=== d_e_pipe_reg ===
Figure 1. The metal 3 layer (d_e_pipe_reg).
The bar under the picture is 100 um long.
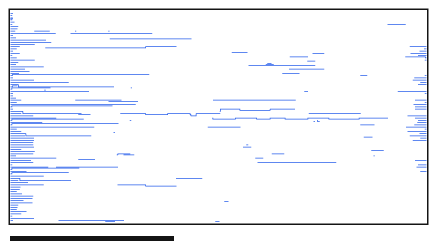

--- config.mk ---
export PLATFORM = sky130hd
export DESIGN_NAME = d_e_pipe_reg
export DESIGN_NICKNAME = d
export VERILOG_FILES = /design/src/rtl/d_e_pipe_reg.sv
export SDC_FILE = /design/constraint.sdc
export NUM_CORES = 1
export LEC_CHECK = 0
export CAP_MARGIN = 20
export CELL_PAD_IN_SITES_DETAIL_PLACEMENT = 1
export CELL_PAD_IN_SITES_GLOBAL_PLACEMENT = 1
export CORE_ASPECT_RATIO = 0.5
export CORE_MARGIN = 3
export CORE_UTILIZATION = 31
export DETAILED_ROUTE_END_ITERATION = 12
export PLACE_DENSITY_LB_ADDON = 0.1
export SLEW_MARGIN = 10
export SYNTH_ARGS = -nofsm -noshare
export SYNTH_HDL_FRONTEND = slang
export SYNTH_SLANG_ARGS = --single-unit
--- constraint.sdc ---
create_clock -name clk -period 4.7 [get_ports clk]
set_input_delay 0.94 -clock clk [delete_from_list [all_inputs] [get_ports clk]]
set_output_delay 0.94 -clock clk [all_outputs]
set_load 0.05 [all_outputs]
--- src/rtl/d_e_pipe_reg.sv ---
// ---------------------------------------------------------------------------
// d_e_pipe_reg
//
// ID/EX pipeline register of the 5-stage MIPS pipeline. Each rising edge either
// advances the D-stage bundle into E, or injects a NOP bubble when the stall
// unit asserts Stall. The block also keeps saturating stall statistics.
//
// Flow control: there is no valid/ready pair here. Stall is a one-cycle
// "hold upstream" command sampled on the rising edge:
//   - Stall=0: the D bundle is accepted and becomes the E bundle (E_Valid=1).
//   - Stall=1: the D bundle is NOT consumed; a bubble (E_Valid=0) enters E
//     carrying the stalled instruction's PC. The stall unit keeps D steady.
//
// Ports
//   clk          in   1      pipeline clock, rising-edge updates
//   reset        in   1      synchronous, active-high, overrides everything
//   Stall        in   1      1 = bubble into E this edge
//   D_Instr      in   32     instruction in D
//   D_PC         in   32     PC of D_Instr
//   D_RD1        in   32     forwarded rs value
//   D_RD2        in   32     forwarded rt value
//   D_Ext        in   32     extended immediate
//   D_Tnew       in   2      cycles until result ready (0..2; 3 is illegal
//                            and is registered unchanged)
//   E_Instr      out  32     registered instruction (0 = bubble)
//   E_PC         out  32     registered PC
//   E_RD1        out  32     registered rs value
//   E_RD2        out  32     registered rt value
//   E_Ext        out  32     registered immediate
//   E_Tnew       out  2      registered Tnew (0 for bubble)
//   E_Valid      out  1      1 = real instruction in E
//   stall_cycles out  CNT_W  total stalled edges since reset, saturating
//   stall_run    out  CNT_W  current consecutive stall run, saturating;
//                            doubles as the state: 0 = RUN, >0 = STALLING
//   stall_max    out  CNT_W  longest run seen (includes a live run), saturating
// ---------------------------------------------------------------------------
module d_e_pipe_reg #(
    parameter int          CNT_W    = 32,
    parameter logic [31:0] PC_RESET = 32'h0000_3000
) (
    input  logic             clk,
    input  logic             reset,
    input  logic             Stall,
    input  logic [31:0]      D_Instr,
    input  logic [31:0]      D_PC,
    input  logic [31:0]      D_RD1,
    input  logic [31:0]      D_RD2,
    input  logic [31:0]      D_Ext,
    input  logic [1:0]       D_Tnew,
    output logic [31:0]      E_Instr,
    output logic [31:0]      E_PC,
    output logic [31:0]      E_RD1,
    output logic [31:0]      E_RD2,
    output logic [31:0]      E_Ext,
    output logic [1:0]       E_Tnew,
    output logic             E_Valid,
    output logic [CNT_W-1:0] stall_cycles,
    output logic [CNT_W-1:0] stall_run,
    output logic [CNT_W-1:0] stall_max
);

    localparam logic [CNT_W-1:0] CNT_SAT = {CNT_W{1'b1}};
    localparam logic [CNT_W-1:0] CNT_ONE = {{(CNT_W-1){1'b0}}, 1'b1};

    logic [31:0]      instr_q, instr_d;
    logic [31:0]      pc_q, pc_d;
    logic [31:0]      rd1_q, rd1_d;
    logic [31:0]      rd2_q, rd2_d;
    logic [31:0]      ext_q, ext_d;
    logic [1:0]       tnew_q, tnew_d;
    logic             valid_q, valid_d;
    logic [CNT_W-1:0] cycles_q, cycles_d;
    logic [CNT_W-1:0] run_q, run_d;
    logic [CNT_W-1:0] max_q, max_d;

    // Pipeline bundle: advance or bubble.
    always_comb begin
        instr_d = D_Instr;
        pc_d    = D_PC;
        rd1_d   = D_RD1;
        rd2_d   = D_RD2;
        ext_d   = D_Ext;
        tnew_d  = D_Tnew;
        valid_d = 1'b1;
        if (Stall) begin
            // Bubble keeps the stalled instruction's PC so E_PC stays meaningful
            // for exception/debug reporting; everything else reads as a NOP.
            instr_d = 32'h0;
            rd1_d   = 32'h0;
            rd2_d   = 32'h0;
            ext_d   = 32'h0;
            tnew_d  = 2'd0;
            valid_d = 1'b0;
        end
    end

    // Stall statistics. run_q is the RUN/STALLING state: a non-stalled edge
    // returns to RUN (0); a stalled edge enters or stays in STALLING.
    always_comb begin
        cycles_d = cycles_q;
        run_d    = '0;
        max_d    = max_q;
        if (Stall) begin
            cycles_d = (cycles_q == CNT_SAT) ? CNT_SAT : cycles_q + CNT_ONE;
            run_d    = (run_q == CNT_SAT) ? CNT_SAT : run_q + CNT_ONE;
        end
        // Compare against the next run length so a live run is reflected
        // in stall_max on the same edge.
        if (run_d > max_q) begin
            max_d = run_d;
        end
    end

    always_ff @(posedge clk) begin
        if (reset) begin
            instr_q  <= 32'h0;
            pc_q     <= PC_RESET;
            rd1_q    <= 32'h0;
            rd2_q    <= 32'h0;
            ext_q    <= 32'h0;
            tnew_q   <= 2'd0;
            valid_q  <= 1'b0;
            cycles_q <= '0;
            run_q    <= '0;
            max_q    <= '0;
        end else begin
            instr_q  <= instr_d;
            pc_q     <= pc_d;
            rd1_q    <= rd1_d;
            rd2_q    <= rd2_d;
            ext_q    <= ext_d;
            tnew_q   <= tnew_d;
            valid_q  <= valid_d;
            cycles_q <= cycles_d;
            run_q    <= run_d;
            max_q    <= max_d;
        end
    end

    assign E_Instr      = instr_q;
    assign E_PC         = pc_q;
    assign E_RD1        = rd1_q;
    assign E_RD2        = rd2_q;
    assign E_Ext        = ext_q;
    assign E_Tnew       = tnew_q;
    assign E_Valid      = valid_q;
    assign stall_cycles = cycles_q;
    assign stall_run    = run_q;
    assign stall_max    = max_q;

endmodule

=== serial_negate_engine ===
## config.mk

```make
export PLATFORM = sky130hd
export DESIGN_NAME = serial_negate_engine
export DESIGN_NICKNAME = d
export VERILOG_FILES = /design/src/rtl/serial_negate_pkg.sv /design/src/rtl/serial_word_counter.sv /design/src/rtl/serial_negate_engine.sv
export SDC_FILE = /design/constraint.sdc
export NUM_CORES = 1
export LEC_CHECK = 0
export CORE_AREA = 2 2 39 41
export DETAILED_ROUTE_END_ITERATION = 6
export DIE_AREA = 0 0 41 43
export PLACE_DENSITY = 0.72
export SYNTH_ARGS = -nofsm -noshare
export SYNTH_HDL_FRONTEND = slang
export SYNTH_SLANG_ARGS = --single-unit
```

## constraint.sdc

```tcl
create_clock -name clk -period 3.2 [get_ports clk]
set_input_delay 0.64 -clock clk [delete_from_list [all_inputs] [get_ports clk]]
set_output_delay 0.64 -clock clk [all_outputs]
set_load 0.01 [all_outputs]
```

## src/rtl/serial_negate_pkg.sv

```systemverilog
// Shared types for the serial negate engine: FSM states and word transform modes.
package serial_negate_pkg;

  typedef enum logic {
    SEARCH = 1'b0,
    INVERT = 1'b1
  } state_t;

  typedef enum logic [1:0] {
    PASS = 2'b00,
    NEG2 = 2'b01,
    NEG1 = 2'b10
  } mode_t;

  // The reserved encoding 11 behaves as PASS.
  function automatic mode_t decode_mode(input logic [1:0] m);
    case (m)
      2'b01:   return NEG2;
      2'b10:   return NEG1;
      default: return PASS;
    endcase
  endfunction

endpackage

```

## src/rtl/serial_word_counter.sv

```systemverilog
// Bit position counter for LSB-first serial words: start-of-word load, wrap at WIDTH-1,
// and first/last position flags for the bit being accepted this cycle.
module serial_word_counter #(
  parameter int WIDTH = 8
) (
  input  logic clk,
  input  logic rst_n,
  input  logic advance,
  input  logic load,
  output logic first,
  output logic last
);

  localparam int CW = (WIDTH > 2) ? $clog2(WIDTH) : 1;

  logic [CW-1:0] cnt_reg;
  logic [CW-1:0] pos;

  // A start-of-word marker only counts when it comes with an accepted bit.
  assign pos   = (advance && load) ? '0 : cnt_reg;
  assign first = (pos == '0);
  assign last  = (pos == CW'(WIDTH - 1));

  always_ff @(posedge clk or negedge rst_n) begin
    if (!rst_n) begin
      cnt_reg <= '0;
    end else if (advance) begin
      cnt_reg <= last ? '0 : pos + 1'b1;
    end
  end

endmodule

```

## src/rtl/serial_negate_engine.sv

```systemverilog
// Serial PASS / two's / ones' complement engine with one-cycle latency and word flags.
// Build option: define SERIAL_NEGATE_OVF_EN to enable NEG2 overflow detection on out_ovf.
module serial_negate_engine
  import serial_negate_pkg::*;
#(
  parameter int WIDTH = 8
) (
  input  logic       clk,
  input  logic       rst_n,
  input  logic       in_valid,
  input  logic       in_bit,
  input  logic       in_sow,
  input  logic [1:0] in_mode,
  output logic       out_valid,
  output logic       out_bit,
  output logic       out_eow,
  output logic       out_zero,
  output logic       out_ovf
);

  logic   first;
  logic   last;
  state_t state_reg, state_next, cur_state;
  mode_t  mode_reg, mode_next, cur_mode;
  logic   bit_next;
  logic   zero_next;

  serial_word_counter #(.WIDTH(WIDTH)) u_counter (
    .clk    (clk),
    .rst_n  (rst_n),
    .advance(in_valid),
    .load   (in_sow),
    .first  (first),
    .last   (last)
  );

  always_ff @(posedge clk or negedge rst_n) begin
    if (!rst_n) begin
      state_reg <= SEARCH;
      mode_reg  <= PASS;
    end else begin
      state_reg <= state_next;
      mode_reg  <= mode_next;
    end
  end

  // Bit 0 starts a fresh word: SEARCH state and a newly sampled mode apply to it directly.
  always_comb begin
    cur_state  = first ? SEARCH : state_reg;
    cur_mode   = first ? decode_mode(in_mode) : mode_reg;
    state_next = state_reg;
    mode_next  = mode_reg;
    bit_next   = in_bit;
    zero_next  = 1'b0;

    if (in_valid) begin
      state_next = (cur_state == INVERT || in_bit) ? INVERT : SEARCH;
      mode_next  = cur_mode;
    end

    case (cur_mode)
      NEG2:    bit_next = (cur_state == INVERT) ? ~in_bit : in_bit;
      NEG1:    bit_next = ~in_bit;
      default: bit_next = in_bit;
    endcase

    // SEARCH at the final position with a 0 input marks an all-zero word.
    zero_next = last && (cur_state == SEARCH) && !in_bit;
  end

  always_ff @(posedge clk or negedge rst_n) begin
    if (!rst_n) begin
      out_valid <= 1'b0;
      out_bit   <= 1'b0;
      out_eow   <= 1'b0;
      out_zero  <= 1'b0;
    end else begin
      out_valid <= in_valid;
      out_bit   <= in_valid & bit_next;
      out_eow   <= in_valid & last;
      out_zero  <= in_valid & zero_next;
    end
  end

`ifdef SERIAL_NEGATE_OVF_EN
  logic ovf_reg;

  // Only -2^(WIDTH-1) reaches the sign bit still in SEARCH with a 1 arriving.
  always_ff @(posedge clk or negedge rst_n) begin
    if (!rst_n) begin
      ovf_reg <= 1'b0;
    end else begin
      ovf_reg <= in_valid & last & (cur_mode == NEG2) & (cur_state == SEARCH) & in_bit;
    end
  end

  assign out_ovf = ovf_reg;
`else
  assign out_ovf = 1'b0;
`endif

endmodule

```

Figure 2. The metal 3 layer (serial_negate_engine).
The bar under the picture is 10 um long.
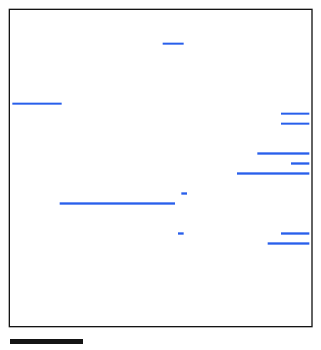
The layer holds 6.4% of the routed length. The longest straight run is 15.4 um.
Vias: 400
met3 Track Usage GR: 4.71%
total wire length: 926 um

==> metrics.yaml, serial_negate_engine <==
cells_and_area:
  non_clock_buffer_area_share_pct: 15.1
  comb_cells: 35
  flop-count: 10
  area_growth_pct: 24.5
  sh_comb_area_pct: 38.7
grt:
  overflow: 0
  grt_max_degree: 13
pwr:
  p_comb_uw: 181
  seq_power_uw: 181
  power_frac_comb_pct: 38.0
  p_leak_nw: 0.366
  power.share.sequential_pct: 38.0
die:
  die_area_mm2: 0.00176
  taps: 16
sta:
  slew_viol_final: 0
  setup_slack_ps: 549
  fin_skew_ps: 3.25
  setup_viol: 0
placement:
  gp_congestion: 0.621
routing:
  dr.pass1.iters: 4
yosys:
  syn_inst: 54
  top_area_share_pct: 43.8
  synthFlopType: "dfrtp_1"
  ys_warn_count: 0
  ys_ff: 10
  synth_area_um2: 572
  async_reset_ff_share_pct: 100
clocking:
  cts-resized-gates: 0
  cts_num_sinks: 10
critical_path:
  critPathKind: "input pin to flop"
  crit_arrival_ps: 2790
  critPathLaunchType: "input pin"
min_path:
  hold_depth: 1
status:
  status: "finished clean"
job:
  maxCapViolCount: 0
  tool_warnings: 28
-- serial_negate_engine: layer usage --
| metal | wire length [um] | GRT usage, % | up-vias |
|---|---|---|---|
| li1 | - | - | 201 |
| met1 | 406 | 16.8 | 183 |
| met2 | 420 | 20.9 | 11 |
| met3 | 59 | 4.71 | 5 |
| met4 | 39 | 12.0 | 0 |
| met5 | 0 | 0 | - |
-- serial_negate_engine: cell usage in the layout, fill, tap and decap left out --
master,n
conb_1,1
o211ai_1,1
a211oi_1,2
ha_1,6
a21bo_1,1
o21ai_0,1
a221oi_1,1
nand2_1,6
a21oi_1,2
nand2_2,1
clkbuf_8,1
clkbuf_4,3
buf_4,1
clkdlybuf4s50_1,10
mux2i_1,2
inv_1,6
nor2b_1,2
dfrtp_1,10
mux2_4,2
mux2_2,3
nor2_1,4
-- serial_negate_engine: stage by stage --
stage	instance area [um2]	hold WS (ps)	instances	utilization, %	power, mW
floorplan	572	344	54	-	0.322
global placement	676	456	78	48.8	0.353
detailed placement	676	463	78	48.8	0.365
CTS	712	472	82	51.4	0.483
global route	712	502	82	51.4	0.519
finish	712	470	82	51.4	0.477
Figure 3. Wiring by layer (d_e_pipe_reg).
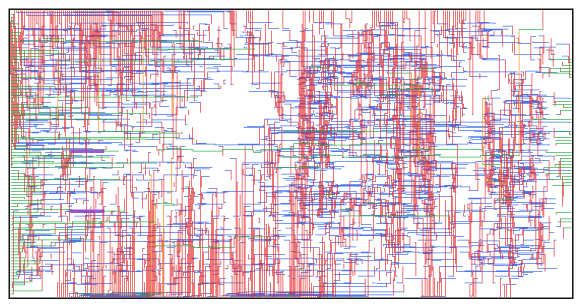
Red marks met2, wire length 18,100 um. Purple marks met5, wire length 27.6 um. Orange marks met4, wire length 433 um. Green marks met3, wire length 2,620 um. Blue marks met1, wire length 14,500 um.
routed length per placed instance: 20.1 um
Vias: 8,274

Figure 4. A small window of the routed layout (d_e_pipe_reg).
Window x 107 to 147, y 19 to 59 um. Cells in gray, sequential cells in the stronger gray; small squares are vias.
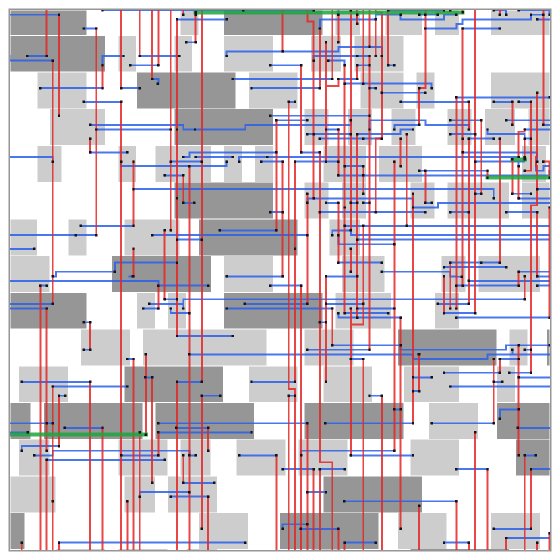
Blue marks met1. Red marks met2. Green marks met3.
Netlist names of flops here include `stall_max` (6), `stall_run` (6), `E_PC` (4). Most frequent: clkdlybuf4s50_1 (20), dfxtp_1 (18), a21oi_1 (7). 86 logic cells have their middle in the window. Sequential cells in the window: 18.

Notes on Figure 1 above:
The wires run mostly horizontal. 157 nets have wire on it.
total wire length: 35.7 mm
met3 Track Usage GR: 7.51%

==> metrics.yaml, d_e_pipe_reg <==
critical_path:
  required_ps: 5120
  startpoint: "stall_run[0]$_SDFF_PP0_"
  crit_slowest_cell: "dfxtp_1"
  r2r_end: "stall_max[9]$_SDFFE_PP0N_"
  cp_cell_sequence: "ha_1, and4_4, and3_2, nand4_2, buf_4, and3_1, nor3_1, ha_1, a21oi_1, o21ai_0, a221oi_1, o31ai_1, a2bb2oi_2, buf_4, mux2_2"
  r2r_start: "stall_run[0]$_SDFF_PP0_"
  crit_arrival_ps: 4750
  critPathKind: "flop to flop"
  crit_path_max_fanout: 23
cells_and_area:
  clk_share_pct: 5.64
  comb_cells: 597
  inverters: 41
  signal_buffers: 437
  logic_area_mm2: 0.00404
  area_growth_pct: 57.6
  non_clock_buffer_area_share_pct: 28.9
pwr:
  p_leak_nw: 5.72
  max-vdd-ir-drop_mv: 0.235
  seq_power_mw: 2.28
  pg_clk_mw: 2.08
  power.density_mw_per_mm2: 334
  p_comb_uw: 675
  switchingPower_mw: 1.30
die:
  core_area_mm2: 0.0297
  ioPinCount: 424
grt:
  overflow: 0
yosys:
  yosys_cells: 939
  synth-compound-area-share_pct: 7.37
  fp_nets: 1138
  ys_seq_share_pct: 54.2
  top_area_share_pct: 54.2
  area_leaders: "dfxtp_1 (54%), and2_1 (8.8%), ha_1 (4.4%)"
  ys_sh_adder_pct: 4.45
min_path:
  hold_path_startpoint: "stall_cycles[31]$_SDFFE_PP0P_"
  hold_depth: 2
sta:
  setup_viol: 0
  fin_crit_sh_pct: 92.1
  fmax_mhz: 231
  worst_pin_slew_ps: 1000
  slew_headroom_pct: 33.3
clocking:
  cts_tree: "built"
  cts_num_sinks: 259
  cts_buffer_depth: 3
  clock-root-buffer: "clkbuf_16"
routing:
  dr.pass1.iters: 5
job:
  tool_warnings: 28
status:
  status: "finished clean"
## d_e_pipe_reg: worst max-delay path, delay by kind of cell, from the launching register on
| family | cells | cell delay (ps) |
|---|---|---|
| AND-OR/OR-AND | 5 | 800 |
| buffers and inverters | 2 | 690 |
| multiplexers | 1 | 380 |
| adder cells (fa/ha/maj) | 2 | 540 |
| AND/OR/NAND/NOR | 5 | 1340 |
| flip-flops | 1 | 440 |
## d_e_pipe_reg: stage by stage
step | utilization (%) | total power [mW] | area [um2] | hold WS (ps) | setup slack (ps)
floorplan | - | 2.70 | 9560 | 721 | 414
global placement | 47.8 | 3.00 | 14200 | 503 | 528
detailed placement | 47.8 | 3.01 | 14200 | 522 | 396
CTS | 50.7 | 5.11 | 15000 | 540 | 364
global route | 50.8 | 5.24 | 15100 | 571 | 54.7
finish | 50.8 | 5.03 | 15100 | 531 | 370
## d_e_pipe_reg: flip-flops by register name, indices dropped and copies added (netlist names)
name and count:
E_Ext 32, E_Instr 32, E_PC 32, E_RD1 32, E_RD2 32, E_Tnew 2, E_Valid 1, stall_cycles 32
stall_max 32, stall_run 32

=== jk_bank_ctrl ===
Figure 5. Clock wires, drivers and flops (jk_bank_ctrl).
The bar under the picture is 20 um long.
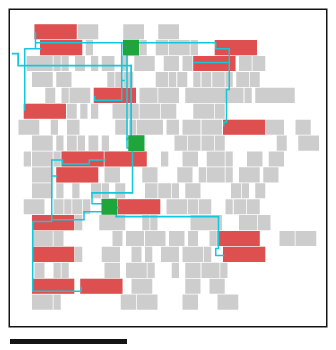

<file path="config.mk">
export PLATFORM = sky130hd
export DESIGN_NAME = jk_bank_ctrl
export DESIGN_NICKNAME = d
export VERILOG_FILES = /design/src/rtl/jk_bank_ctrl.sv
export SDC_FILE = /design/constraint.sdc
export NUM_CORES = 1
export LEC_CHECK = 0
export ABC_CLOCK_PERIOD_IN_PS = 3890
export CAP_MARGIN = 5
export CORE_UTILIZATION = 45
export CTS_CLUSTER_SIZE = 12
export DETAILED_ROUTE_END_ITERATION = 6
export GPL_TIMING_DRIVEN = 0
export HOLD_SLACK_MARGIN = 0.1
export PLACE_DENSITY = 0.7
export SETUP_SLACK_MARGIN = 0.02
export SLEW_MARGIN = 20
export SYNTH_ARGS = -nofsm -noshare
export SYNTH_HDL_FRONTEND = slang
export SYNTH_SLANG_ARGS = --single-unit
</file>
<file path="constraint.sdc">
create_clock -name clk -period 3.89 [get_ports clk]
set_input_delay 0.9725 -clock clk [delete_from_list [all_inputs] [get_ports clk]]
set_output_delay 0.9725 -clock clk [all_outputs]
set_load 0.01 [all_outputs]
</file>
<file path="src/rtl/jk_bank_ctrl.sv">
// Command sequencer driving a bank of synchronous-reset JK flip-flops.
// Single-cycle bit operations and multi-cycle up/down count runs are decoded into per-bit J/K drives.

module jk_sync_res (
    input  logic clk,
    input  logic sync_reset,
    input  logic j,
    input  logic k,
    output logic q
);

    always_ff @(posedge clk) begin
        if (sync_reset) begin
            q <= 1'b0;
        end else begin
            case ({j, k})
                2'b01:   q <= 1'b0;
                2'b10:   q <= 1'b1;
                2'b11:   q <= ~q;
                default: q <= q;
            endcase
        end
    end

endmodule

module jk_bank_ctrl #(
    parameter int WIDTH = 4,
    parameter int LEN_W = 4
) (
    input  logic             clk,
    input  logic             sync_reset,
    input  logic             cmd_valid,
    output logic             cmd_ready,
    input  logic [2:0]       cmd_op,
    input  logic [WIDTH-1:0] cmd_data,
    input  logic [LEN_W-1:0] cmd_len,
    output logic [WIDTH-1:0] q,
    output logic             busy,
    output logic             done
);

    localparam logic [2:0] OP_LOAD   = 3'b001;
    localparam logic [2:0] OP_CLEAR  = 3'b010;
    localparam logic [2:0] OP_SET    = 3'b011;
    localparam logic [2:0] OP_TOGGLE = 3'b100;
    localparam logic [2:0] OP_UP     = 3'b101;
    localparam logic [2:0] OP_DOWN   = 3'b110;

    typedef enum logic {IDLE, EXEC} state_t;

    state_t           state_reg, state_next;
    logic [2:0]       op_reg, op_next;
    logic [WIDTH-1:0] data_reg, data_next;
    logic [LEN_W-1:0] step_reg, step_next;
    logic             done_reg, done_next;

    logic [WIDTH-1:0] j_vec, k_vec;
    logic [WIDTH-1:0] up_carry, dn_borrow;
    logic             is_count;

    assign cmd_ready = (state_reg == IDLE) && !sync_reset;
    assign busy      = (state_reg != IDLE);
    assign done      = done_reg;
    assign is_count  = (op_reg == OP_UP) || (op_reg == OP_DOWN);

    // Ripple toggle-enables: bit i flips when all lower bits are 1 (up) or 0 (down).
    assign up_carry[0]  = 1'b1;
    assign dn_borrow[0] = 1'b1;
    generate
        for (genvar gi = 1; gi < WIDTH; gi++) begin : g_chain
            assign up_carry[gi]  = up_carry[gi-1] & q[gi-1];
            assign dn_borrow[gi] = dn_borrow[gi-1] & ~q[gi-1];
        end
    endgenerate

    always_comb begin
        state_next = state_reg;
        op_next    = op_reg;
        data_next  = data_reg;
        step_next  = step_reg;
        done_next  = 1'b0;
        j_vec      = '0;
        k_vec      = '0;
        case (state_reg)
            IDLE: begin
                if (cmd_valid && cmd_ready) begin
                    op_next    = cmd_op;
                    data_next  = cmd_data;
                    step_next  = cmd_len;
                    state_next = EXEC;
                end
            end
            EXEC: begin
                case (op_reg)
                    OP_LOAD:   begin j_vec = data_reg; k_vec = ~data_reg; end
                    OP_CLEAR:  k_vec = data_reg;
                    OP_SET:    j_vec = data_reg;
                    OP_TOGGLE: begin j_vec = data_reg; k_vec = data_reg; end
                    OP_UP:     if (step_reg != '0) begin j_vec = up_carry; k_vec = up_carry; end
                    OP_DOWN:   if (step_reg != '0) begin j_vec = dn_borrow; k_vec = dn_borrow; end
                    default:   ;
                endcase
                if (is_count && (step_reg > LEN_W'(1))) begin
                    step_next = step_reg - LEN_W'(1);
                end else begin
                    step_next  = '0;
                    state_next = IDLE;
                    done_next  = 1'b1;
                end
            end
            default: state_next = IDLE;
        endcase
    end

    always_ff @(posedge clk) begin
        if (sync_reset) begin
            state_reg <= IDLE;
            op_reg    <= '0;
            data_reg  <= '0;
            step_reg  <= '0;
            done_reg  <= 1'b0;
        end else begin
            state_reg <= state_next;
            op_reg    <= op_next;
            data_reg  <= data_next;
            step_reg  <= step_next;
            done_reg  <= done_next;
        end
    end

    generate
        for (genvar gi = 0; gi < WIDTH; gi++) begin : g_bank
            jk_sync_res u_ff (
                .clk        (clk),
                .sync_reset (sync_reset),
                .j          (j_vec[gi]),
                .k          (k_vec[gi]),
                .q          (q[gi])
            );
        end
    endgenerate

endmodule

</file>
=== mips_multicycle_ctrl ===
**src/rtl/mips_ctrl_pkg.sv**
```systemverilog
// mips_ctrl_pkg
// Shared definitions for the multi-cycle MIPS control path: FSM state
// encodings (identical to the state_dbg values), opcode/funct constants,
// ALU control codes and the ALUSrcB / PCSource mux encodings.
package mips_ctrl_pkg;

    typedef enum logic [3:0] {
        S_FETCH   = 4'd0,
        S_DECODE  = 4'd1,
        S_MEM_ADR = 4'd2,
        S_MEM_RD  = 4'd3,
        S_MEM_WB  = 4'd4,
        S_MEM_WR  = 4'd5,
        S_R_EXEC  = 4'd6,
        S_R_WB    = 4'd7,
        S_I_EXEC  = 4'd8,
        S_I_WB    = 4'd9,
        S_BRANCH  = 4'd10,
        S_JUMP    = 4'd11,
        S_HALT    = 4'd15
    } state_t;

    localparam logic [5:0] OP_R    = 6'b000000;
    localparam logic [5:0] OP_LW   = 6'b100011;
    localparam logic [5:0] OP_SW   = 6'b101011;
    localparam logic [5:0] OP_BEQ  = 6'b000100;
    localparam logic [5:0] OP_BNE  = 6'b000101;
    localparam logic [5:0] OP_J    = 6'b000010;
    localparam logic [5:0] OP_ADDI = 6'b001000;
    localparam logic [5:0] OP_SLTI = 6'b001010;

    localparam logic [5:0] FN_ADD = 6'b100000;
    localparam logic [5:0] FN_SUB = 6'b100010;
    localparam logic [5:0] FN_AND = 6'b100100;
    localparam logic [5:0] FN_OR  = 6'b100101;
    localparam logic [5:0] FN_XOR = 6'b100110;
    localparam logic [5:0] FN_NOR = 6'b100111;
    localparam logic [5:0] FN_SLT = 6'b101010;

    localparam logic [3:0] ALU_AND = 4'b0000;
    localparam logic [3:0] ALU_OR  = 4'b0001;
    localparam logic [3:0] ALU_XOR = 4'b0010;
    localparam logic [3:0] ALU_NOR = 4'b0011;
    localparam logic [3:0] ALU_ADD = 4'b0110;
    localparam logic [3:0] ALU_SUB = 4'b1110;
    localparam logic [3:0] ALU_SLT = 4'b1111;

    localparam logic [1:0] SRCB_RB     = 2'b00;
    localparam logic [1:0] SRCB_FOUR   = 2'b01;
    localparam logic [1:0] SRCB_IMM    = 2'b10;
    localparam logic [1:0] SRCB_IMM_SH = 2'b11;

    localparam logic [1:0] PCSRC_ALU    = 2'b00;
    localparam logic [1:0] PCSRC_ALUOUT = 2'b01;
    localparam logic [1:0] PCSRC_JUMP   = 2'b10;

endpackage

```
**src/rtl/mips_multicycle_ctrl_alu_decoder.sv**
```systemverilog
// mips_alu_decoder
// Combinational funct -> ALUCtrl mapping for R-type instructions.
// Ports:
//   funct    in  6  funct field latched at DECODE
//   alu_ctrl out 4  ALU operation code; unknown functs fall back to ADD
module mips_alu_decoder
    import mips_ctrl_pkg::*;
(
    input  logic [5:0] funct,
    output logic [3:0] alu_ctrl
);

    always_comb begin
        alu_ctrl = ALU_ADD;
        case (funct)
            FN_ADD:  alu_ctrl = ALU_ADD;
            FN_SUB:  alu_ctrl = ALU_SUB;
            FN_AND:  alu_ctrl = ALU_AND;
            FN_OR:   alu_ctrl = ALU_OR;
            FN_XOR:  alu_ctrl = ALU_XOR;
            FN_NOR:  alu_ctrl = ALU_NOR;
            FN_SLT:  alu_ctrl = ALU_SLT;
            default: alu_ctrl = ALU_ADD;
        endcase
    end

endmodule

```
**src/rtl/mips_multicycle_ctrl.sv**
```systemverilog
// mips_multicycle_ctrl
// Main control FSM of the multi-cycle MIPS core. Sequences every
// instruction through FETCH/DECODE and its execute/writeback states and
// drives the datapath strobes for the current state.
// Ports:
//   clk, reset              clock (rising edge), async active-high reset
//   Op, Function, Zero      opcode, funct and ALU zero flag from datapath
//   IorD ... ALUCtrl        datapath control strobes (Moore on state,
//                           except PCSel in BRANCH which follows Zero)
//   illegal                 sticky flag, set when an unknown opcode halts
//   state_dbg               current state encoding
//   instr_retired           retired-instruction count, wraps at 2^CNT_W
module mips_multicycle_ctrl
    import mips_ctrl_pkg::*;
#(
    parameter int CNT_W = 16
) (
    input  logic             clk,
    input  logic             reset,
    input  logic [5:0]       Op,
    input  logic [5:0]       Function,
    input  logic             Zero,
    output logic             IorD,
    output logic             MemRead,
    output logic             MemWrite,
    output logic             MemToReg,
    output logic             IRWrite,
    output logic             ALUSrcA,
    output logic             RegWrite,
    output logic             RegDst,
    output logic             PCSel,
    output logic [1:0]       PCSource,
    output logic [1:0]       ALUSrcB,
    output logic [3:0]       ALUCtrl,
    output logic             illegal,
    output logic [3:0]       state_dbg,
    output logic [CNT_W-1:0] instr_retired
);

    localparam logic [CNT_W-1:0] CNT_ONE = {{(CNT_W-1){1'b0}}, 1'b1};

    state_t     state;
    logic [5:0] op_q;
    logic [5:0] funct_q;
    logic [3:0] r_alu_ctrl;

    mips_alu_decoder u_alu_dec (
        .funct    (funct_q),
        .alu_ctrl (r_alu_ctrl)
    );

    always_ff @(posedge clk or posedge reset) begin
        if (reset) begin
            state         <= S_FETCH;
            op_q          <= '0;
            funct_q       <= '0;
            illegal       <= 1'b0;
            instr_retired <= '0;
        end else begin
            case (state)
                S_FETCH: state <= S_DECODE;
                S_DECODE: begin
                    op_q    <= Op;
                    funct_q <= Function;
                    case (Op)
                        OP_LW, OP_SW:     state <= S_MEM_ADR;
                        OP_R:             state <= S_R_EXEC;
                        OP_ADDI, OP_SLTI: state <= S_I_EXEC;
                        OP_BEQ, OP_BNE:   state <= S_BRANCH;
                        OP_J:             state <= S_JUMP;
                        default: begin
                            state   <= S_HALT;
                            illegal <= 1'b1;
                        end
                    endcase
                end
                S_MEM_ADR: state <= (op_q == OP_LW) ? S_MEM_RD : S_MEM_WR;
                S_MEM_RD:  state <= S_MEM_WB;
                S_R_EXEC:  state <= S_R_WB;
                S_I_EXEC:  state <= S_I_WB;
                // Every retiring state bumps the counter on its exit edge.
                S_MEM_WB, S_MEM_WR, S_R_WB, S_I_WB, S_BRANCH, S_JUMP: begin
                    state         <= S_FETCH;
                    instr_retired <= instr_retired + CNT_ONE;
                end
                S_HALT:  state <= S_HALT;
                default: state <= S_HALT;
            endcase
        end
    end

    assign state_dbg = state;

    // Strobes are gated by reset so that an asynchronous reset in the
    // middle of MEM_WR / *_WB kills the write before the next edge, and
    // FETCH's strobes do not fire while reset is held.
    always_comb begin
        IorD     = 1'b0;
        MemRead  = 1'b0;
        MemWrite = 1'b0;
        MemToReg = 1'b0;
        IRWrite  = 1'b0;
        ALUSrcA  = 1'b0;
        RegWrite = 1'b0;
        RegDst   = 1'b0;
        PCSel    = 1'b0;
        PCSource = PCSRC_ALU;
        ALUSrcB  = SRCB_RB;
        ALUCtrl  = ALU_ADD;
        if (!reset) begin
            case (state)
                S_FETCH: begin
                    MemRead = 1'b1;
                    IRWrite = 1'b1;
                    ALUSrcB = SRCB_FOUR;
                    PCSel   = 1'b1;
                end
                S_DECODE:  ALUSrcB = SRCB_IMM_SH;
                S_MEM_ADR: begin
                    ALUSrcA = 1'b1;
                    ALUSrcB = SRCB_IMM;
                end
                S_MEM_RD: begin
                    IorD    = 1'b1;
                    MemRead = 1'b1;
                end
                S_MEM_WB: begin
                    MemToReg = 1'b1;
                    RegWrite = 1'b1;
                end
                S_MEM_WR: begin
                    IorD     = 1'b1;
                    MemWrite = 1'b1;
                end
                S_R_EXEC: begin
                    ALUSrcA = 1'b1;
                    ALUCtrl = r_alu_ctrl;
                end
                S_R_WB: begin
                    RegDst   = 1'b1;
                    RegWrite = 1'b1;
                end
                S_I_EXEC: begin
                    ALUSrcA = 1'b1;
                    ALUSrcB = SRCB_IMM;
                    ALUCtrl = (op_q == OP_SLTI) ? ALU_SLT : ALU_ADD;
                end
                S_I_WB: RegWrite = 1'b1;
                S_BRANCH: begin
                    ALUSrcA  = 1'b1;
                    ALUCtrl  = ALU_SUB;
                    PCSource = PCSRC_ALUOUT;
                    // Mealy: the branch decision follows Zero in the same cycle.
                    PCSel    = (op_q == OP_BNE) ? ~Zero : Zero;
                end
                S_JUMP: begin
                    PCSource = PCSRC_JUMP;
                    PCSel    = 1'b1;
                end
                default: ;
            endcase
        end
    end

endmodule

```
**config.mk**
```make
export PLATFORM = sky130hd
export DESIGN_NAME = mips_multicycle_ctrl
export DESIGN_NICKNAME = d
export VERILOG_FILES = /design/src/rtl/mips_ctrl_pkg.sv /design/src/rtl/mips_multicycle_ctrl_alu_decoder.sv /design/src/rtl/mips_multicycle_ctrl.sv
export SDC_FILE = /design/constraint.sdc
export NUM_CORES = 1
export LEC_CHECK = 0
export CORE_MARGIN = 5
export CORE_UTILIZATION = 40
export DETAILED_ROUTE_END_ITERATION = 10
export GPL_TIMING_DRIVEN = 0
export HOLD_SLACK_MARGIN = 0.15
export PLACE_DENSITY = 0.69
export SETUP_SLACK_MARGIN = 0.4
export SLEW_MARGIN = 5
export SYNTH_ARGS = -nofsm -noshare
export SYNTH_HDL_FRONTEND = slang
export SYNTH_SLANG_ARGS = --single-unit
```
**constraint.sdc**
```tcl
create_clock -name clk -period 2.3 [get_ports clk]
set_input_delay 0.46 -clock clk [delete_from_list [all_inputs] [get_ports clk]]
set_output_delay 0.46 -clock clk [all_outputs]
set_load 0.005 [all_outputs]
```
Figure 6. The metal 3 layer (mips_multicycle_ctrl).
The bar under the picture is 20 um long.
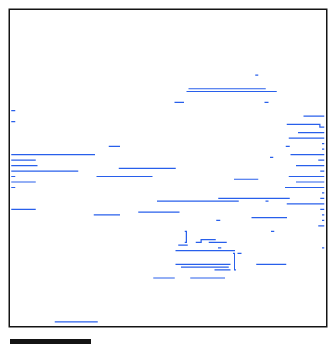
53 nets have wire on it. The layer carries 384 um of wire.

==> metrics.yaml, mips_multicycle_ctrl <==
status:
  status: "finished, violations left"
  violations: "setup timing"
critical_path:
  startpoint: "op_q[1]$_DFFE_PP0P_"
  critPathKind: "flop to output port"
  r2r_end: "op_q[3]$_DFFE_PP0P_"
  reg2reg_slack_ps: 430
clocking:
  clk_pin_slew_ps: 70
  cts_tree: "built"
  h-tree-depth: 2
yosys:
  largest_area_cell: "dfrtp_1"
  area_leaders: "dfrtp_1 (44%), nand2_1 (8.6%), xnor2_1 (7.5%)"
  ys_seq_share_pct: 44.2
pwr:
  p_comb_uw: 71.7
  switchingPower_uw: 247
sta:
  finalSetupTns_ps: -159
  setup_viol: 2
  setup_slack_ps: -116
  fin_crit_sh_pct: 105
placement:
  gp_congestion: 0.868
  port_buffers: 52
grt:
  grt_pass1_wl_mm: 9.54
cells_and_area:
  mostFrequentLayoutCell: "nand2_1"
die:
  fp.dieW_um: 78.3
routing:
  routed_wl_mm: 6.37
==> mips_multicycle_ctrl: sequential cells by signal, indices dropped and copies added, names as in the netlist <==
signal and cells:
instr_retired 16, state_dbg 4, funct_q 6, op_q 6, illegal 1
==> mips_multicycle_ctrl: layout make-up <==
cell class	count	area [um2]
clock buffers	7	96.3
flip-flops and latches	33	830
well taps	52	65.1
fillers	351	1280
repair buffers	94	845
plain buffers	10	103
multi-input cells	166	1200
inverters	5	22.5
clock inverters	1	5.00
==> mips_multicycle_ctrl: critical path, cell delays in order, from the launching register on <==
cell and delay (ps):
dfrtp_1 390, or4b_4 540, o31a_1 260, o311ai_2 250, a21boi_1 100, buf_2 140
==> mips_multicycle_ctrl: per-stage QoR <==
| step | hold WS, ps | util, % | total power [mW] | cells |
|---|---|---|---|---|
| global placement | 456 | 55.2 | 0.656 | 318 |
| CTS | 476 | 65.8 | 1.14 | 352 |
| global route | 505 | 71.3 | 1.18 | 368 |
| detailed placement | 461 | 55.2 | 0.656 | 318 |
| finish | 468 | 71.3 | 1.13 | 368 |
| floorplan | 438 | - | 0.616 | 214 |
Figure 7. The metal 3 layer (jk_bank_ctrl).
The bar under the picture is 20 um long.
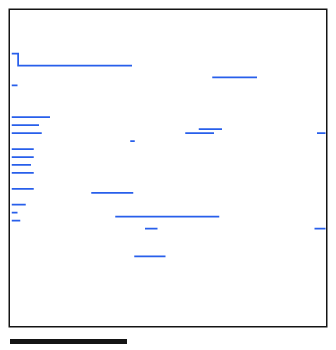
The layer holds 3.7% of the routed length. 22 nets have wire on it. The layer carries 109 um of wire.

Figure 8. Where the registers sit (jk_bank_ctrl).
Other sequential cells in the stronger gray, the rest of the logic in the fainter gray.
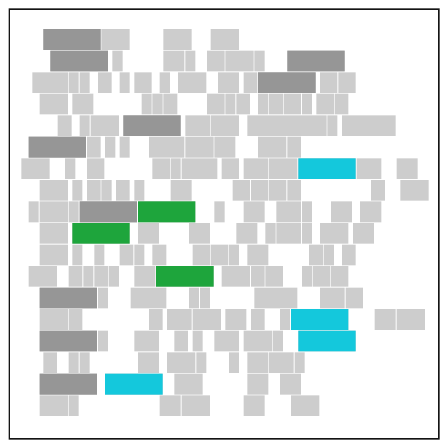
Cyan marks `g_bank.u_ff.q`, sequential cells 4. Green marks `op_reg`, sequential cells 3.
Another 10 sequential cells are not colored.

## Picture notes: Figure 5
Green marks cells driving clock nets, count 3. Cyan marks clock wires, length 246 um. Red marks flip-flops, count 17.
There are 4 routed clock nets.
clock skew: 1.27 ps
Clk. pwr: 99.7 uW
clock power share: 25.2%
Skew-Pair Late Insertion Delay: 300 ps

==> metrics.yaml, jk_bank_ctrl <==
grt:
  overflow: 0
critical_path:
  required_ps: 2920
  crit_end: "cmd_ready"
  critPathMaxStageDelay_ps: 510
  path_depth: 3
  crit_slowest_cell: "clkdlybuf4s50_1"
sta:
  timing.hold.ws_ps: 513
  fin_crit_sh_pct: 76.8
  slew_headroom_pct: 63.0
pwr:
  p_comb_uw: 101
  power.density_mw_per_mm2: 270
  p_sw_share_pct: 31.8
  switchingPower_uw: 126
  p_leak_nw: 0.549
  top_power_group: "sequential cells"
die:
  ioPinCount: 21
  core_area_mm2: 0.00252
yosys:
  topCombFamilyByArea: "simple AND/OR/NAND/NOR gates"
  avgSynthCellArea_um2: 7.81
  muxShareOfSynthArea_pct: 3.29
routing:
  wl_met2_mm: 1.42
  avgRoutedWirePerCell_um: 14.3
clocking:
  cts_buffers: 3
  cts_tree: "built"
  postCtsSetupBuffers: 0
min_path:
  hold_path_startpoint: "data_reg[0]$_SDFFE_PP0P_"
placement:
  dp_cells: 204
cells_and_area:
  fin_cells: 208
  clockBufferCount: 3
  non_clock_buffer_area_share_pct: 18.2
  top_area_cell_class: "combinational gates"
  nNetsFinal: 195
status:
  status: "finished clean"
-- jk_bank_ctrl: synth_stat cells, drive strengths merged --
library cell  instances  share of area (%)
mux2i                 4                3.3
o311a                 1               0.82
o2111ai               1               0.72
o21bai                2                1.2
or3                   1               0.51
and3                  2                1.0
clkbuf                5                1.5
nand3b                4                2.5
a22o                  1               0.72
o22ai                 2                1.0
nand2b                5                2.6
and4b                 1               0.82
dfxtp                17                 28
a32o                  1               0.82
nor2                 11                3.4
xnor2                 1               0.72
o311ai                2                1.4
o21a                  1               0.62
a21oi                12                4.9
o31ai                 1                1.0
nor4bb                1               0.82
xor2                  1               0.72
nor2b                 3                1.5
o211ai                4                2.9
or3b                  2                1.4
nor3b                 3                2.8
and2                  1               0.51
nor4                  1               0.51
nor4b                 1                1.2
nor3                  3                1.2
a311oi                1               0.72
ha                    2                2.1
o221ai                1               0.72
or4b                  1               0.82
buf                  10                5.5
a2111oi               1                2.3
inv                   9                2.8
a22oi                 1               0.62
o21ai                 4                1.6
o32a                  2                1.6
nand3                 2               0.82
nand2                23                7.1
a31oi                 4                2.1

=== cu_mc_hs ===
Figure 9. Clock wires, drivers and flops (cu_mc_hs).
The bar under the picture is 20 um long.
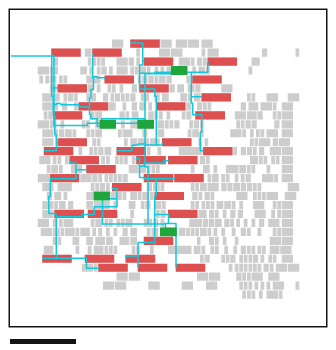

===== config.mk =====
export PLATFORM = sky130hd
export DESIGN_NAME = cu_mc_hs
export DESIGN_NICKNAME = d
export VERILOG_FILES = /design/src/rtl/cu_mc_pkg.sv /design/src/rtl/cu_alu_dec.sv /design/src/rtl/cu_mc_hs.sv
export SDC_FILE = /design/constraint.sdc
export NUM_CORES = 1
export LEC_CHECK = 0
export ABC_AREA = 1
export CAP_MARGIN = 5
export CORE_MARGIN = 8
export CORE_UTILIZATION = 47
export CTS_CLUSTER_SIZE = 30
export DETAILED_ROUTE_END_ITERATION = 16
export HOLD_SLACK_MARGIN = 0.12
export PLACE_DENSITY = 0.79
export REMOVE_ABC_BUFFERS = 1
export SLEW_MARGIN = 20
export SYNTH_ARGS = -nofsm -noshare
export SYNTH_HDL_FRONTEND = slang
export SYNTH_SLANG_ARGS = --single-unit

===== constraint.sdc =====
create_clock -name clk -period 4.62 [get_ports clk]
set_input_delay 0.462 -clock clk [delete_from_list [all_inputs] [get_ports clk]]
set_output_delay 0.462 -clock clk [all_outputs]
set_load 0.02 [all_outputs]

===== src/rtl/cu_mc_pkg.sv =====
// cu_mc_pkg: shared encodings for the multicycle RV32I control unit.
package cu_mc_pkg;
  typedef enum logic [4:0] {
    S_FETCH, S_DECODE, S_EX_R, S_EX_I, S_EX_U, S_WB_ALU, S_BR, S_JAL,
    S_MEM_ADDR, S_MEM_RD, S_MEM_WR, S_WB_MEM, S_TRAP
  } state_t;
  typedef enum logic [1:0] {CL_ADD, CL_R, CL_I, CL_BR} alu_cls_t;
  localparam logic [6:0] OP_R      = 7'b0110011;
  localparam logic [6:0] OP_IMM    = 7'b0010011;
  localparam logic [6:0] OP_JALR   = 7'b1100111;
  localparam logic [6:0] OP_BRANCH = 7'b1100011;
  localparam logic [6:0] OP_JAL    = 7'b1101111;
  localparam logic [6:0] OP_LOAD   = 7'b0000011;
  localparam logic [6:0] OP_STORE  = 7'b0100011;
  localparam logic [6:0] OP_LUI    = 7'b0110111;
  localparam logic [6:0] OP_AUIPC  = 7'b0010111;
  localparam logic [3:0] ALU_AND  = 4'b0000;
  localparam logic [3:0] ALU_OR   = 4'b0001;
  localparam logic [3:0] ALU_ADD  = 4'b0010;
  localparam logic [3:0] ALU_SLTU = 4'b0011;
  localparam logic [3:0] ALU_SLL  = 4'b0100;
  localparam logic [3:0] ALU_XOR  = 4'b0101;
  localparam logic [3:0] ALU_SUB  = 4'b0110;
  localparam logic [3:0] ALU_SLT  = 4'b0111;
  localparam logic [3:0] ALU_SRL  = 4'b1000;
  localparam logic [3:0] ALU_SRA  = 4'b1001;
  localparam logic [1:0] SA_RS1 = 2'b00, SA_PC = 2'b01, SA_ZERO = 2'b10, SA_OLDPC = 2'b11;
  localparam logic [2:0] SB_RS2 = 3'b000, SB_4 = 3'b001, SB_IIMM = 3'b010, SB_SIMM = 3'b011, SB_UIMM = 3'b110;
  localparam logic [1:0] PC_ALU = 2'b00, PC_BR = 2'b01, PC_JAL = 2'b10, PC_JALR = 2'b11;
  localparam logic [1:0] M2R_ALU = 2'b00, M2R_MEM = 2'b01, M2R_PC4 = 2'b10;
  localparam logic [1:0] TC_NONE = 2'b00, TC_ILL = 2'b01, TC_IMEM = 2'b10, TC_DMEM = 2'b11;
endpackage


===== src/rtl/cu_alu_dec.sv =====
// cu_alu_dec: maps instruction class, funct3 and funct7[5] to the ALU operation.
module cu_alu_dec
  import cu_mc_pkg::*;
(
  input  logic [1:0] cls,
  input  logic [2:0] funct3,
  input  logic       f7b5,
  output logic [3:0] alu_op
);
  logic [3:0] base;
  always_comb begin
    case (funct3)
      3'b000:  base = (cls == CL_R && f7b5) ? ALU_SUB : ALU_ADD;
      3'b001:  base = ALU_SLL;
      3'b010:  base = ALU_SLT;
      3'b011:  base = ALU_SLTU;
      3'b100:  base = ALU_XOR;
      3'b101:  base = f7b5 ? ALU_SRA : ALU_SRL;
      3'b110:  base = ALU_OR;
      default: base = ALU_AND;
    endcase
    alu_op = cls == CL_ADD ? ALU_ADD :
             cls == CL_BR  ? (funct3[2:1] == 2'b10 ? ALU_SLT : funct3[2:1] == 2'b11 ? ALU_SLTU : ALU_SUB) :
             base;
  end
endmodule


===== src/rtl/cu_mc_hs.sv =====
// cu_mc_hs: multicycle RV32I control unit with ready/valid memory handshakes, timeout and trap.
// Define CU_ILLEGAL_TRAP_EN to trap on illegal opcodes instead of treating them as NOPs.
module cu_mc_hs
  import cu_mc_pkg::*;
#(
  parameter int CNT_W       = 32,
  parameter int MEM_TIMEOUT = 0,
  parameter int TO_W        = 8
) (
  input  logic             clk,
  input  logic             rst_n,
  input  logic [6:0]       opcode,
  input  logic [2:0]       funct3,
  input  logic [6:0]       funct7,
  input  logic             imem_ready,
  input  logic             dmem_ready,
  output logic             cu_IRwrite,
  output logic             cu_Regwrite,
  output logic             cu_PCwrite,
  output logic             cu_Branch,
  output logic [1:0]       cu_Mem2Reg,
  output logic [1:0]       cu_PCsrc,
  output logic [1:0]       cu_ALUsrcA,
  output logic [2:0]       cu_ALUsrcB,
  output logic [3:0]       alu_op,
  output logic             cu_BrLt,
  output logic             cu_BrInv,
  output logic             imem_req,
  output logic             dmem_req,
  output logic             dmem_we,
  output logic [2:0]       dmem_size,
  output logic [4:0]       state,
  output logic [CNT_W-1:0] instret,
  output logic             trap,
  output logic [1:0]       trap_cause
);
  localparam logic [TO_W-1:0] TO_LAST = TO_W'(MEM_TIMEOUT - 1);
  state_t          st, nxt;
  alu_cls_t        cls;
  logic [3:0]      dec_op;
  logic [1:0]      ncause;
  logic [TO_W-1:0] wcnt;
  logic            to_hit, waiting, retire, unused_f7;
  assign state     = st;
  assign unused_f7 = ^{funct7[6], funct7[4:0]};
  // the timeout fires on the last allowed wait cycle unless ready arrives in it
  assign to_hit    = (MEM_TIMEOUT != 0) && (wcnt == TO_LAST);
  assign waiting   = st inside {S_FETCH, S_MEM_RD, S_MEM_WR};
  assign retire    = nxt == S_FETCH && st inside {S_WB_ALU, S_BR, S_JAL, S_MEM_WR, S_WB_MEM};
  always_comb
    cls = st == S_EX_R ? CL_R :
          (st == S_EX_I && opcode != OP_JALR) ? CL_I :
          st == S_BR ? CL_BR : CL_ADD;
  cu_alu_dec u_alu_dec (.cls(cls), .funct3(funct3), .f7b5(funct7[5]), .alu_op(dec_op));
  always_comb begin
    nxt = st;
    ncause = TC_NONE;
    cu_IRwrite = 1'b0;
    cu_Regwrite = 1'b0;
    cu_PCwrite = 1'b0;
    cu_Branch = 1'b0;
    cu_Mem2Reg = M2R_ALU;
    cu_PCsrc = PC_ALU;
    cu_ALUsrcA = SA_RS1;
    cu_ALUsrcB = SB_RS2;
    alu_op = 4'b0000;
    cu_BrLt = 1'b0;
    cu_BrInv = 1'b0;
    imem_req = 1'b0;
    dmem_req = 1'b0;
    dmem_we = 1'b0;
    dmem_size = 3'b000;
    if (rst_n)
      case (st)
        S_FETCH: begin
          imem_req = 1'b1;
          cu_ALUsrcA = SA_PC;
          cu_ALUsrcB = SB_4;
          alu_op = dec_op;
          if (imem_ready) begin
            cu_IRwrite = 1'b1;
            cu_PCwrite = 1'b1;
            nxt = S_DECODE;
          end else if (to_hit) begin
            nxt = S_TRAP;
            ncause = TC_IMEM;
          end
        end
        S_DECODE:
          case (opcode)
            OP_R:                nxt = S_EX_R;
            OP_IMM, OP_JALR:     nxt = S_EX_I;
            OP_BRANCH:           nxt = S_BR;
            OP_JAL:              nxt = S_JAL;
            OP_LOAD, OP_STORE:   nxt = S_MEM_ADDR;
            OP_LUI, OP_AUIPC:    nxt = S_EX_U;
            default: begin
`ifdef CU_ILLEGAL_TRAP_EN
              nxt = S_TRAP;
              ncause = TC_ILL;
`else
              nxt = S_FETCH;
`endif
            end
          endcase
        S_EX_R: begin
          alu_op = dec_op;
          nxt = S_WB_ALU;
        end
        S_EX_I: begin
          cu_ALUsrcB = SB_IIMM;
          alu_op = dec_op;
          nxt = S_WB_ALU;
        end
        S_EX_U: begin
          cu_ALUsrcA = opcode == OP_AUIPC ? SA_OLDPC : SA_ZERO;
          cu_ALUsrcB = SB_UIMM;
          alu_op = dec_op;
          nxt = S_WB_ALU;
        end
        S_WB_ALU: begin
          cu_Regwrite = 1'b1;
          if (opcode == OP_JALR) begin
            cu_PCwrite = 1'b1;
            cu_PCsrc = PC_JALR;
            cu_Mem2Reg = M2R_PC4;
          end
          nxt = S_FETCH;
        end
        S_BR: begin
          cu_Branch = 1'b1;
          cu_PCsrc = PC_BR;
          alu_op = dec_op;
          cu_BrLt = funct3[2];
          cu_BrInv = funct3[0];
          nxt = S_FETCH;
        end
        S_JAL: begin
          cu_Regwrite = 1'b1;
          cu_Mem2Reg = M2R_PC4;
          cu_PCwrite = 1'b1;
          cu_PCsrc = PC_JAL;
          nxt = S_FETCH;
        end
        S_MEM_ADDR: begin
          cu_ALUsrcB = opcode == OP_STORE ? SB_SIMM : SB_IIMM;
          alu_op = dec_op;
          nxt = opcode == OP_STORE ? S_MEM_WR : S_MEM_RD;
        end
        S_MEM_RD, S_MEM_WR: begin
          dmem_req = 1'b1;
          dmem_we = st == S_MEM_WR;
          dmem_size = funct3;
          if (dmem_ready) nxt = st == S_MEM_RD ? S_WB_MEM : S_FETCH;
          else if (to_hit) begin
            nxt = S_TRAP;
            ncause = TC_DMEM;
          end
        end
        S_WB_MEM: begin
          cu_Regwrite = 1'b1;
          cu_Mem2Reg = M2R_MEM;
          nxt = S_FETCH;
        end
        S_TRAP: nxt = S_TRAP;
        default: nxt = S_FETCH;
      endcase
  end
  always_ff @(posedge clk or negedge rst_n)
    if (!rst_n) begin
      st <= S_FETCH;
      wcnt <= '0;
      instret <= '0;
      trap <= 1'b0;
      trap_cause <= TC_NONE;
    end else begin
      st <= nxt;
      wcnt <= (nxt == st && waiting) ? wcnt + TO_W'(1) : '0;
      if (retire) instret <= instret + CNT_W'(1);
      if (nxt == S_TRAP && st != S_TRAP) begin
        trap <= 1'b1;
        trap_cause <= ncause;
      end
    end
endmodule


=== clint_mh ===
`config.mk`:
```
export PLATFORM = sky130hd
export DESIGN_NAME = clint_mh
export DESIGN_NICKNAME = d
export VERILOG_FILES = /design/src/rtl/clint_pkg.sv /design/src/rtl/clint_mtime.sv /design/src/rtl/clint_mh.sv
export SDC_FILE = /design/constraint.sdc
export NUM_CORES = 1
export LEC_CHECK = 0
export CORE_MARGIN = 8
export CORE_UTILIZATION = 30
export DETAILED_ROUTE_END_ITERATION = 10
export MAX_ROUTING_LAYER = met4
export SYNTH_ARGS = -nofsm -noshare
export SYNTH_HDL_FRONTEND = slang
export SYNTH_SLANG_ARGS = --single-unit
```
`constraint.sdc`:
```
create_clock -name clk_i -period 11.9 [get_ports clk_i]
set_clock_uncertainty 0.15 [all_clocks]
set_input_delay 2.975 -clock clk_i [delete_from_list [all_inputs] [get_ports clk_i]]
set_output_delay 2.975 -clock clk_i [all_outputs]
set_load 0.05 [all_outputs]
```
`src/rtl/clint_pkg.sv`:
```
// ============================================================================
// Module      : clint_pkg
// Description : Shared constants and address helpers for the clint_mh CLINT.
// Revision    : 1.0 - initial release
// ============================================================================
`default_nettype none

package clint_pkg;

    localparam int XLEN = 32;

    localparam logic [15:0] MSIP_BASE     = 16'h0000;
    localparam logic [15:0] MTIMECMP_BASE = 16'h4000;
    localparam logic [15:0] MTIME_LO      = 16'hBFF8;
    localparam logic [15:0] MTIME_HI      = 16'hBFFC;

    localparam int MSIP_STRIDE     = 4;
    localparam int MTIMECMP_STRIDE = 8;

    function automatic logic [15:0] msip_addr(input int h);
        return MSIP_BASE + 16'(MSIP_STRIDE * h);
    endfunction

    function automatic logic [15:0] mtimecmp_addr(input int h);
        return MTIMECMP_BASE + 16'(MTIMECMP_STRIDE * h);
    endfunction

endpackage

`default_nettype wire

```
`src/rtl/clint_mtime.sv`:
```
// ============================================================================
// Module      : clint_mtime
// Description : Prescaler and shared 64-bit mtime counter with half-word writes.
// Revision    : 1.0 - initial release
// ============================================================================
`default_nettype none

module clint_mtime #(
    parameter int TICK_DIV = 1
) (
    input  logic        clk_i,
    input  logic        rst_i,
    input  logic        i_wr_lo,
    input  logic        i_wr_hi,
    input  logic [31:0] i_wdata,
    output logic [63:0] o_mtime,
    output logic [63:0] o_mtime_nxt
);

    localparam logic [15:0] C_PRE_LAST = 16'(TICK_DIV - 1);

    logic [15:0] r_pre;
    logic [63:0] r_mtime;
    logic [15:0] w_pre_nxt;
    logic [63:0] w_mtime_nxt;

    // A software write wins over a coincident tick and restarts the prescaler.
    always_comb begin
        w_pre_nxt   = r_pre + 16'd1;
        w_mtime_nxt = r_mtime;
        if (i_wr_lo || i_wr_hi) begin
            w_pre_nxt = '0;
            if (i_wr_lo) w_mtime_nxt[31:0]  = i_wdata;
            if (i_wr_hi) w_mtime_nxt[63:32] = i_wdata;
        end else if (r_pre == C_PRE_LAST) begin
            w_pre_nxt   = '0;
            w_mtime_nxt = r_mtime + 64'd1;
        end
    end

    always_ff @(posedge clk_i or posedge rst_i) begin
        if (rst_i) begin
            r_pre   <= '0;
            r_mtime <= '0;
        end else begin
            r_pre   <= w_pre_nxt;
            r_mtime <= w_mtime_nxt;
        end
    end

    assign o_mtime     = r_mtime;
    assign o_mtime_nxt = w_mtime_nxt;

endmodule

`default_nettype wire

```
`src/rtl/clint_mh.sv`:
```
// ============================================================================
// Module      : clint_mh
// Description : Multi-hart core-local interruptor (mtime, mtimecmp, msip).
// Revision    : 1.0 - initial release
// ============================================================================
`default_nettype none

module clint_mh
    import clint_pkg::*;
#(
    parameter int NUM_HARTS = 2,
    parameter int TICK_DIV  = 1,
    parameter int ADDR_W    = 16
) (
    input  logic                 clk_i,
    input  logic                 rst_i,
    input  logic                 req_i,
    input  logic                 we_i,
    input  logic [XLEN-1:0]      addr_i,
    input  logic [XLEN-1:0]      data_i,
    output logic [XLEN-1:0]      data_o,
    output logic                 ack_o,
    output logic [NUM_HARTS-1:0] timer_irq_o,
    output logic [NUM_HARTS-1:0] software_irq_o
);

    logic [ADDR_W-1:0]    w_off;
    logic                 w_wr;
    logic                 w_mt_lo_hit;
    logic                 w_mt_hi_hit;
    logic [63:0]          w_mtime;
    logic [63:0]          w_mtime_nxt;
    logic [NUM_HARTS-1:0] w_msip_hit;
    logic [NUM_HARTS-1:0] w_cmp_lo_hit;
    logic [NUM_HARTS-1:0] w_cmp_hi_hit;
    logic [63:0]          w_cmp [NUM_HARTS];
    logic [XLEN-1:0]      w_rdata;
    logic                 r_ack;
    logic [XLEN-1:0]      r_data;

    assign w_off       = addr_i[ADDR_W-1:0];
    assign w_wr        = req_i && we_i;
    assign w_mt_lo_hit = (w_off == ADDR_W'(MTIME_LO));
    assign w_mt_hi_hit = (w_off == ADDR_W'(MTIME_HI));

    generate
        if (ADDR_W < XLEN) begin : g_addr_hi
            logic w_unused_addr;
            assign w_unused_addr = ^addr_i[XLEN-1:ADDR_W];
        end
    endgenerate

    clint_mtime #(
        .TICK_DIV (TICK_DIV)
    ) u_mtime (
        .clk_i       (clk_i),
        .rst_i       (rst_i),
        .i_wr_lo     (w_wr && w_mt_lo_hit),
        .i_wr_hi     (w_wr && w_mt_hi_hit),
        .i_wdata     (data_i),
        .o_mtime     (w_mtime),
        .o_mtime_nxt (w_mtime_nxt)
    );

    generate
        for (genvar h = 0; h < NUM_HARTS; h++) begin : g_hart
            logic        r_msip;
            logic        r_tirq;
            logic [63:0] r_cmp;
            logic [63:0] w_cmp_nxt;

            assign w_msip_hit[h]   = (w_off == ADDR_W'(msip_addr(h)));
            assign w_cmp_lo_hit[h] = (w_off == ADDR_W'(mtimecmp_addr(h)));
            assign w_cmp_hi_hit[h] = (w_off == ADDR_W'(mtimecmp_addr(h) + 16'd4));

            always_comb begin
                w_cmp_nxt = r_cmp;
                if (w_wr && w_cmp_lo_hit[h]) w_cmp_nxt[31:0]  = data_i;
                if (w_wr && w_cmp_hi_hit[h]) w_cmp_nxt[63:32] = data_i;
            end

            // Compare against the values this edge is about to commit.
            always_ff @(posedge clk_i or posedge rst_i) begin
                if (rst_i) begin
                    r_msip <= 1'b0;
                    r_tirq <= 1'b0;
                    r_cmp  <= '1;
                end else begin
                    if (w_wr && w_msip_hit[h]) r_msip <= data_i[0];
                    r_cmp  <= w_cmp_nxt;
                    r_tirq <= (w_mtime_nxt >= w_cmp_nxt);
                end
            end

            assign w_cmp[h]          = r_cmp;
            assign software_irq_o[h] = r_msip;
            assign timer_irq_o[h]    = r_tirq;
        end
    endgenerate

    always_comb begin
        w_rdata = '0;
        if (w_mt_lo_hit) w_rdata = w_mtime[31:0];
        if (w_mt_hi_hit) w_rdata = w_mtime[63:32];
        for (int h = 0; h < NUM_HARTS; h++) begin
            if (w_msip_hit[h])   w_rdata = {{(XLEN-1){1'b0}}, software_irq_o[h]};
            if (w_cmp_lo_hit[h]) w_rdata = w_cmp[h][31:0];
            if (w_cmp_hi_hit[h]) w_rdata = w_cmp[h][63:32];
        end
    end

    always_ff @(posedge clk_i or posedge rst_i) begin
        if (rst_i) begin
            r_ack  <= 1'b0;
            r_data <= '0;
        end else begin
            r_ack  <= req_i;
            r_data <= (req_i && !we_i) ? w_rdata : '0;
        end
    end

    assign ack_o  = r_ack;
    assign data_o = r_data;

endmodule

`default_nettype wire
```
=== pack_store ===
==> config.mk <==
export PLATFORM = sky130hd
export DESIGN_NAME = pack_store
export DESIGN_NICKNAME = d
export VERILOG_FILES = /design/src/rtl/npu_pkg.sv /design/src/rtl/pack_store_addr_ctr.sv /design/src/rtl/pack_store.sv
export SDC_FILE = /design/constraint.sdc
export NUM_CORES = 1
export LEC_CHECK = 0
export CAP_MARGIN = 10
export CORE_ASPECT_RATIO = 1.2
export CORE_MARGIN = 2
export CORE_UTILIZATION = 35
export DETAILED_ROUTE_END_ITERATION = 7
export GPL_ROUTABILITY_DRIVEN = 0
export GPL_TIMING_DRIVEN = 0
export MAX_ROUTING_LAYER = met4
export PLACE_DENSITY = 0.72
export SLEW_MARGIN = 40
export SYNTH_ARGS = -nofsm -noshare
export SYNTH_HDL_FRONTEND = slang
export SYNTH_SLANG_ARGS = --single-unit
==> constraint.sdc <==
create_clock -name clk -period 1.7 [get_ports clk]
set_input_delay 0.255 -clock clk [delete_from_list [all_inputs] [get_ports clk]]
set_output_delay 0.255 -clock clk [all_outputs]
set_load 0.02 [all_outputs]
==> src/rtl/npu_pkg.sv <==
// ============================================================================
// Module  : npu_pkg
// Purpose : Shared types and frame-geometry constants for the pixel path.
// Rev     : 1.0  initial release
// ============================================================================
`default_nettype none

package npu_pkg;

    typedef enum logic [1:0] {
        IDLE  = 2'd0,
        WRITE = 2'd1,
        ACK   = 2'd2
    } pack_store_state_t;

    localparam int PIX_PER_FRAME = 182;
    localparam int PIX_PER_WORD  = 4;
    // The last word of a frame is partial, so round up.
    localparam int FRAME_WORDS   = (PIX_PER_FRAME + PIX_PER_WORD - 1) / PIX_PER_WORD;

endpackage : npu_pkg

`default_nettype wire

==> src/rtl/pack_store_addr_ctr.sv <==
// ============================================================================
// Module  : pack_store_addr_ctr
// Purpose : Per-frame SRAM word counter with wrap, clear and last-word flag.
// Rev     : 1.0  initial release
// ============================================================================
`default_nettype none

module pack_store_addr_ctr
    import npu_pkg::*;
#(
    parameter int FRAME_WORDS = 46,
    parameter int ADDR_W      = 6
) (
    input  logic              clk,
    input  logic              rst,
    input  logic              clr,
    input  logic              inc,
    output logic [ADDR_W-1:0] count,
    output logic              last
);

    logic [ADDR_W-1:0] r_count;

    assign last  = (r_count == ADDR_W'(FRAME_WORDS - 1));
    assign count = r_count;

    // Clear has priority so a frame restart never lands on a stale address.
    always_ff @(posedge clk) begin
        if (rst) begin
            r_count <= '0;
        end else if (clr) begin
            r_count <= '0;
        end else if (inc) begin
            r_count <= last ? '0 : r_count + 1'b1;
        end
    end

endmodule : pack_store_addr_ctr

`default_nettype wire

==> src/rtl/pack_store.sv <==
// ============================================================================
// Module  : pack_store
// Purpose : Writes packed pixel words to the feature-map SRAM and acks the
//           packer. Optional frame checksum: define PACK_STORE_CHKSUM_EN.
// Rev     : 1.0  initial release
// ============================================================================
`default_nettype none

module pack_store
    import npu_pkg::*;
#(
    parameter int WORD_W      = 32,
    parameter int FRAME_WORDS = npu_pkg::FRAME_WORDS,
    parameter int ADDR_W      = 6,
    parameter int WAIT_MAX    = 15
) (
    input  logic              clk,
    input  logic              rst,
    input  logic              pack_valid,
    input  logic [WORD_W-1:0] pack_data,
    input  logic              frame_start,
    output logic              save_done,
    output logic              mem_req,
    output logic [ADDR_W-1:0] mem_addr,
    output logic [WORD_W-1:0] mem_wdata,
    input  logic              mem_gnt,
    output logic              frame_done,
    output logic              stall_err,
    output logic [WORD_W-1:0] frame_chksum
);

    localparam int WAIT_W = $clog2(WAIT_MAX + 1);

    pack_store_state_t r_state;
    pack_store_state_t w_state_nxt;

    logic [WORD_W-1:0] r_wdata;
    logic [WAIT_W-1:0] r_wait;
    logic              r_stall;
    logic              r_frame_done;
    logic              r_abort;
    logic              r_last_wr;

    logic              w_accept;
    logic              w_grant;
    logic              w_abort_now;
    logic              w_fd_set;
    logic              w_ctr_clr;
    logic              w_ctr_inc;
    logic              w_ctr_last;
    logic [ADDR_W-1:0] w_count;

    assign w_accept    = (r_state == IDLE) && pack_valid;
    assign w_grant     = (r_state == WRITE) && mem_gnt;
    assign w_abort_now = r_abort || frame_start;
    assign w_fd_set    = (r_state == ACK) && r_last_wr && !w_abort_now;

    // A restart seen while a word is in flight only takes effect once that
    // word has been granted at its original address.
    assign w_ctr_clr = ((r_state == IDLE) && frame_start)
                    || (w_grant && w_abort_now)
                    || ((r_state == ACK) && frame_start);
    assign w_ctr_inc = w_grant && !w_abort_now;

    pack_store_addr_ctr #(
        .FRAME_WORDS (FRAME_WORDS),
        .ADDR_W      (ADDR_W)
    ) u_addr_ctr (
        .clk   (clk),
        .rst   (rst),
        .clr   (w_ctr_clr),
        .inc   (w_ctr_inc),
        .count (w_count),
        .last  (w_ctr_last)
    );

    always_ff @(posedge clk) begin
        if (rst) begin
            r_state <= IDLE;
        end else begin
            r_state <= w_state_nxt;
        end
    end

    always_comb begin
        w_state_nxt = r_state;
        mem_req     = 1'b0;
        save_done   = 1'b0;
        case (r_state)
            IDLE: begin
                if (pack_valid) begin
                    w_state_nxt = WRITE;
                end
            end
            WRITE: begin
                mem_req = 1'b1;
                if (mem_gnt) begin
                    w_state_nxt = ACK;
                end
            end
            ACK: begin
                save_done   = 1'b1;
                w_state_nxt = IDLE;
            end
            default: begin
                w_state_nxt = IDLE;
            end
        endcase
    end

    always_ff @(posedge clk) begin
        if (rst) begin
            r_wdata      <= '0;
            r_wait       <= '0;
            r_stall      <= 1'b0;
            r_frame_done <= 1'b0;
            r_abort      <= 1'b0;
            r_last_wr    <= 1'b0;
        end else begin
            if (w_accept) begin
                r_wdata <= pack_data;
            end

            if (w_accept) begin
                r_wait <= '0;
            end else if ((r_state == WRITE) && !mem_gnt
                         && (r_wait != WAIT_W'(WAIT_MAX))) begin
                r_wait <= r_wait + 1'b1;
            end

            // Raised in the same cycle the wait count reaches WAIT_MAX.
            if ((r_state == WRITE) && !mem_gnt
                && (r_wait == WAIT_W'(WAIT_MAX - 1))) begin
                r_stall <= 1'b1;
            end

            if (r_state == WRITE) begin
                r_abort <= w_abort_now;
            end else begin
                r_abort <= 1'b0;
            end

            if (w_grant) begin
                r_last_wr <= w_ctr_last;
            end

            r_frame_done <= w_fd_set;
        end
    end

`ifdef PACK_STORE_CHKSUM_EN
    logic [WORD_W-1:0] r_acc;
    logic [WORD_W-1:0] r_chksum;

    // Words of an aborted frame never reach the next frame's checksum.
    always_ff @(posedge clk) begin
        if (rst) begin
            r_acc    <= '0;
            r_chksum <= '0;
        end else begin
            if (w_fd_set) begin
                r_chksum <= r_acc;
            end
            if (frame_start || w_fd_set) begin
                r_acc <= '0;
            end else if (w_grant && !r_abort) begin
                r_acc <= r_acc ^ r_wdata;
            end
        end
    end

    assign frame_chksum = r_chksum;
`else
    assign frame_chksum = '0;
`endif

    assign mem_addr   = w_count;
    assign mem_wdata  = r_wdata;
    assign frame_done = r_frame_done;
    assign stall_err  = r_stall;

endmodule : pack_store

`default_nettype wire

Figure 10. The metal 3 layer (cu_mc_hs).
The bar under the picture is 20 um long.
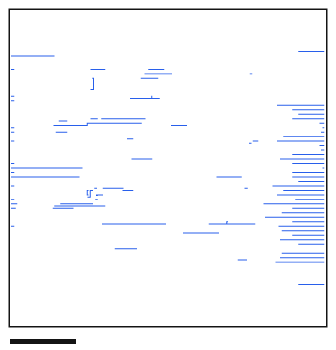
The layer holds 7.5% of the routed length. 76 nets have wire on it. The layer carries 630 um of wire. The longest straight run is 21.4 um. The wires run mostly horizontal.

Figure 11. Cell outlines without signal wires (cu_mc_hs).
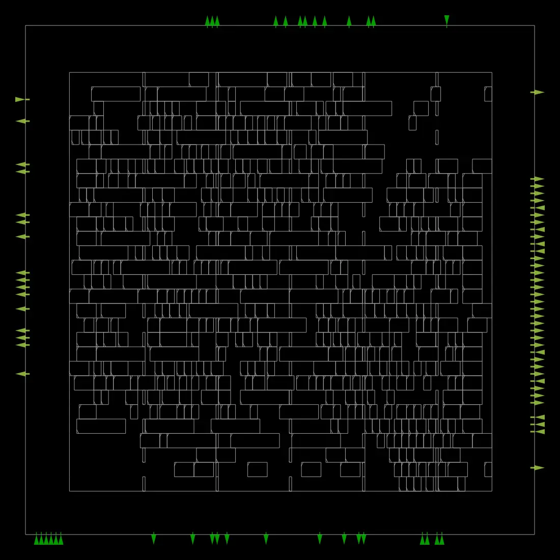
fillers: 602
Rows: 29
Flop Count: 38
Core Util, Final: 61.0%

## Picture notes: Figure 9
Cyan marks clock wires, length 557 um. Green marks cells driving clock nets, count 5. Red marks flip-flops, count 38.
There are 6 routed clock nets.
Skew-Pair Late Insertion Delay: 300 ps
clock power share: 19.7%
clock skew: 6.60 ps

==> metrics.yaml, cu_mc_hs <==
pwr:
  top_power_group: "combinational cells"
  p_leak_nw: 1.83
  switchingPower_uw: 588
  power_frac_comb_pct: 49.1
  max-vdd-ir-drop_mv: 0.184
status:
  status: "finished clean"
critical_path:
  cp_cell_sequence: "nor2_2, nand2_1, nor2_1, inv_1, o21ai_0, nor2_1, a2111oi_0, clkdlybuf4s50_1"
  critPathMaxStageDelay_ps: 690
yosys:
  edf_count: 0
  netlist-cell-type-count: 30
  synthFlopType: "dfrtp_1"
  top_area_share_pct: 31.7
cells_and_area:
  logic_area_mm2: 0.00166
  fin_cells: 610
clocking:
  clock-root-buffer: "clkbuf_8"
  cts-resized-gates: 0
job:
  maxCapViolCount: 0
grt:
  antenna_found_initial: 0
  busiest_layer: "met2"
sta:
  slew_headroom_pct: 50.6
  fin_crit_ps: 3320
die:
  core_area_mm2: 0.00628
[cu_mc_hs: final timing paths]
| kind | to | slack, ps |
|---|---|---|
| min in group clk | trap$_DFFE_PN0P_ | 380 |
| min reg2reg | trap$_DFFE_PN0P_ | 380 |
| min | instret[31]$_DFFE_PN0P_ | 250 |
| max in group asynchronous | state[1]$_DFF_PN0_ | 3970 |
| max | alu_op[0] | 1300 |
| max reg2reg | instret[24]$_DFFE_PN0P_ | 1890 |
[cu_mc_hs: routing by layer]
metal | routed length, um | up-vias
met3 | 629 | 15
met1 | 3630 | 1558
met2 | 3990 | 114
li1 | - | 1640
met5 | 0 | -
met4 | 138 | 0
[cu_mc_hs: sequential cells by signal, summed over array words and instances (netlist names)]
name     flops
instret     32
state        5
trap         1
[cu_mc_hs: synthesized netlist by cell type, types with 2 or more instances]
cell type,count
nand2_1,133
inv_1,62
nor2_1,55
nand3_1,48
nand4_1,46
dfrtp_1,38
nor3_1,17
buf_4,6
xor2_1,6
buf_2,5
buf_6,5
clkbuf_1,5
nor2_2,5
inv_2,4
nor4_1,4
o21ai_0,4
xnor2_1,4
a21oi_1,3
nand2_2,2
nand3_2,2
nor2_4,2
nor2_8,2
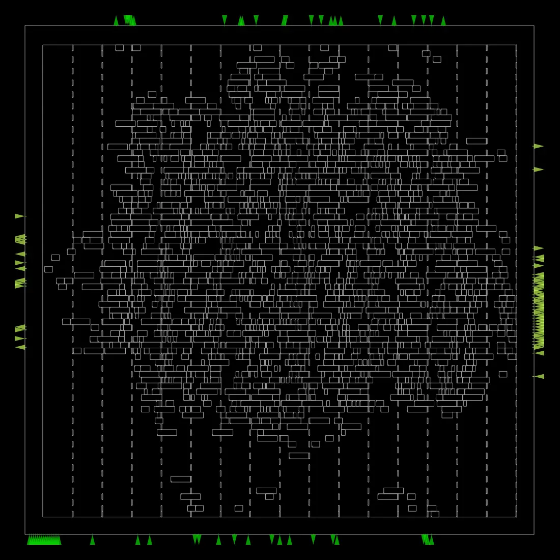
Figure 12: clint_mh, cell outlines without signal wires.
Well Taps: 664
Rows: 81
sequential cell area share: 36.5%
Flop Count: 245

Figure 13. Clock wires, drivers and flops (clint_mh).
The bar under the picture is 50 um long.
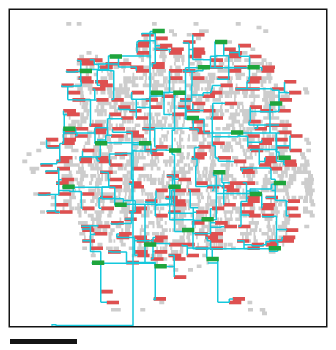
Cyan marks clock wires, length 3,910 um. Red marks flip-flops, count 245. Green marks cells driving clock nets, count 29.
There are 30 routed clock nets.

==> metrics.yaml, clint_mh <==
status:
  status: "finished clean"
yosys:
  ys_seq_share_pct: 42.7
  ys_sh_xor_pct: 4.52
  top_area_share_pct: 22.8
  synthFlopType: "dfstp_2"
  area_leaders: "dfstp_2 (23%), dfrtp_1 (20%), ha_1 (11%)"
critical_path:
  required_ps: 12210
  critical_path.top_delay_family: "simple AND/OR/NAND/NOR gates"
  reg2reg_slack_ps: 6490
  critPathLaunchType: "input pin"
  path_common_cell: "nand4_1"
  path_depth: 14
  worstRegToRegCells: 16
  cp-end-kind: "flop"
routing:
  final_antenna_net_count: 0
  wl_met2_mm: 21.1
  routed_wl_mm: 45.8
  dr.pass1.iters: 7
  drt-met1-wl_mm: 20.7
grt:
  overflow: 0
  antenna_found_initial: 0
cells_and_area:
  area_growth_pct: 17.2
  largest-register: "g_hart.r_cmp"
  largest_register_ffs: 128
die:
  fp_util_pct: 30.2
sta:
  fmax_mhz: 121
  rsz0062_at_grt: "no"
pwr:
  total_power_mw: 1.86
  power.density_mw_per_mm2: 108
clocking:
  cts_tree: "built"
-- clint_mh: metal layers --
layer  global-route usage (%)  up-vias
met4                     4.46        0
met5                        -        -
met3                     2.50       68
li1                         -     5385
met1                     21.7     5840
met2                     26.0      382
-- clint_mh: layout make-up --
type / count / area (um2) / area share, %
Multi-Input combinational cell: 1004 / 7640 / 44.3
Sequential cell: 245 / 6290 / 36.5
Timing Repair Buffer: 103 / 993 / 5.76
Clock buffer: 42 / 845 / 4.90
Tap cell: 664 / 831 / 4.82
Inverter: 141 / 537 / 3.11
Clock inverter: 12 / 116 / 0.674
-- clint_mh: report_power, final --
group / total (mW) / switching, mW / internal (mW)
logic: 0.109 / 0.0709 / 0.0379
clock network: 0.906 / 0.372 / 0.534
registers: 0.849 / 0.00792 / 0.842
-- clint_mh: stage by stage --
step / instance area, um2 / setup WS (ps) / hold slack [ps] / instances
detailed placement: 16300 / 3180 / 365 / 2157
CTS: 17300 / 3800 / 373 / 2211
global route: 17300 / 3290 / 403 / 2211
global placement: 16300 / 3320 / 339 / 2157
finish: 17300 / 3630 / 370 / 2211
floorplan: 14700 / 2260 / 318 / 1458
Figure 14. Clock wires, drivers and flops (pack_store).
The bar under the picture is 20 um long.
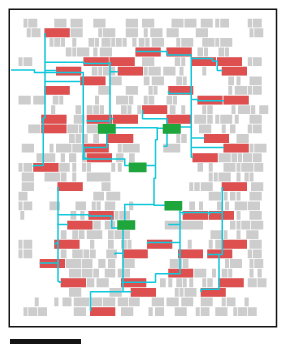
Cyan marks clock wires, length 560 um. Red marks flip-flops, count 48. Green marks cells driving clock nets, count 5.
Position of the flops: spread over the die.

==> metrics.yaml, pack_store <==
status:
  status: "finished clean"
die:
  die_h_um: 89.4
  ioPinCount: 111
  fp_util_pct: 35.6
  placementRows: 31
yosys:
  netlist-cell-type-count: 34
  synthTopCellsByCount: "nand2_1 (67), dfxtp_1 (48), a21oi_1 (34)"
  topCombFamilyByArea: "simple AND/OR/NAND/NOR gates"
  ys_ff: 48
  ys_sh_xor_pct: 3.29
  largest_area_cell: "dfxtp_1"
  ys_seq_share_pct: 45.2
  synthFlopType: "dfxtp_1"
  muxShareOfSynthArea_pct: 0
clocking:
  postCtsSetupBuffers: 0
  cts_tree: "built"
  clk_pin_slew_ps: 90
  holdBufCountCts: 0
  cts-resized-gates: 3
  cts_num_sinks: 48
  h-tree-depth: 2
sta:
  setup_slack_ps: 105
  finalHoldViolCount: 0
  slew_headroom_pct: 65.2
  fmax_mhz: 627
  rsz0062_at_grt: "no"
  slew_viol_final: 0
routing:
  routed_wl_mm: 4.81
  avgRoutedWirePerCell_um: 10.6
  viasPerCell: 4.17
  drc_errors: 0
pwr:
  total_power_mw: 2.61
  power.density_mw_per_mm2: 804
  max-vdd-ir-drop_mv: 0.357
cells_and_area:
  sh_seq_area_pct: 29.6
  antennaDiodeCount: 0
  logic_area_um2: 960
  largest_register_ffs: 32
  nNetsFinal: 411
  fillers: 602
  inverters: 3
  final_util_pct: 54.4
  sh_comb_area_pct: 29.5
  comb_cells: 189
placement:
  port_buffers: 78
  dp_cells: 445
  dp_slack_ps: -223
grt:
  overflow: 0
  grt_pass1_vias: 1703
  grt_usage_pct: 14.8
  antenna_found_initial: 0
critical_path:
  critPathLaunchType: "flop"
  critical_path.top_delay_family: "buffers and inverters"
  crit_arrival_ps: 1340
  reg2reg_slack_ps: 330
## pack_store: final timing paths
check | startpoint | endpoint | cells after the start
max | u_addr_ctr.count[1]$_SDFFE_PP0P_ | mem_addr[1] | 1
min | mem_wdata[16]$_SDFFE_PP0P_ | mem_wdata[16]$_SDFFE_PP0P_ | 2
max reg2reg | r_state[0]$_SDFFE_PP0P_ | r_wait[1]$_SDFFE_PP0P_ | 4
min reg2reg | mem_wdata[16]$_SDFFE_PP0P_ | mem_wdata[16]$_SDFFE_PP0P_ | 2
## pack_store: routing by layer
metal | global-route usage, % | wire, um
met5 | - | 0
met4 | 4.47 | 24
met3 | 3.95 | 343
met1 | 16.9 | 1990
met2 | 25.4 | 2460
## pack_store: cells in the final DEF, fill, tap and decap left out, types with 5 or more instances in the layout
master / n
nor2_1: 8
clkbuf_8: 7
buf_4: 32
xor2_1: 5
nor3_1: 7
dfxtp_1: 47
clkdlybuf4s50_1: 75
nand3_1: 7
nand2_1: 67
conb_1: 32
a21oi_1: 34
## pack_store: where the power goes
group | leakage [nW] | internal, mW | switching, mW
combinational | 0.914 | 0.267 | 0.288
clock | 0.0614 | 0.481 | 0.369
sequential | 0.393 | 1.18 | 0.0312
total | 1.37 | 1.93 | 0.688

=== btb_lru ===
Figure 15. Cell outlines without signal wires (btb_lru).
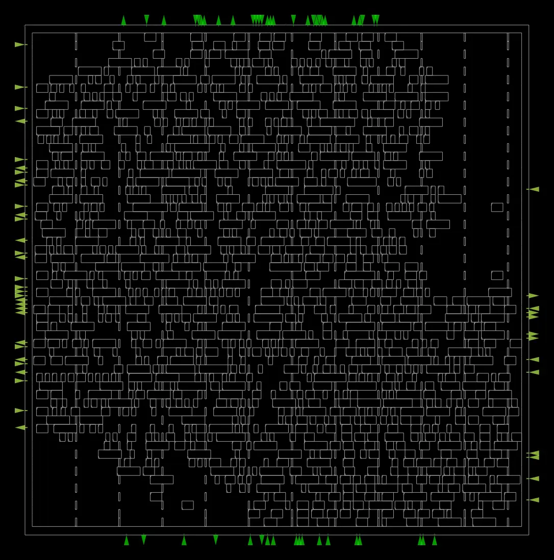

`config.mk`:
```
export PLATFORM = sky130hd
export DESIGN_NAME = btb_lru
export DESIGN_NICKNAME = d
export VERILOG_FILES = /design/src/rtl/btb_lru.sv
export SDC_FILE = /design/constraint.sdc
export NUM_CORES = 1
export LEC_CHECK = 0
export ABC_CLOCK_PERIOD_IN_PS = 9800
export CAP_MARGIN = 30
export CELL_PAD_IN_SITES_DETAIL_PLACEMENT = 1
export CELL_PAD_IN_SITES_GLOBAL_PLACEMENT = 2
export CORE_AREA = 2 2 159 161
export DETAILED_ROUTE_END_ITERATION = 10
export DIE_AREA = 0 0 161 163
export PLACE_DENSITY = 0.85
export RECOVER_POWER = 50
export SYNTH_ARGS = -nofsm -noshare
export SYNTH_HDL_FRONTEND = slang
export SYNTH_SLANG_ARGS = --single-unit
export TNS_END_PERCENT = 50
```
`constraint.sdc`:
```
create_clock -name clk -period 9.8 [get_ports clk]
set_input_delay 1.47 -clock clk [delete_from_list [all_inputs] [get_ports clk]]
set_output_delay 1.47 -clock clk [all_outputs]
set_load 0.005 [all_outputs]
```
`src/rtl/btb_lru.sv`:
```
// Fully associative branch target buffer with true-LRU replacement and 2-bit direction counters.
// Lookup is combinational over registered state; training happens on the clocked update port.
module btb_lru #(
  parameter int W_PC  = 8,
  parameter int W_BTA = 32,
  parameter int DEPTH = 4
) (
  input  logic                     clk,
  input  logic                     reset,
  input  logic                     lookup_en,
  input  logic [W_PC-1:0]          lookup_pc,
  output logic                     lookup_hit,
  output logic [W_BTA-1:0]         lookup_bta,
  output logic                     predict_taken,
  input  logic                     upd_valid,
  input  logic [W_PC-1:0]          upd_pc,
  input  logic                     upd_taken,
  input  logic [W_BTA-1:0]         upd_target,
  output logic [$clog2(DEPTH):0]   occupancy
);
  localparam int R = $clog2(DEPTH);
  typedef logic [R-1:0] rank_t;

  logic             valid_q [DEPTH];
  logic             valid_d [DEPTH];
  logic [W_PC-1:0]  tag_q   [DEPTH];
  logic [W_PC-1:0]  tag_d   [DEPTH];
  logic [W_BTA-1:0] bta_q   [DEPTH];
  logic [W_BTA-1:0] bta_d   [DEPTH];
  logic [1:0]       ctr_q   [DEPTH];
  logic [1:0]       ctr_d   [DEPTH];
  rank_t            rank_q  [DEPTH];
  rank_t            rank_mid[DEPTH];
  rank_t            rank_d  [DEPTH];
  logic [R:0]       occ_q, occ_d;

  logic [DEPTH-1:0] lk_match, up_match, free_sel, lru_sel, vic_sel, upd_touch;
  logic [W_BTA-1:0] lk_bta;
  logic             lk_ctr1, up_hit, free_found;
  rank_t            lk_rank, e_rank;

  // Lookup: tags are unique, so OR-reducing the matching entries selects the single hit.
  always_comb begin
    lk_match = '0;
    lk_bta   = '0;
    lk_ctr1  = 1'b0;
    lk_rank  = '0;
    for (int i = 0; i < DEPTH; i++) begin
      if (valid_q[i] && tag_q[i] == lookup_pc) begin
        lk_match[i] = 1'b1;
        lk_bta      = lk_bta | bta_q[i];
        lk_ctr1     = lk_ctr1 | ctr_q[i][1];
        lk_rank     = lk_rank | rank_q[i];
      end
    end
  end

  assign lookup_hit    = |lk_match;
  assign lookup_bta    = lk_bta;
  assign predict_taken = lk_ctr1;
  assign occupancy     = occ_q;

  always_comb begin
    up_match   = '0;
    free_sel   = '0;
    lru_sel    = '0;
    free_found = 1'b0;
    for (int i = 0; i < DEPTH; i++) begin
      up_match[i] = valid_q[i] && tag_q[i] == upd_pc;
      lru_sel[i]  = rank_q[i] == rank_t'(DEPTH - 1);
      if (!valid_q[i] && !free_found) begin
        free_sel[i] = 1'b1;
        free_found  = 1'b1;
      end
    end
    up_hit    = |up_match;
    vic_sel   = free_found ? free_sel : lru_sel;
    upd_touch = (upd_valid && upd_taken) ? (up_hit ? up_match : vic_sel) : '0;
  end

  // Two chained touches: the fetch lookup first, then the update, so the update ends at MRU.
  always_comb begin
    e_rank = '0;
    for (int i = 0; i < DEPTH; i++) begin
      rank_mid[i] = rank_q[i];
      if (lookup_en && lk_match[i])
        rank_mid[i] = '0;
      else if (lookup_en && lookup_hit && rank_q[i] < lk_rank)
        rank_mid[i] = rank_q[i] + rank_t'(1);
    end
    for (int i = 0; i < DEPTH; i++)
      if (upd_touch[i]) e_rank = e_rank | rank_mid[i];
    for (int i = 0; i < DEPTH; i++) begin
      rank_d[i] = rank_mid[i];
      if (upd_touch[i])
        rank_d[i] = '0;
      else if (|upd_touch && rank_mid[i] < e_rank)
        rank_d[i] = rank_mid[i] + rank_t'(1);
    end
  end

  always_comb begin
    occ_d = '0;
    for (int i = 0; i < DEPTH; i++) begin
      valid_d[i] = valid_q[i];
      tag_d[i]   = tag_q[i];
      bta_d[i]   = bta_q[i];
      ctr_d[i]   = ctr_q[i];
      if (upd_valid && up_match[i]) begin
        if (upd_taken) begin
          bta_d[i] = upd_target;
          ctr_d[i] = (ctr_q[i] == 2'b11) ? 2'b11 : ctr_q[i] + 2'b01;
        end else begin
          ctr_d[i] = (ctr_q[i] == 2'b00) ? 2'b00 : ctr_q[i] - 2'b01;
        end
      end else if (upd_valid && upd_taken && !up_hit && vic_sel[i]) begin
        valid_d[i] = 1'b1;
        tag_d[i]   = upd_pc;
        bta_d[i]   = upd_target;
        ctr_d[i]   = 2'b10;
      end
      occ_d = occ_d + {{R{1'b0}}, valid_d[i]};
    end
  end

  for (genvar gi = 0; gi < DEPTH; gi++) begin : g_entry
    always_ff @(posedge clk) begin
      if (reset) begin
        valid_q[gi] <= 1'b0;
        tag_q[gi]   <= '0;
        bta_q[gi]   <= '0;
        ctr_q[gi]   <= 2'b00;
        rank_q[gi]  <= rank_t'(gi);
      end else begin
        valid_q[gi] <= valid_d[gi];
        tag_q[gi]   <= tag_d[gi];
        bta_q[gi]   <= bta_d[gi];
        ctr_q[gi]   <= ctr_d[gi];
        rank_q[gi]  <= rank_d[gi];
      end
    end
  end

  always_ff @(posedge clk) begin
    if (reset) occ_q <= '0;
    else       occ_q <= occ_d;
  end
endmodule

```
=== io_arb ===
**config.mk**
```make
export PLATFORM = sky130hd
export DESIGN_NAME = io_arb
export DESIGN_NICKNAME = d
export VERILOG_FILES = /design/src/rtl/io_pkg.sv /design/src/rtl/io_arb_rr_arb2.sv /design/src/rtl/io_arb.sv
export SDC_FILE = /design/constraint.sdc
export NUM_CORES = 1
export LEC_CHECK = 0
export ABC_CLOCK_PERIOD_IN_PS = 3930
export CORE_AREA = 8 8 60 62
export CTS_BUF_LIST = sky130_fd_sc_hd__clkbuf_16
export CTS_CLUSTER_DIAMETER = 200
export DETAILED_ROUTE_END_ITERATION = 7
export DIE_AREA = 0 0 68 70
export GPL_TIMING_DRIVEN = 0
export PLACE_DENSITY = 0.83
export REMOVE_ABC_BUFFERS = 1
export SLEW_MARGIN = 5
export SYNTH_ARGS = -nofsm -noshare
export SYNTH_HDL_FRONTEND = slang
export SYNTH_SLANG_ARGS = --single-unit
export TNS_END_PERCENT = 30
```
**constraint.sdc**
```tcl
create_clock -name clk -period 3.93 [get_ports clk]
set_input_delay 0.786 -clock clk [delete_from_list [all_inputs] [get_ports clk]]
set_output_delay 0.786 -clock clk [all_outputs]
set_load 0.03 [all_outputs]
```
**src/rtl/io_pkg.sv**
```systemverilog
// Shared definitions for the io_arb block.
// Port-block register map, no-op code, FSM states and command bundle.
package io_pkg;

    localparam logic [2:0] PA     = 3'd0;
    localparam logic [2:0] DDRA   = 3'd1;
    localparam logic [2:0] PB     = 3'd2;
    localparam logic [2:0] DDRB   = 3'd3;
    localparam logic [2:0] IO_NOP = 3'b111;

    typedef enum logic [1:0] {
        IDLE  = 2'd0,
        ISSUE = 2'd1,
        RESP  = 2'd2
    } state_t;

    typedef struct packed {
        logic       we;
        logic [2:0] addr;
        logic [7:0] wdata;
    } cmd_t;

    // Upper half of the address space has no port register behind it.
    function automatic logic is_nop(input logic [2:0] a);
        return a[2];
    endfunction

endpackage

```
**src/rtl/io_arb_rr_arb2.sv**
```systemverilog
// Two-way tie-break for io_arb.
// A lone requester wins; on a tie the one that did not go last wins.
module rr_arb2 (
    input  logic [1:0] req,
    input  logic       last_owner,
    output logic       winner,
    output logic       any
);

    // Purely combinational pick
    always_comb begin
        any    = |req;
        winner = (&req) ? ~last_owner : req[1];
    end

endmodule

```
**src/rtl/io_arb.sv**
```systemverilog
// Two-requester arbiter in front of the port block.
// One access per three cycles: capture, issue, respond.
module io_arb
    import io_pkg::*;
(
    input  logic       clk,
    input  logic       rst_n,
    input  logic       m0_req,
    input  logic       m0_we,
    input  logic [2:0] m0_addr,
    input  logic [7:0] m0_wdata,
    output logic       m0_done,
    output logic [7:0] m0_rdata,
    input  logic       m1_req,
    input  logic       m1_we,
    input  logic [2:0] m1_addr,
    input  logic [7:0] m1_wdata,
    output logic       m1_done,
    output logic [7:0] m1_rdata,
    output logic       io_we_n,
    output logic [2:0] io_a,
    output logic [7:0] io_di,
    input  logic [7:0] io_do,
    output logic       busy,
    output logic       owner
);

    state_t state;
    state_t state_nx;
    logic   last_owner;
    logic   winner;
    logic   any;
    logic   rd_q;
    cmd_t   cmd;

    rr_arb2 u_arb (
        .req        ({m1_req, m0_req}),
        .last_owner (last_owner),
        .winner     (winner),
        .any        (any)
    );

    // Command of whichever requester wins this cycle
    always_comb begin
        cmd = winner ? {m1_we, m1_addr, m1_wdata}
                     : {m0_we, m0_addr, m0_wdata};
    end

    // State register
    always_ff @(posedge clk or negedge rst_n) begin
        if (!rst_n) state <= IDLE;
        else        state <= state_nx;
    end

    // Next-state logic
    always_comb begin
        state_nx = state;
        unique case (state)
            IDLE:    state_nx = any ? ISSUE : IDLE;
            ISSUE:   state_nx = RESP;
            RESP:    state_nx = IDLE;
            default: state_nx = IDLE;
        endcase
    end

    // Capture the command at grant and retire it after the issue cycle
    always_ff @(posedge clk or negedge rst_n) begin
        if (!rst_n) begin
            owner      <= 1'b0;
            last_owner <= 1'b1;
            io_we_n    <= 1'b1;
            io_a       <= IO_NOP;
            io_di      <= 8'h00;
            rd_q       <= 1'b0;
        end else begin
            unique case (state)
                IDLE: begin
                    if (any) begin
                        owner <= winner;
                        if (is_nop(cmd.addr)) begin
                            io_we_n <= 1'b1;
                            io_a    <= IO_NOP;
                            rd_q    <= 1'b0;
                        end else begin
                            io_we_n <= ~cmd.we;
                            io_a    <= cmd.addr;
                            rd_q    <= ~cmd.we;
                            if (cmd.we) io_di <= cmd.wdata;
                        end
                    end
                end
                ISSUE: begin
                    io_we_n <= 1'b1;
                    io_a    <= IO_NOP;
                end
                RESP: begin
                    last_owner <= owner;
                end
                default: begin
                    io_we_n <= 1'b1;
                    io_a    <= IO_NOP;
                end
            endcase
        end
    end

    // Completion pulse and read data to the owner only
    always_comb begin
        logic [7:0] resp;
        busy     = (state != IDLE);
        m0_done  = 1'b0;
        m1_done  = 1'b0;
        m0_rdata = 8'h00;
        m1_rdata = 8'h00;
        resp     = rd_q ? io_do : 8'h00;
        if (state == RESP) begin
            if (owner) begin
                m1_done  = 1'b1;
                m1_rdata = resp;
            end else begin
                m0_done  = 1'b1;
                m0_rdata = resp;
            end
        end
    end

endmodule

```
=== regfile_mp ===
## src/rtl/regfile_mp_pkg.sv

```systemverilog
// Shared definitions for the multi-port register file.
// Holds the default geometry of the ARM core register file and the
// helper that picks a register's reset contents (its own index or zero).
// No ports; imported by regfile_wr_sel and regfile_mp.
package regfile_mp_pkg;

    localparam int DefDataW = 32;
    localparam int DefAddrW = 4;

    // Reset contents of register idx: the index itself makes freshly reset
    // registers distinguishable, which helps bring-up; zero is the classic choice.
    function automatic int unsigned resetValue(input int unsigned idx, input bit useIdx);
        return useIdx ? idx : 32'd0;
    endfunction

endpackage

```

## src/rtl/regfile_wr_sel.sv

```systemverilog
// Write resolution for one target address.
// Scans all write ports, reports whether any enabled port targets tgt_addr_i
// and which data wins when several do (highest port index has priority).
// Ports:
//   wr_en_i    NUM_WR         write enable per port
//   wr_addr_i  NUM_WR*ADDR_W  write addresses, port j at [j*ADDR_W +: ADDR_W]
//   wr_data_i  NUM_WR*DATA_W  write data, port j at [j*DATA_W +: DATA_W]
//   tgt_addr_i ADDR_W         address being resolved
//   hit_o      1              some enabled port writes tgt_addr_i
//   data_o     DATA_W         data of the winning port (0 when no hit)
module regfile_wr_sel
    import regfile_mp_pkg::*;
#(
    parameter int DATA_W = DefDataW,
    parameter int ADDR_W = DefAddrW,
    parameter int NUM_WR = 2
) (
    input  logic [NUM_WR-1:0]        wr_en_i,
    input  logic [NUM_WR*ADDR_W-1:0] wr_addr_i,
    input  logic [NUM_WR*DATA_W-1:0] wr_data_i,
    input  logic [ADDR_W-1:0]        tgt_addr_i,
    output logic                     hit_o,
    output logic [DATA_W-1:0]        data_o
);

    // Ascending scan: a later (higher-index) matching port overwrites an
    // earlier one, which gives the required fixed priority.
    always_comb begin
        hit_o  = 1'b0;
        data_o = '0;
        for (int j = 0; j < NUM_WR; j++) begin
            if (wr_en_i[j] && (wr_addr_i[j*ADDR_W +: ADDR_W] == tgt_addr_i)) begin
                hit_o  = 1'b1;
                data_o = wr_data_i[j*DATA_W +: DATA_W];
            end
        end
    end

endmodule

```

## src/rtl/regfile_mp.sv

```systemverilog
// Parametrised multi-port register file with RAW scoreboard.
// NUM_RD registered read ports, NUM_WR prioritised write ports, optional
// same-cycle write->read bypass and a per-register busy bit.
// Ports:
//   clk_i        clock, all state on posedge
//   rst_ni       asynchronous reset, active-low
//   rd_en_i      read enable per port
//   rd_addr_i    read addresses, port k at [k*ADDR_W +: ADDR_W]
//   rd_data_o    registered read data, port k at [k*DATA_W +: DATA_W]
//   rd_busy_o    registered busy flag of the addressed register
//   wr_en_i      write enable per port
//   wr_addr_i    write addresses
//   wr_data_i    write data
//   busy_set_i   mark busy_addr_i as pending
//   busy_addr_i  destination register being issued
//   busy_o       current scoreboard, bit i = reg i pending
module regfile_mp
    import regfile_mp_pkg::*;
#(
    parameter int DATA_W    = DefDataW,
    parameter int ADDR_W    = DefAddrW,
    parameter int NUM_RD    = 3,
    parameter int NUM_WR    = 2,
    parameter int BYPASS    = 1,
    parameter int RESET_IDX = 1,
    localparam int DEPTH    = 2 ** ADDR_W
) (
    input  logic                     clk_i,
    input  logic                     rst_ni,
    input  logic [NUM_RD-1:0]        rd_en_i,
    input  logic [NUM_RD*ADDR_W-1:0] rd_addr_i,
    output logic [NUM_RD*DATA_W-1:0] rd_data_o,
    output logic [NUM_RD-1:0]        rd_busy_o,
    input  logic [NUM_WR-1:0]        wr_en_i,
    input  logic [NUM_WR*ADDR_W-1:0] wr_addr_i,
    input  logic [NUM_WR*DATA_W-1:0] wr_data_i,
    input  logic                     busy_set_i,
    input  logic [ADDR_W-1:0]        busy_addr_i,
    output logic [DEPTH-1:0]         busy_o
);

    logic [DATA_W-1:0] regs_q   [DEPTH];
    logic [DATA_W-1:0] regs_d   [DEPTH];
    logic [DATA_W-1:0] regWrData[DEPTH];
    logic [DEPTH-1:0]  regHit;
    logic [DEPTH-1:0]  busy_q;
    logic [DEPTH-1:0]  busy_d;

    // One resolver per register decides whether and with what it is written.
    // Busy bit: a new issue outranks a retiring write to the same register.
    for (genvar i = 0; i < DEPTH; i++) begin : gRegs
        regfile_wr_sel #(
            .DATA_W (DATA_W),
            .ADDR_W (ADDR_W),
            .NUM_WR (NUM_WR)
        ) uWrSel (
            .wr_en_i    (wr_en_i),
            .wr_addr_i  (wr_addr_i),
            .wr_data_i  (wr_data_i),
            .tgt_addr_i (ADDR_W'(i)),
            .hit_o      (regHit[i]),
            .data_o     (regWrData[i])
        );

        assign regs_d[i] = regHit[i] ? regWrData[i] : regs_q[i];
        assign busy_d[i] = (busy_set_i && (busy_addr_i == ADDR_W'(i))) ||
                           (busy_q[i] && !regHit[i]);
    end

    // Storage and scoreboard; reset aborts any in-flight write.
    always_ff @(posedge clk_i or negedge rst_ni) begin
        if (!rst_ni) begin
            for (int i = 0; i < DEPTH; i++) begin
                regs_q[i] <= DATA_W'(resetValue(i, RESET_IDX != 0));
            end
            busy_q <= '0;
        end else begin
            for (int i = 0; i < DEPTH; i++) begin
                regs_q[i] <= regs_d[i];
            end
            busy_q <= busy_d;
        end
    end

    assign busy_o = busy_q;

    // Read pipelines. With bypass the port sees the value and busy state
    // this cycle will leave behind; without it, the state before the edge.
    for (genvar k = 0; k < NUM_RD; k++) begin : gRead
        logic [ADDR_W-1:0] rdAddr;
        logic              rdHit;
        logic [DATA_W-1:0] rdWrData;
        logic [DATA_W-1:0] rdData_d;
        logic              rdBusy_d;
        logic [DATA_W-1:0] rdData_q;
        logic              rdBusy_q;

        assign rdAddr = rd_addr_i[k*ADDR_W +: ADDR_W];

        regfile_wr_sel #(
            .DATA_W (DATA_W),
            .ADDR_W (ADDR_W),
            .NUM_WR (NUM_WR)
        ) uBypSel (
            .wr_en_i    (wr_en_i),
            .wr_addr_i  (wr_addr_i),
            .wr_data_i  (wr_data_i),
            .tgt_addr_i (rdAddr),
            .hit_o      (rdHit),
            .data_o     (rdWrData)
        );

        assign rdData_d = ((BYPASS != 0) && rdHit) ? rdWrData : regs_q[rdAddr];
        assign rdBusy_d = (BYPASS != 0) ? busy_d[rdAddr] : busy_q[rdAddr];

        always_ff @(posedge clk_i or negedge rst_ni) begin
            if (!rst_ni) begin
                rdData_q <= '0;
                rdBusy_q <= 1'b0;
            end else if (rd_en_i[k]) begin
                rdData_q <= rdData_d;
                rdBusy_q <= rdBusy_d;
            end
        end

        assign rd_data_o[k*DATA_W +: DATA_W] = rdData_q;
        assign rd_busy_o[k]                  = rdBusy_q;
    end

endmodule
```

## config.mk

```make
export PLATFORM = sky130hd
export DESIGN_NAME = regfile_mp
export DESIGN_NICKNAME = d
export VERILOG_FILES = /design/src/rtl/regfile_mp_pkg.sv /design/src/rtl/regfile_wr_sel.sv /design/src/rtl/regfile_mp.sv
export SDC_FILE = /design/constraint.sdc
export NUM_CORES = 2
export LEC_CHECK = 0
export CAP_MARGIN = 20
export CORE_ASPECT_RATIO = 1.5
export CORE_MARGIN = 10
export CORE_UTILIZATION = 50
export CTS_CLUSTER_DIAMETER = 150
export DETAILED_ROUTE_END_ITERATION = 16
export MAX_ROUTING_LAYER = met4
export PLACE_DENSITY = 0.73
export SLEW_MARGIN = 20
export SYNTH_ARGS = -nofsm -noshare
export SYNTH_HDL_FRONTEND = slang
export SYNTH_HIERARCHICAL = 1
export SYNTH_SLANG_ARGS = --single-unit
export TNS_END_PERCENT = 100
```

## constraint.sdc

```tcl
create_clock -name clk_i -period 2.3 [get_ports clk_i]
set_input_delay 0.69 -clock clk_i [delete_from_list [all_inputs] [get_ports clk_i]]
set_output_delay 0.69 -clock clk_i [all_outputs]
set_load 0.005 [all_outputs]
```

=== fetch_unit_flat ===
$ cat config.mk
export PLATFORM = sky130hd
export DESIGN_NAME = fetch_unit_flat
export DESIGN_NICKNAME = d
export VERILOG_FILES = /design/src/rtl/fetch_unit_if.sv /design/src/rtl/fetch_unit.sv /design/src/flat_wrapper.sv
export SDC_FILE = /design/constraint.sdc
export NUM_CORES = 1
export LEC_CHECK = 0
export ABC_CLOCK_PERIOD_IN_PS = 4780
export CAP_MARGIN = 20
export CORE_MARGIN = 4
export CORE_UTILIZATION = 52
export CTS_BUF_LIST = sky130_fd_sc_hd__clkbuf_16
export DETAILED_ROUTE_END_ITERATION = 7
export DONT_BUFFER_PORTS = 1
export MAX_ROUTING_LAYER = met4
export PLACE_DENSITY_LB_ADDON = 0.1
export SKIP_LAST_GASP = 1
export SLEW_MARGIN = 20
export SYNTH_ARGS = -nofsm -noshare
export SYNTH_HDL_FRONTEND = slang
export SYNTH_SLANG_ARGS = --single-unit
$ cat constraint.sdc
create_clock -name clk -period 4.78 [get_ports clk]
set_clock_uncertainty 0.2 [all_clocks]
set_input_delay 0.956 -clock clk [delete_from_list [all_inputs] [get_ports clk]]
set_output_delay 0.956 -clock clk [all_outputs]
set_load 0.03 [all_outputs]
$ cat src/rtl/fetch_unit_if.sv
// Interface between the fetch stage and its neighbours: instruction ROM,
// execute redirect path, and the decode valid/ready output channel.
// master = fetch_unit side, slave = environment (ROM / execute / decode).
interface fetch_unit_if #(
  parameter int IWIDTH = 16,
  parameter int AWIDTH = 8
);
  // ROM port
  logic [AWIDTH-1:0] rom_addr;
  logic [IWIDTH-1:0] rom_data;
  // Redirect from execute
  logic              redirect_valid;
  logic [AWIDTH-1:0] redirect_pc;
  // Output channel to decode
  logic              out_valid;
  logic              out_ready;
  logic [IWIDTH-1:0] out_instr;
  logic [AWIDTH-1:0] out_pc;
  logic              halted;

  modport master (
    output rom_addr,
    input  rom_data,
    input  redirect_valid,
    input  redirect_pc,
    output out_valid,
    input  out_ready,
    output out_instr,
    output out_pc,
    output halted
  );

  modport slave (
    input  rom_addr,
    output rom_data,
    output redirect_valid,
    output redirect_pc,
    input  out_valid,
    output out_ready,
    input  out_instr,
    input  out_pc,
    input  halted
  );
endinterface

$ cat src/rtl/fetch_unit.sv
// Instruction fetch stage for the Mini-CPU.
// Owns the PC, addresses a combinational ROM and registers the returned word
// plus its PC into a one-entry output register drained by decode through a
// valid/ready handshake. Redirects flush and restart; a HALT opcode stops
// fetching until the next redirect or reset.
// Optional build macro FETCH_PERF_EN adds saturating transfer/stall counters.
module fetch_unit #(
  parameter int               IWIDTH   = 16,
  parameter int               AWIDTH   = 8,
  parameter logic [AWIDTH-1:0] RESET_PC = 8'h00,
  parameter logic [7:0]        HALT_OP  = 8'h0E
) (
  input  logic                clk,
  input  logic                rst_n,
  fetch_unit_if.master        bus
`ifdef FETCH_PERF_EN
  ,
  output logic [15:0]         perf_fetched,
  output logic [15:0]         perf_stalls
`endif
);

  typedef enum logic {
    S_RUN    = 1'b0,
    S_HALTED = 1'b1
  } state_t;

  state_t            r_state;
  state_t            w_state_next;
  logic [AWIDTH-1:0] r_pc;
  logic              r_out_valid;
  logic [IWIDTH-1:0] r_out_instr;
  logic [AWIDTH-1:0] r_out_pc;

  logic              w_capture;
  logic              w_is_halt;

  // The output register can take a new word when it is empty or being drained
  // this cycle; a redirect always wins and suppresses the capture.
  assign w_capture = (r_state == S_RUN) && (!r_out_valid || bus.out_ready)
                     && !bus.redirect_valid;
  assign w_is_halt = (bus.rom_data[IWIDTH-1 -: 8] == HALT_OP);

  // Next-state logic: redirect resumes RUN, capturing a HALT word stops fetch.
  always_comb begin
    // NOTE: default assigned first so every path drives the signal; otherwise
    // a latch is inferred.
    w_state_next = r_state;
    if (bus.redirect_valid) begin
      w_state_next = S_RUN;
    end else if (w_capture && w_is_halt) begin
      w_state_next = S_HALTED;
    end
  end

  // State register.
  always_ff @(posedge clk or negedge rst_n) begin
    if (!rst_n) begin
      r_state <= S_RUN;
    end else begin
      // NOTE: non-blocking assignments for all clocked state so every register
      // samples pre-edge values regardless of statement order.
      r_state <= w_state_next;
    end
  end

  // PC and output register: flush on redirect, capture, or bubble on drain.
  always_ff @(posedge clk or negedge rst_n) begin
    if (!rst_n) begin
      r_pc        <= RESET_PC;
      r_out_valid <= 1'b0;
      r_out_instr <= '0;
      r_out_pc    <= '0;
    end else if (bus.redirect_valid) begin
      r_pc        <= bus.redirect_pc;
      r_out_valid <= 1'b0;
    end else if (w_capture) begin
      r_out_instr <= bus.rom_data;
      r_out_pc    <= r_pc;
      r_out_valid <= 1'b1;
      r_pc        <= r_pc + AWIDTH'(1);
    end else if (bus.out_ready) begin
      // Not capturing while decode is ready: either the halted stage drains
      // its last word or nothing was held; either way the register empties.
      r_out_valid <= 1'b0;
    end
  end

  assign bus.rom_addr  = r_pc;
  assign bus.out_valid = r_out_valid;
  assign bus.out_instr = r_out_instr;
  assign bus.out_pc    = r_out_pc;
  assign bus.halted    = (r_state == S_HALTED);

`ifdef FETCH_PERF_EN
  logic [15:0] r_perf_fetched;
  logic [15:0] r_perf_stalls;

  // Saturating counters of transfers and stall cycles; redirects leave them alone.
  always_ff @(posedge clk or negedge rst_n) begin
    if (!rst_n) begin
      r_perf_fetched <= '0;
      r_perf_stalls  <= '0;
    end else if (r_out_valid) begin
      if (bus.out_ready) begin
        if (r_perf_fetched != 16'hFFFF) r_perf_fetched <= r_perf_fetched + 16'd1;
      end else begin
        if (r_perf_stalls != 16'hFFFF) r_perf_stalls <= r_perf_stalls + 16'd1;
      end
    end
  end

  assign perf_fetched = r_perf_fetched;
  assign perf_stalls  = r_perf_stalls;
`endif

endmodule

$ cat src/flat_wrapper.sv
// flat-port wrapper written by rule: the top's interface ports become plain ports
module fetch_unit_flat 
#(
  parameter int               IWIDTH   = 16,
  parameter int               AWIDTH   = 8,
  parameter logic [AWIDTH-1:0] RESET_PC = 8'h00,
  parameter logic [7:0]        HALT_OP  = 8'h0E
)
  (clk, rst_n, bus_rom_addr, bus_rom_data, bus_redirect_valid, bus_redirect_pc, bus_out_valid, bus_out_ready, bus_out_instr, bus_out_pc, bus_halted);
  fetch_unit_if #(.IWIDTH(IWIDTH), .AWIDTH(AWIDTH)) bus_i ();
  input  logic clk;
  input  logic rst_n;
  output wire logic [$bits(bus_i.rom_addr)-1:0] bus_rom_addr;
  input wire logic [$bits(bus_i.rom_data)-1:0] bus_rom_data;
  input wire logic [$bits(bus_i.redirect_valid)-1:0] bus_redirect_valid;
  input wire logic [$bits(bus_i.redirect_pc)-1:0] bus_redirect_pc;
  output wire logic [$bits(bus_i.out_valid)-1:0] bus_out_valid;
  input wire logic [$bits(bus_i.out_ready)-1:0] bus_out_ready;
  output wire logic [$bits(bus_i.out_instr)-1:0] bus_out_instr;
  output wire logic [$bits(bus_i.out_pc)-1:0] bus_out_pc;
  output wire logic [$bits(bus_i.halted)-1:0] bus_halted;
  assign bus_rom_addr = bus_i.rom_addr;
  assign bus_i.rom_data = bus_rom_data;
  assign bus_i.redirect_valid = bus_redirect_valid;
  assign bus_i.redirect_pc = bus_redirect_pc;
  assign bus_out_valid = bus_i.out_valid;
  assign bus_i.out_ready = bus_out_ready;
  assign bus_out_instr = bus_i.out_instr;
  assign bus_out_pc = bus_i.out_pc;
  assign bus_halted = bus_i.halted;
  fetch_unit #(.IWIDTH(IWIDTH), .AWIDTH(AWIDTH), .RESET_PC(RESET_PC), .HALT_OP(HALT_OP)) u_core (.clk(clk), .rst_n(rst_n), .bus(bus_i));
endmodule
Figure 16. Cell outlines without signal wires (io_arb).
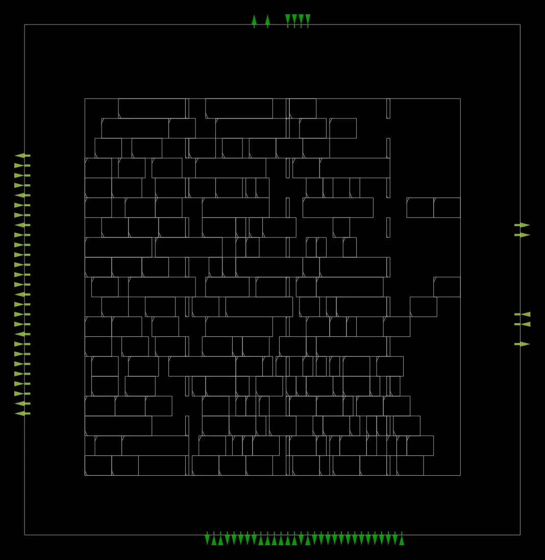
Flop Count: 17
sequential cell area share: 25.0%
Well Taps: 31
Core Region: 0.00266 mm2
Rows: 19

==> metrics.yaml, io_arb <==
status:
  status: "finished clean"
yosys:
  largest_area_cell: "dfrtp_1"
  ys_seq_share_pct: 45.3
  yosys-stat-area_um2: 952
  syn_inst: 96
  synth_area_um2: 952
  ys_sh_xor_pct: 0
  ys_ff: 17
  yosys_cells: 96
  ys_sh_adder_pct: 0
  avgSynthCellArea_um2: 9.92
clocking:
  cts-resized-gates: 0
  clock_latency_ps: 250
  holdBufCountCts: 0
  clk_pin_slew_ps: 50
cells_and_area:
  comb_cells: 71
  top_area_cell_class: "buffers"
  mostFrequentLayoutCells: "clkdlybuf4s50_1 (67), nor2_1 (23), mux2_2 (16)"
  sh_comb_area_pct: 28.2
  nNetsFinal: 201
  clk_share_pct: 4.64
  flop_area_um2: 432
  inverters: 5
  drive_gt1_share_pct: 18.3
  area_growth_pct: 81.3
critical_path:
  critPathLaunchType: "input pin"
  critPathMaxStageDelay_ps: 710
  reg2reg_slack_ps: 2140
  path_depth: 4
  startpoint: "io_do[6]"
  critical_path.top_delay_family: "buffers and inverters"
  path_common_cell: "clkdlybuf4s50_1"
  cp-end-kind: "output port"
routing:
  final_antenna_net_count: 0
pwr:
  total_power_mw: 1.17
  max-vdd-ir-drop_mv: 0.398
die:
  die_h_um: 70
  ioPinCount: 68
  die_area_mm2: 0.00476
  fp_util_pct: 35.8
sta:
  slew_viol_final: 0
grt:
  use_met2_pct: 21.5
  antenna_found_initial: 0
min_path:
  hp-class: "flop to flop"
placement:
  dp_slack_ps: 1010
[io_arb: flip-flops by register name (all words and copies together) (netlist names)]
signal	cells
io_di	8
io_a	3
state	2
io_we_n	1
last_owner	1
owner	1
rd_q	1
[io_arb: cells in the mapped netlist]
cell type and n:
nor2_1 23, and3b_4 1, mux2i_1 2, nor2_4 1
nor3b_2 1, nand2_1 10, o21bai_1 1, a21oi_1 4
nand3b_1 1, o21ai_0 2, nor3_1 1, or3_1 1
dfrtp_1 12, a31oi_1 2, inv_1 5, buf_4 1
o21ai_4 1, nor2b_1 1, buf_1 1, clkbuf_1 1
a22o_1 1, dfstp_2 5, mux2_2 16, o21a_1 1
a21boi_4 1
[io_arb: metal layers]
layer  wire, um  part of all wire (%)
met5          0                     0
met2       1570                    50
met1       1220                    39
met4         40                   1.3
met3        276                   8.9
[io_arb: report_power, final]
| part | leakage (nW) | total, mW | switching (mW) | internal, mW |
|---|---|---|---|---|
| clock network | 0.0409 | 0.207 | 0.0706 | 0.136 |
| logic | 0.463 | 0.631 | 0.352 | 0.279 |
| registers | 0.196 | 0.335 | 0.0633 | 0.272 |
| total | 0.700 | 1.17 | 0.486 | 0.687 |
Figure 17. The metal 3 layer (btb_lru).
The bar under the picture is 50 um long.
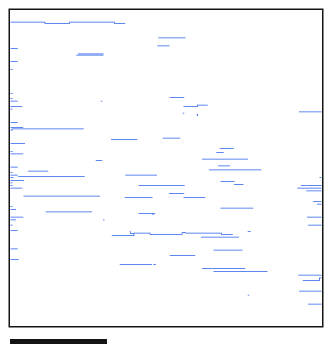
The wires run mostly horizontal. The layer holds 3.0% of the routed length. The layer carries 850 um of wire. The longest straight run is 39.1 um. 64 nets have wire on it.
total wire length: 28.1 mm
Vias: 7,913
met3 Track Usage GR: 2.85%

About Figure 15:
Rows: 58
Well Taps: 330

==> metrics.yaml, btb_lru <==
status:
  status: "finished, violations left"
  violations: "capacitance limit, slew limit"
sta:
  slew_viol_final: 71
  fin_skew_ps: 17.9
  worst_pin_slew_ps: 2230
  finalSetupTns_ps: 0
yosys:
  fp_nets: 1183
  edf_count: 0
  ys_seq_share_pct: 41.1
  simple_gate_area_share_pct: 22.9
  avgSynthCellArea_um2: 7.97
  synthFlopType: "dfxtp_1"
  netlist-cell-type-count: 75
placement:
  port_buffers: 89
  dp_cells: 1462
  gp_congestion: 0.843
  dp_hpwl_mm: 17.0
  dp_slack_ps: 3510
critical_path:
  crit_end: "rank_q[0][0]$_SDFF_PP0_"
  r2r_end: "rank_q[0][0]$_SDFF_PP0_"
  r2r_start: "tag_q[0][6]$_SDFFE_PP0P_"
job:
  maxCapViolCount: 2
  tool_warnings: 28
min_path:
  hold_path_end: "bta_q[1][12]$_SDFFE_PP0P_"
  hp-class: "flop to flop"
routing:
  drt-met1-wl_mm: 13.8
  final_antenna_net_count: 0
  drtIter0Drc: 400
cells_and_area:
  final_util_pct: 42.6
  reg_top3: "bta_q (128), tag_q (32)"
  drive_gt1_share_pct: 6.70
  sh_seq_area_pct: 34.8
  nNetsFinal: 1215
  comb_cells: 837
  sh_comb_area_pct: 45.5
  fillers: 3003
  clk_share_pct: 6.06
  largest-register: "bta_q"
  area_growth_pct: 17.9
grt:
  grt_max_degree: 113
  grt_use_met1_pct: 29.7
  grt_pass1_vias: 7989
pwr:
  p_leak_nw: 3.61
  max-vdd-ir-drop_mv: 0.103
  power.share.sequential_pct: 46.9
  p_sw_share_pct: 25.5
  total_power_mw: 1.63
die:
  die_area_mm2: 0.0262
  die_h_um: 163
  fp.dieW_um: 161
clocking:
  cts_buffers: 17
  h-tree-depth: 4
[btb_lru: power groups by stage]
stage / Combinational [mW] / Sequential (mW) / Clock (mW)
after floorplan: 0.0752 / 0.780 / 0
after global placement: 0.118 / 0.783 / 0
after detailed placement: 0.119 / 0.783 / 0
after CTS: 0.120 / 0.765 / 0.766
after global routing: 0.128 / 0.767 / 0.799
final: 0.118 / 0.765 / 0.750
[btb_lru: placed cells by master (no fill, tap or decap), types with 8 or more instances in the layout]
cell,Yosys,routed
nor2_1,52,53
xnor2_1,63,63
nand2_1,326,327
ha_1,10,10
mux2i_1,24,24
buf_4,12,9
inv_1,12,12
clkdlybuf4s50_1,0,82
o21ai_0,8,8
a22oi_1,69,68
nand3_1,22,22
clkbuf_16,0,17
a21oi_1,149,148
nor3_1,17,15
dfxtp_1,183,183
[btb_lru: critical path, stage by stage]
cell	delay, ps
dlygate4sd3_1	780
xnor2_1	170
nand3_1	170
nor4_1	650
a2111o_1	230
nor2_1	150
clkbuf_1	400
a21oi_4	220
clkbuf_1	1610
o32ai_4	280
o41ai_1	410
a2111oi_1	120
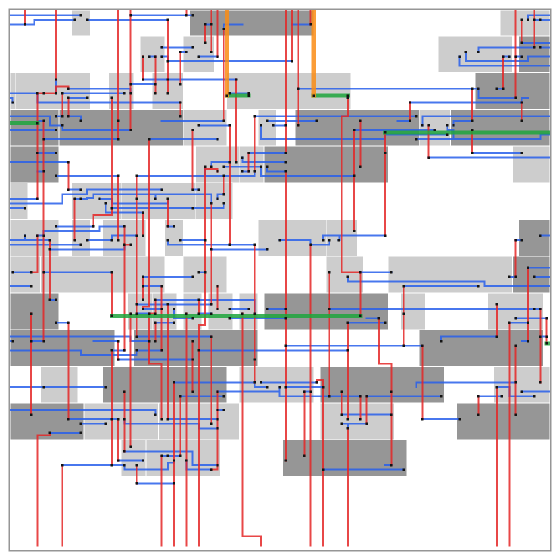
Figure 18: fetch_unit_flat, a small window of the routed layout.
Window x 12 to 52, y 0 to 40 um. Cells in gray, sequential cells in the stronger gray; small squares are vias.
Red marks met2. Green marks met3. Orange marks met4. Blue marks met1.
Sequential cells in the window: 15. Most frequent: dfrtp_1 (15), mux2_4 (7), nand2_1 (4). Netlist names of flops here include `u_core.bus.out_pc` (5), `u_core.bus.out_instr` (4), `u_core.bus.rom_addr` (4). 59 logic cells have their middle in the window.

==> metrics.yaml, fetch_unit_flat <==
clocking:
  clock-root-buffer: "clkbuf_16"
job:
  tool_warnings: 26
pwr:
  pg_clk_uw: 299
  p_comb_uw: 86.3
critical_path:
  r2r_start: "u_core.bus.halted$_DFFE_PN0P_"
  crit_arrival_ps: 2160
routing:
  drtIter0Drc: 35
  wl_met3_um: 313
status:
  status: "finished clean"
cells_and_area:
  antennaDiodeCount: 0
  area_growth_pct: 7.67
sta:
  rsz0062_at_grt: "no"
  finalHoldViolCount: 0
yosys:
  synth_area_mm2: 0.00158
die:
  placementRows: 19
placement:
  gp_congestion: 0.731
grt:
  grt_use_met1_pct: 19.6
[fetch_unit_flat: state kept, by name (all words and copies together), names as in the netlist]
name	count
u_core.bus.out_pc	8
u_core.bus.out_valid	1
u_core.bus.halted	1
u_core.bus.rom_addr	8
u_core.bus.out_instr	16
[fetch_unit_flat: how the worst max path moves through the flow]
stage | start | to | slack (ps)
final | u_core.bus.halted$_DFFE_PN0P_ | u_core.bus.out_pc[6]$_DFFE_PN0P_ | 2570
after global routing | u_core.bus.halted$_DFFE_PN0P_ | u_core.bus.out_instr[15]$_DFFE_PN0P_ | 2480
after CTS | u_core.bus.halted$_DFFE_PN0P_ | u_core.bus.out_pc[6]$_DFFE_PN0P_ | 2560
after detailed placement | bus_redirect_valid | u_core.bus.out_pc[6]$_DFFE_PN0P_ | 2310
after global placement | bus_redirect_valid | u_core.bus.out_pc[6]$_DFFE_PN0P_ | 2350
after floorplan | bus_redirect_valid | u_core.bus.out_instr[10]$_DFFE_PN0P_ | 2550
[fetch_unit_flat: layout make-up]
cell class	instances	share of cell area, %
multi-input combinational	71	38.8
clock inverter	3	0.954
sequential	34	49.9
timing repair buffer	1	0.441
tap	31	2.28
inverter	1	0.220
clock buffer	5	7.34
Figure 19. Cell outlines without signal wires (regfile_mp).
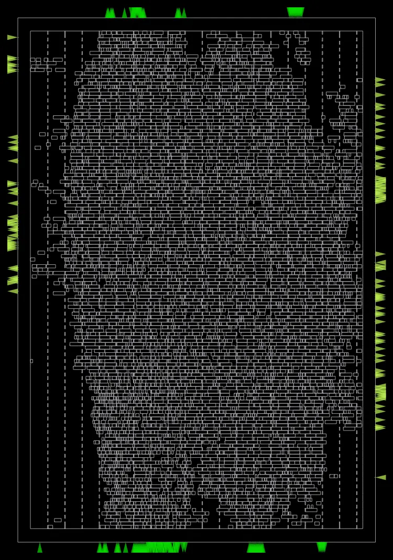
Core Util, Final: 62.0%
fillers: 7,985

Figure 20. Clock wires, drivers and flops (regfile_mp).
The bar under the picture is 100 um long.
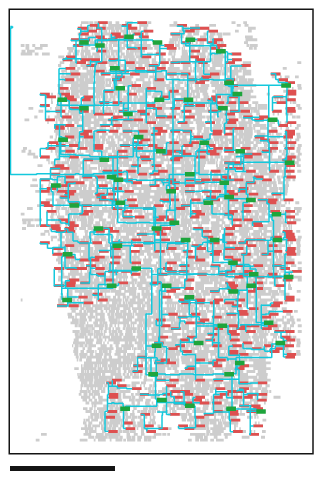
Red marks flip-flops, count 627. Green marks cells driving clock nets, count 68. Cyan marks clock wires, length 9,770 um.
There are 69 routed clock nets.
clock power share: 32.7%
Clk. pwr: 11.7 mW
clock skew: 28.4 ps

==> metrics.yaml, regfile_mp <==
cells_and_area:
  mostFrequentLayoutCells: "nor2_1 (722), nand3_1 (610), dfrtp_1 (595)"
  non_clock_buffer_area_share_pct: 14.2
  largest-register: "regs_q"
  clk_share_pct: 3.38
  comb_cells: 3628
  drive_gt1_share_pct: 47.1
  final_area_mm2: 0.0663
  mostFrequentLayoutCell: "nor2_1"
  flop_area_mm2: 0.0157
  flop-count: 627
critical_path:
  required_ps: 2870
  critPathKind: "input pin to flop"
  critPathLaunchType: "input pin"
  cp-end-kind: "flop"
  crit_slowest_cell: "dlygate4sd2_1"
clocking:
  holdBufCountCts: 1
  clk_pin_slew_ps: 70
  cts_num_sinks: 627
die:
  ioPinCount: 211
  core_area_mm2: 0.107
  die_h_um: 421
  fp.dieW_um: 288
placement:
  gp_congestion: 0.969
  dp_cells: 6501
  port_buffers: 210
routing:
  avgRoutedWirePerCell_um: 34.5
min_path:
  hold_path_startpoint: "rd_en_i[1]"
  hp-class: "input pin to flop"
yosys:
  synth-compound-area-share_pct: 2.31
  edf_count: 0
  ys_sh_adder_pct: 0
  topCombFamilyByArea: "multiplexers"
  synth_area_mm2: 0.0537
  avgSynthCellArea_um2: 11.6
  ys_seq_share_pct: 29.3
  async_reset_ff_share_pct: 100
  top_area_share_pct: 27.7
status:
  status: "finished, violations left"
  violations: "setup timing"
sta:
  setup_viol: 3
  finalSetupTns_ps: -14.4
  worst_pin_slew_ps: 893
  setup_slack_ps: -6.35
  slew_headroom_pct: 40.4
  slew_viol_final: 0
pwr:
  power.density_mw_per_mm2: 542
regfile_mp: cell families after synthesis:
kind of cell,count (synthesis)
mux,1703
compound gates,194
buf+inv,543
simple gates,1473
other cells,2
xor+xnor,98
flops,627
regfile_mp: metal layers:
metal  GRT usage [%]  vias up  part of all wire [%]
li1                -    18300                     -
met1            42.0    23800                    32
met2            54.9     4386                    44
met3            13.0     1535                    14
met4            32.5        0                    11
met5               -        -                     0
regfile_mp: worst max-delay path by stage:
| stage | from | end | slack [ps] | depth (start not counted) |
|---|---|---|---|---|
| floorplan | wr_addr_i[5] | gRead[2].rdBusy_q$_DFFE_PN0P_ | -430 | 12 |
| global placement | wr_addr_i[3] | gRead[2].rdData_q[28]$_DFFE_PN0P_ | -980 | 10 |
| detailed placement | wr_addr_i[5] | gRead[1].rdData_q[28]$_DFFE_PN0P_ | -1050 | 11 |
| CTS | wr_addr_i[2] | gRead[0].rdBusy_q$_DFFE_PN0P_ | -7 | 11 |
| global route | wr_addr_i[6] | gRead[1].rdData_q[17]$_DFFE_PN0P_ | -0.9 | 13 |
| finish | wr_addr_i[6] | gRead[1].rdData_q[11]$_DFFE_PN0P_ | -6 | 12 |

## Gallery

Wiring by layer.
image #1
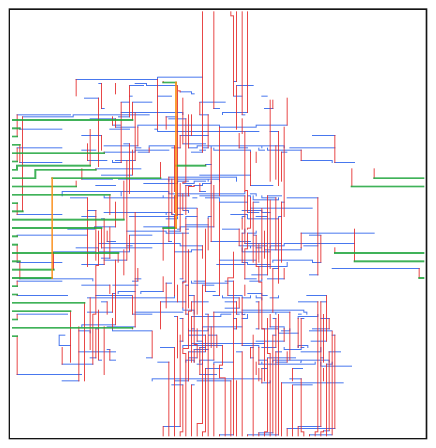
image #2
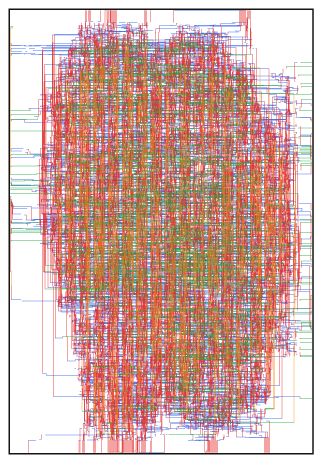
image #3
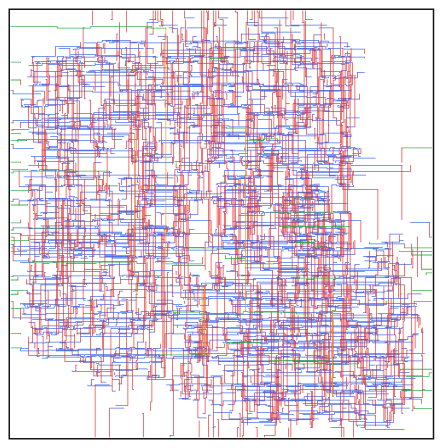
image #4
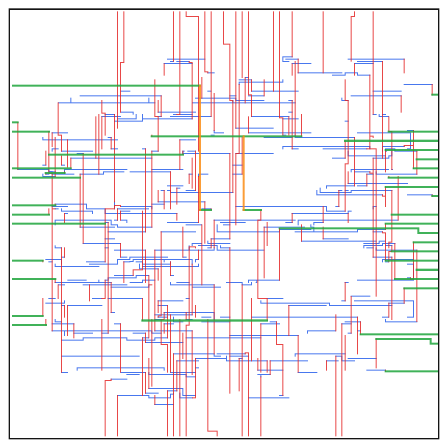
- most wire: image #2
Image #3 is btb_lru.
Image #2 is regfile_mp.
Image #4 is fetch_unit_flat.
Image #1 is io_arb.



## Gallery

Cell outlines without signal wires.
Plate I
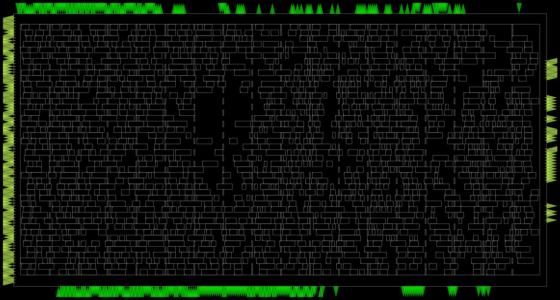
Plate II
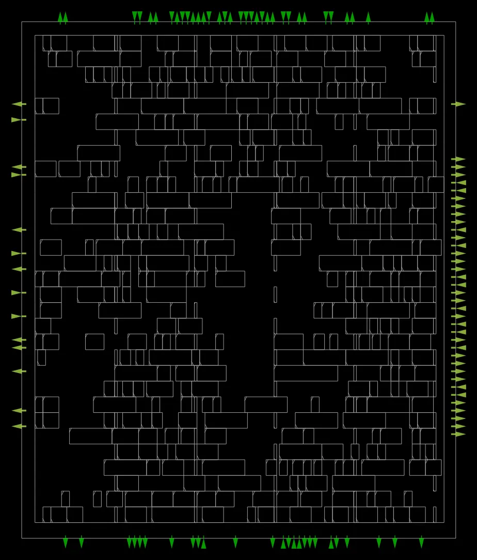
Plate III
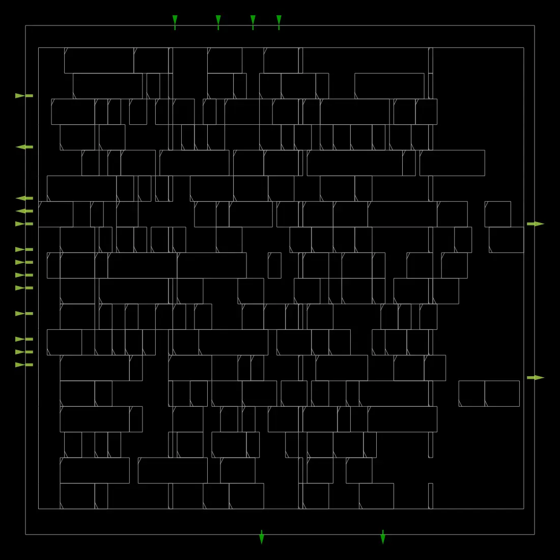
Plate IV
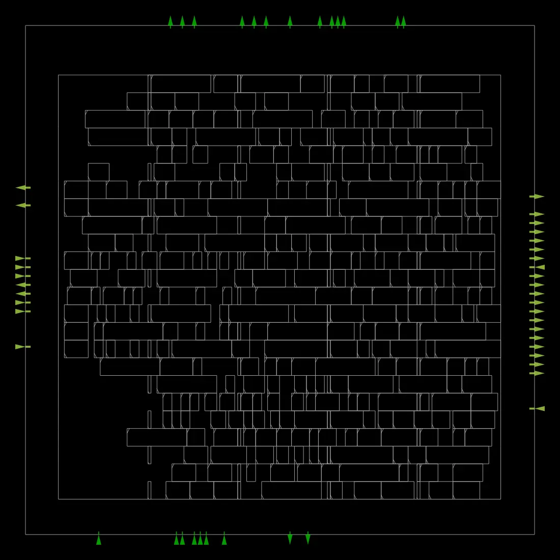
Plate V
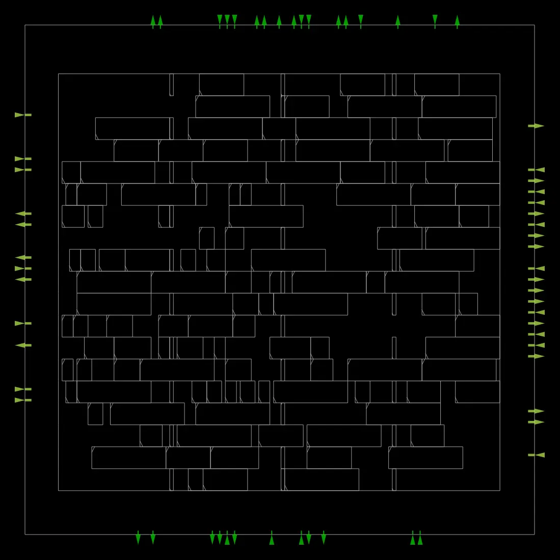
Plate VI
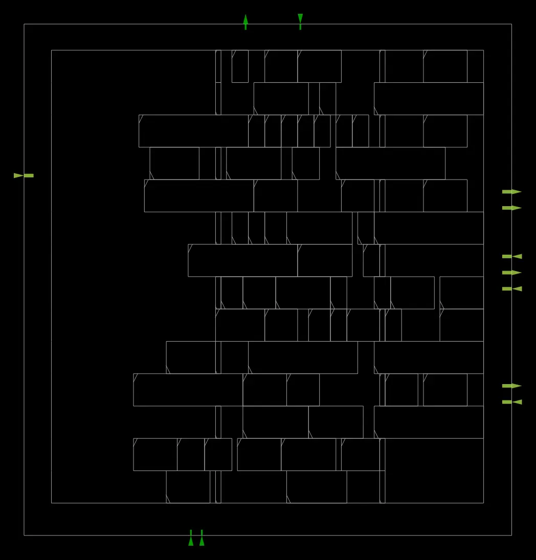
- serial_negate_engine = Plate VI
- pack_store = Plate II
- jk_bank_ctrl = Plate III
- fetch_unit_flat = Plate V
- mips_multicycle_ctrl = Plate IV
- d_e_pipe_reg = Plate I
The one with the most cells is Plate I.


==> notes/layouts.md <==
Pictures saved along the way, in no particular order.

The metal 3 layer.
(a)
The bar under the picture is 20 um long.
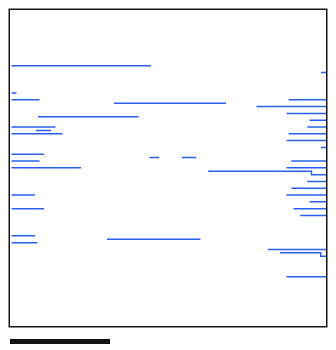
(b)
The bar under the picture is 50 um long.
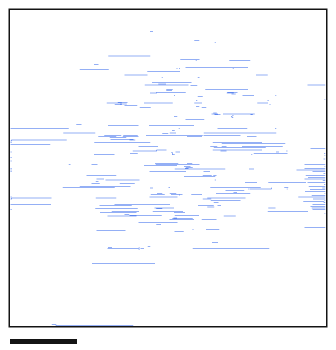
(c)
The bar under the picture is 20 um long.
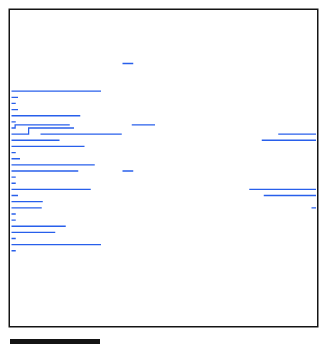
(d)
The bar under the picture is 20 um long.
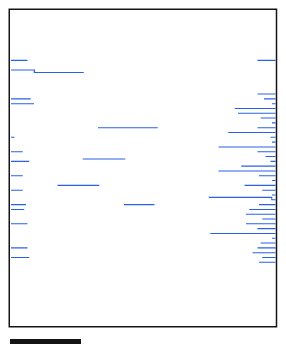
(e)
The bar under the picture is 100 um long.
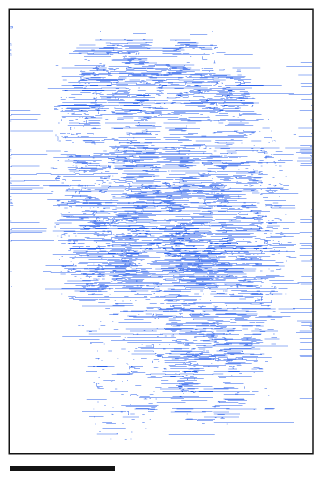
The one with the smallest die is (a).
(b) is clint_mh.
(c) is io_arb.
(d) is pack_store.
(e) is regfile_mp.
(a) is fetch_unit_flat.

Key to (a):
35 nets have wire on it. The longest straight run is 27.6 um. The wires run mostly horizontal. The layer holds 11% of the routed length. The layer carries 313 um of wire.

Power is estimated from default activity; no workload was simulated.
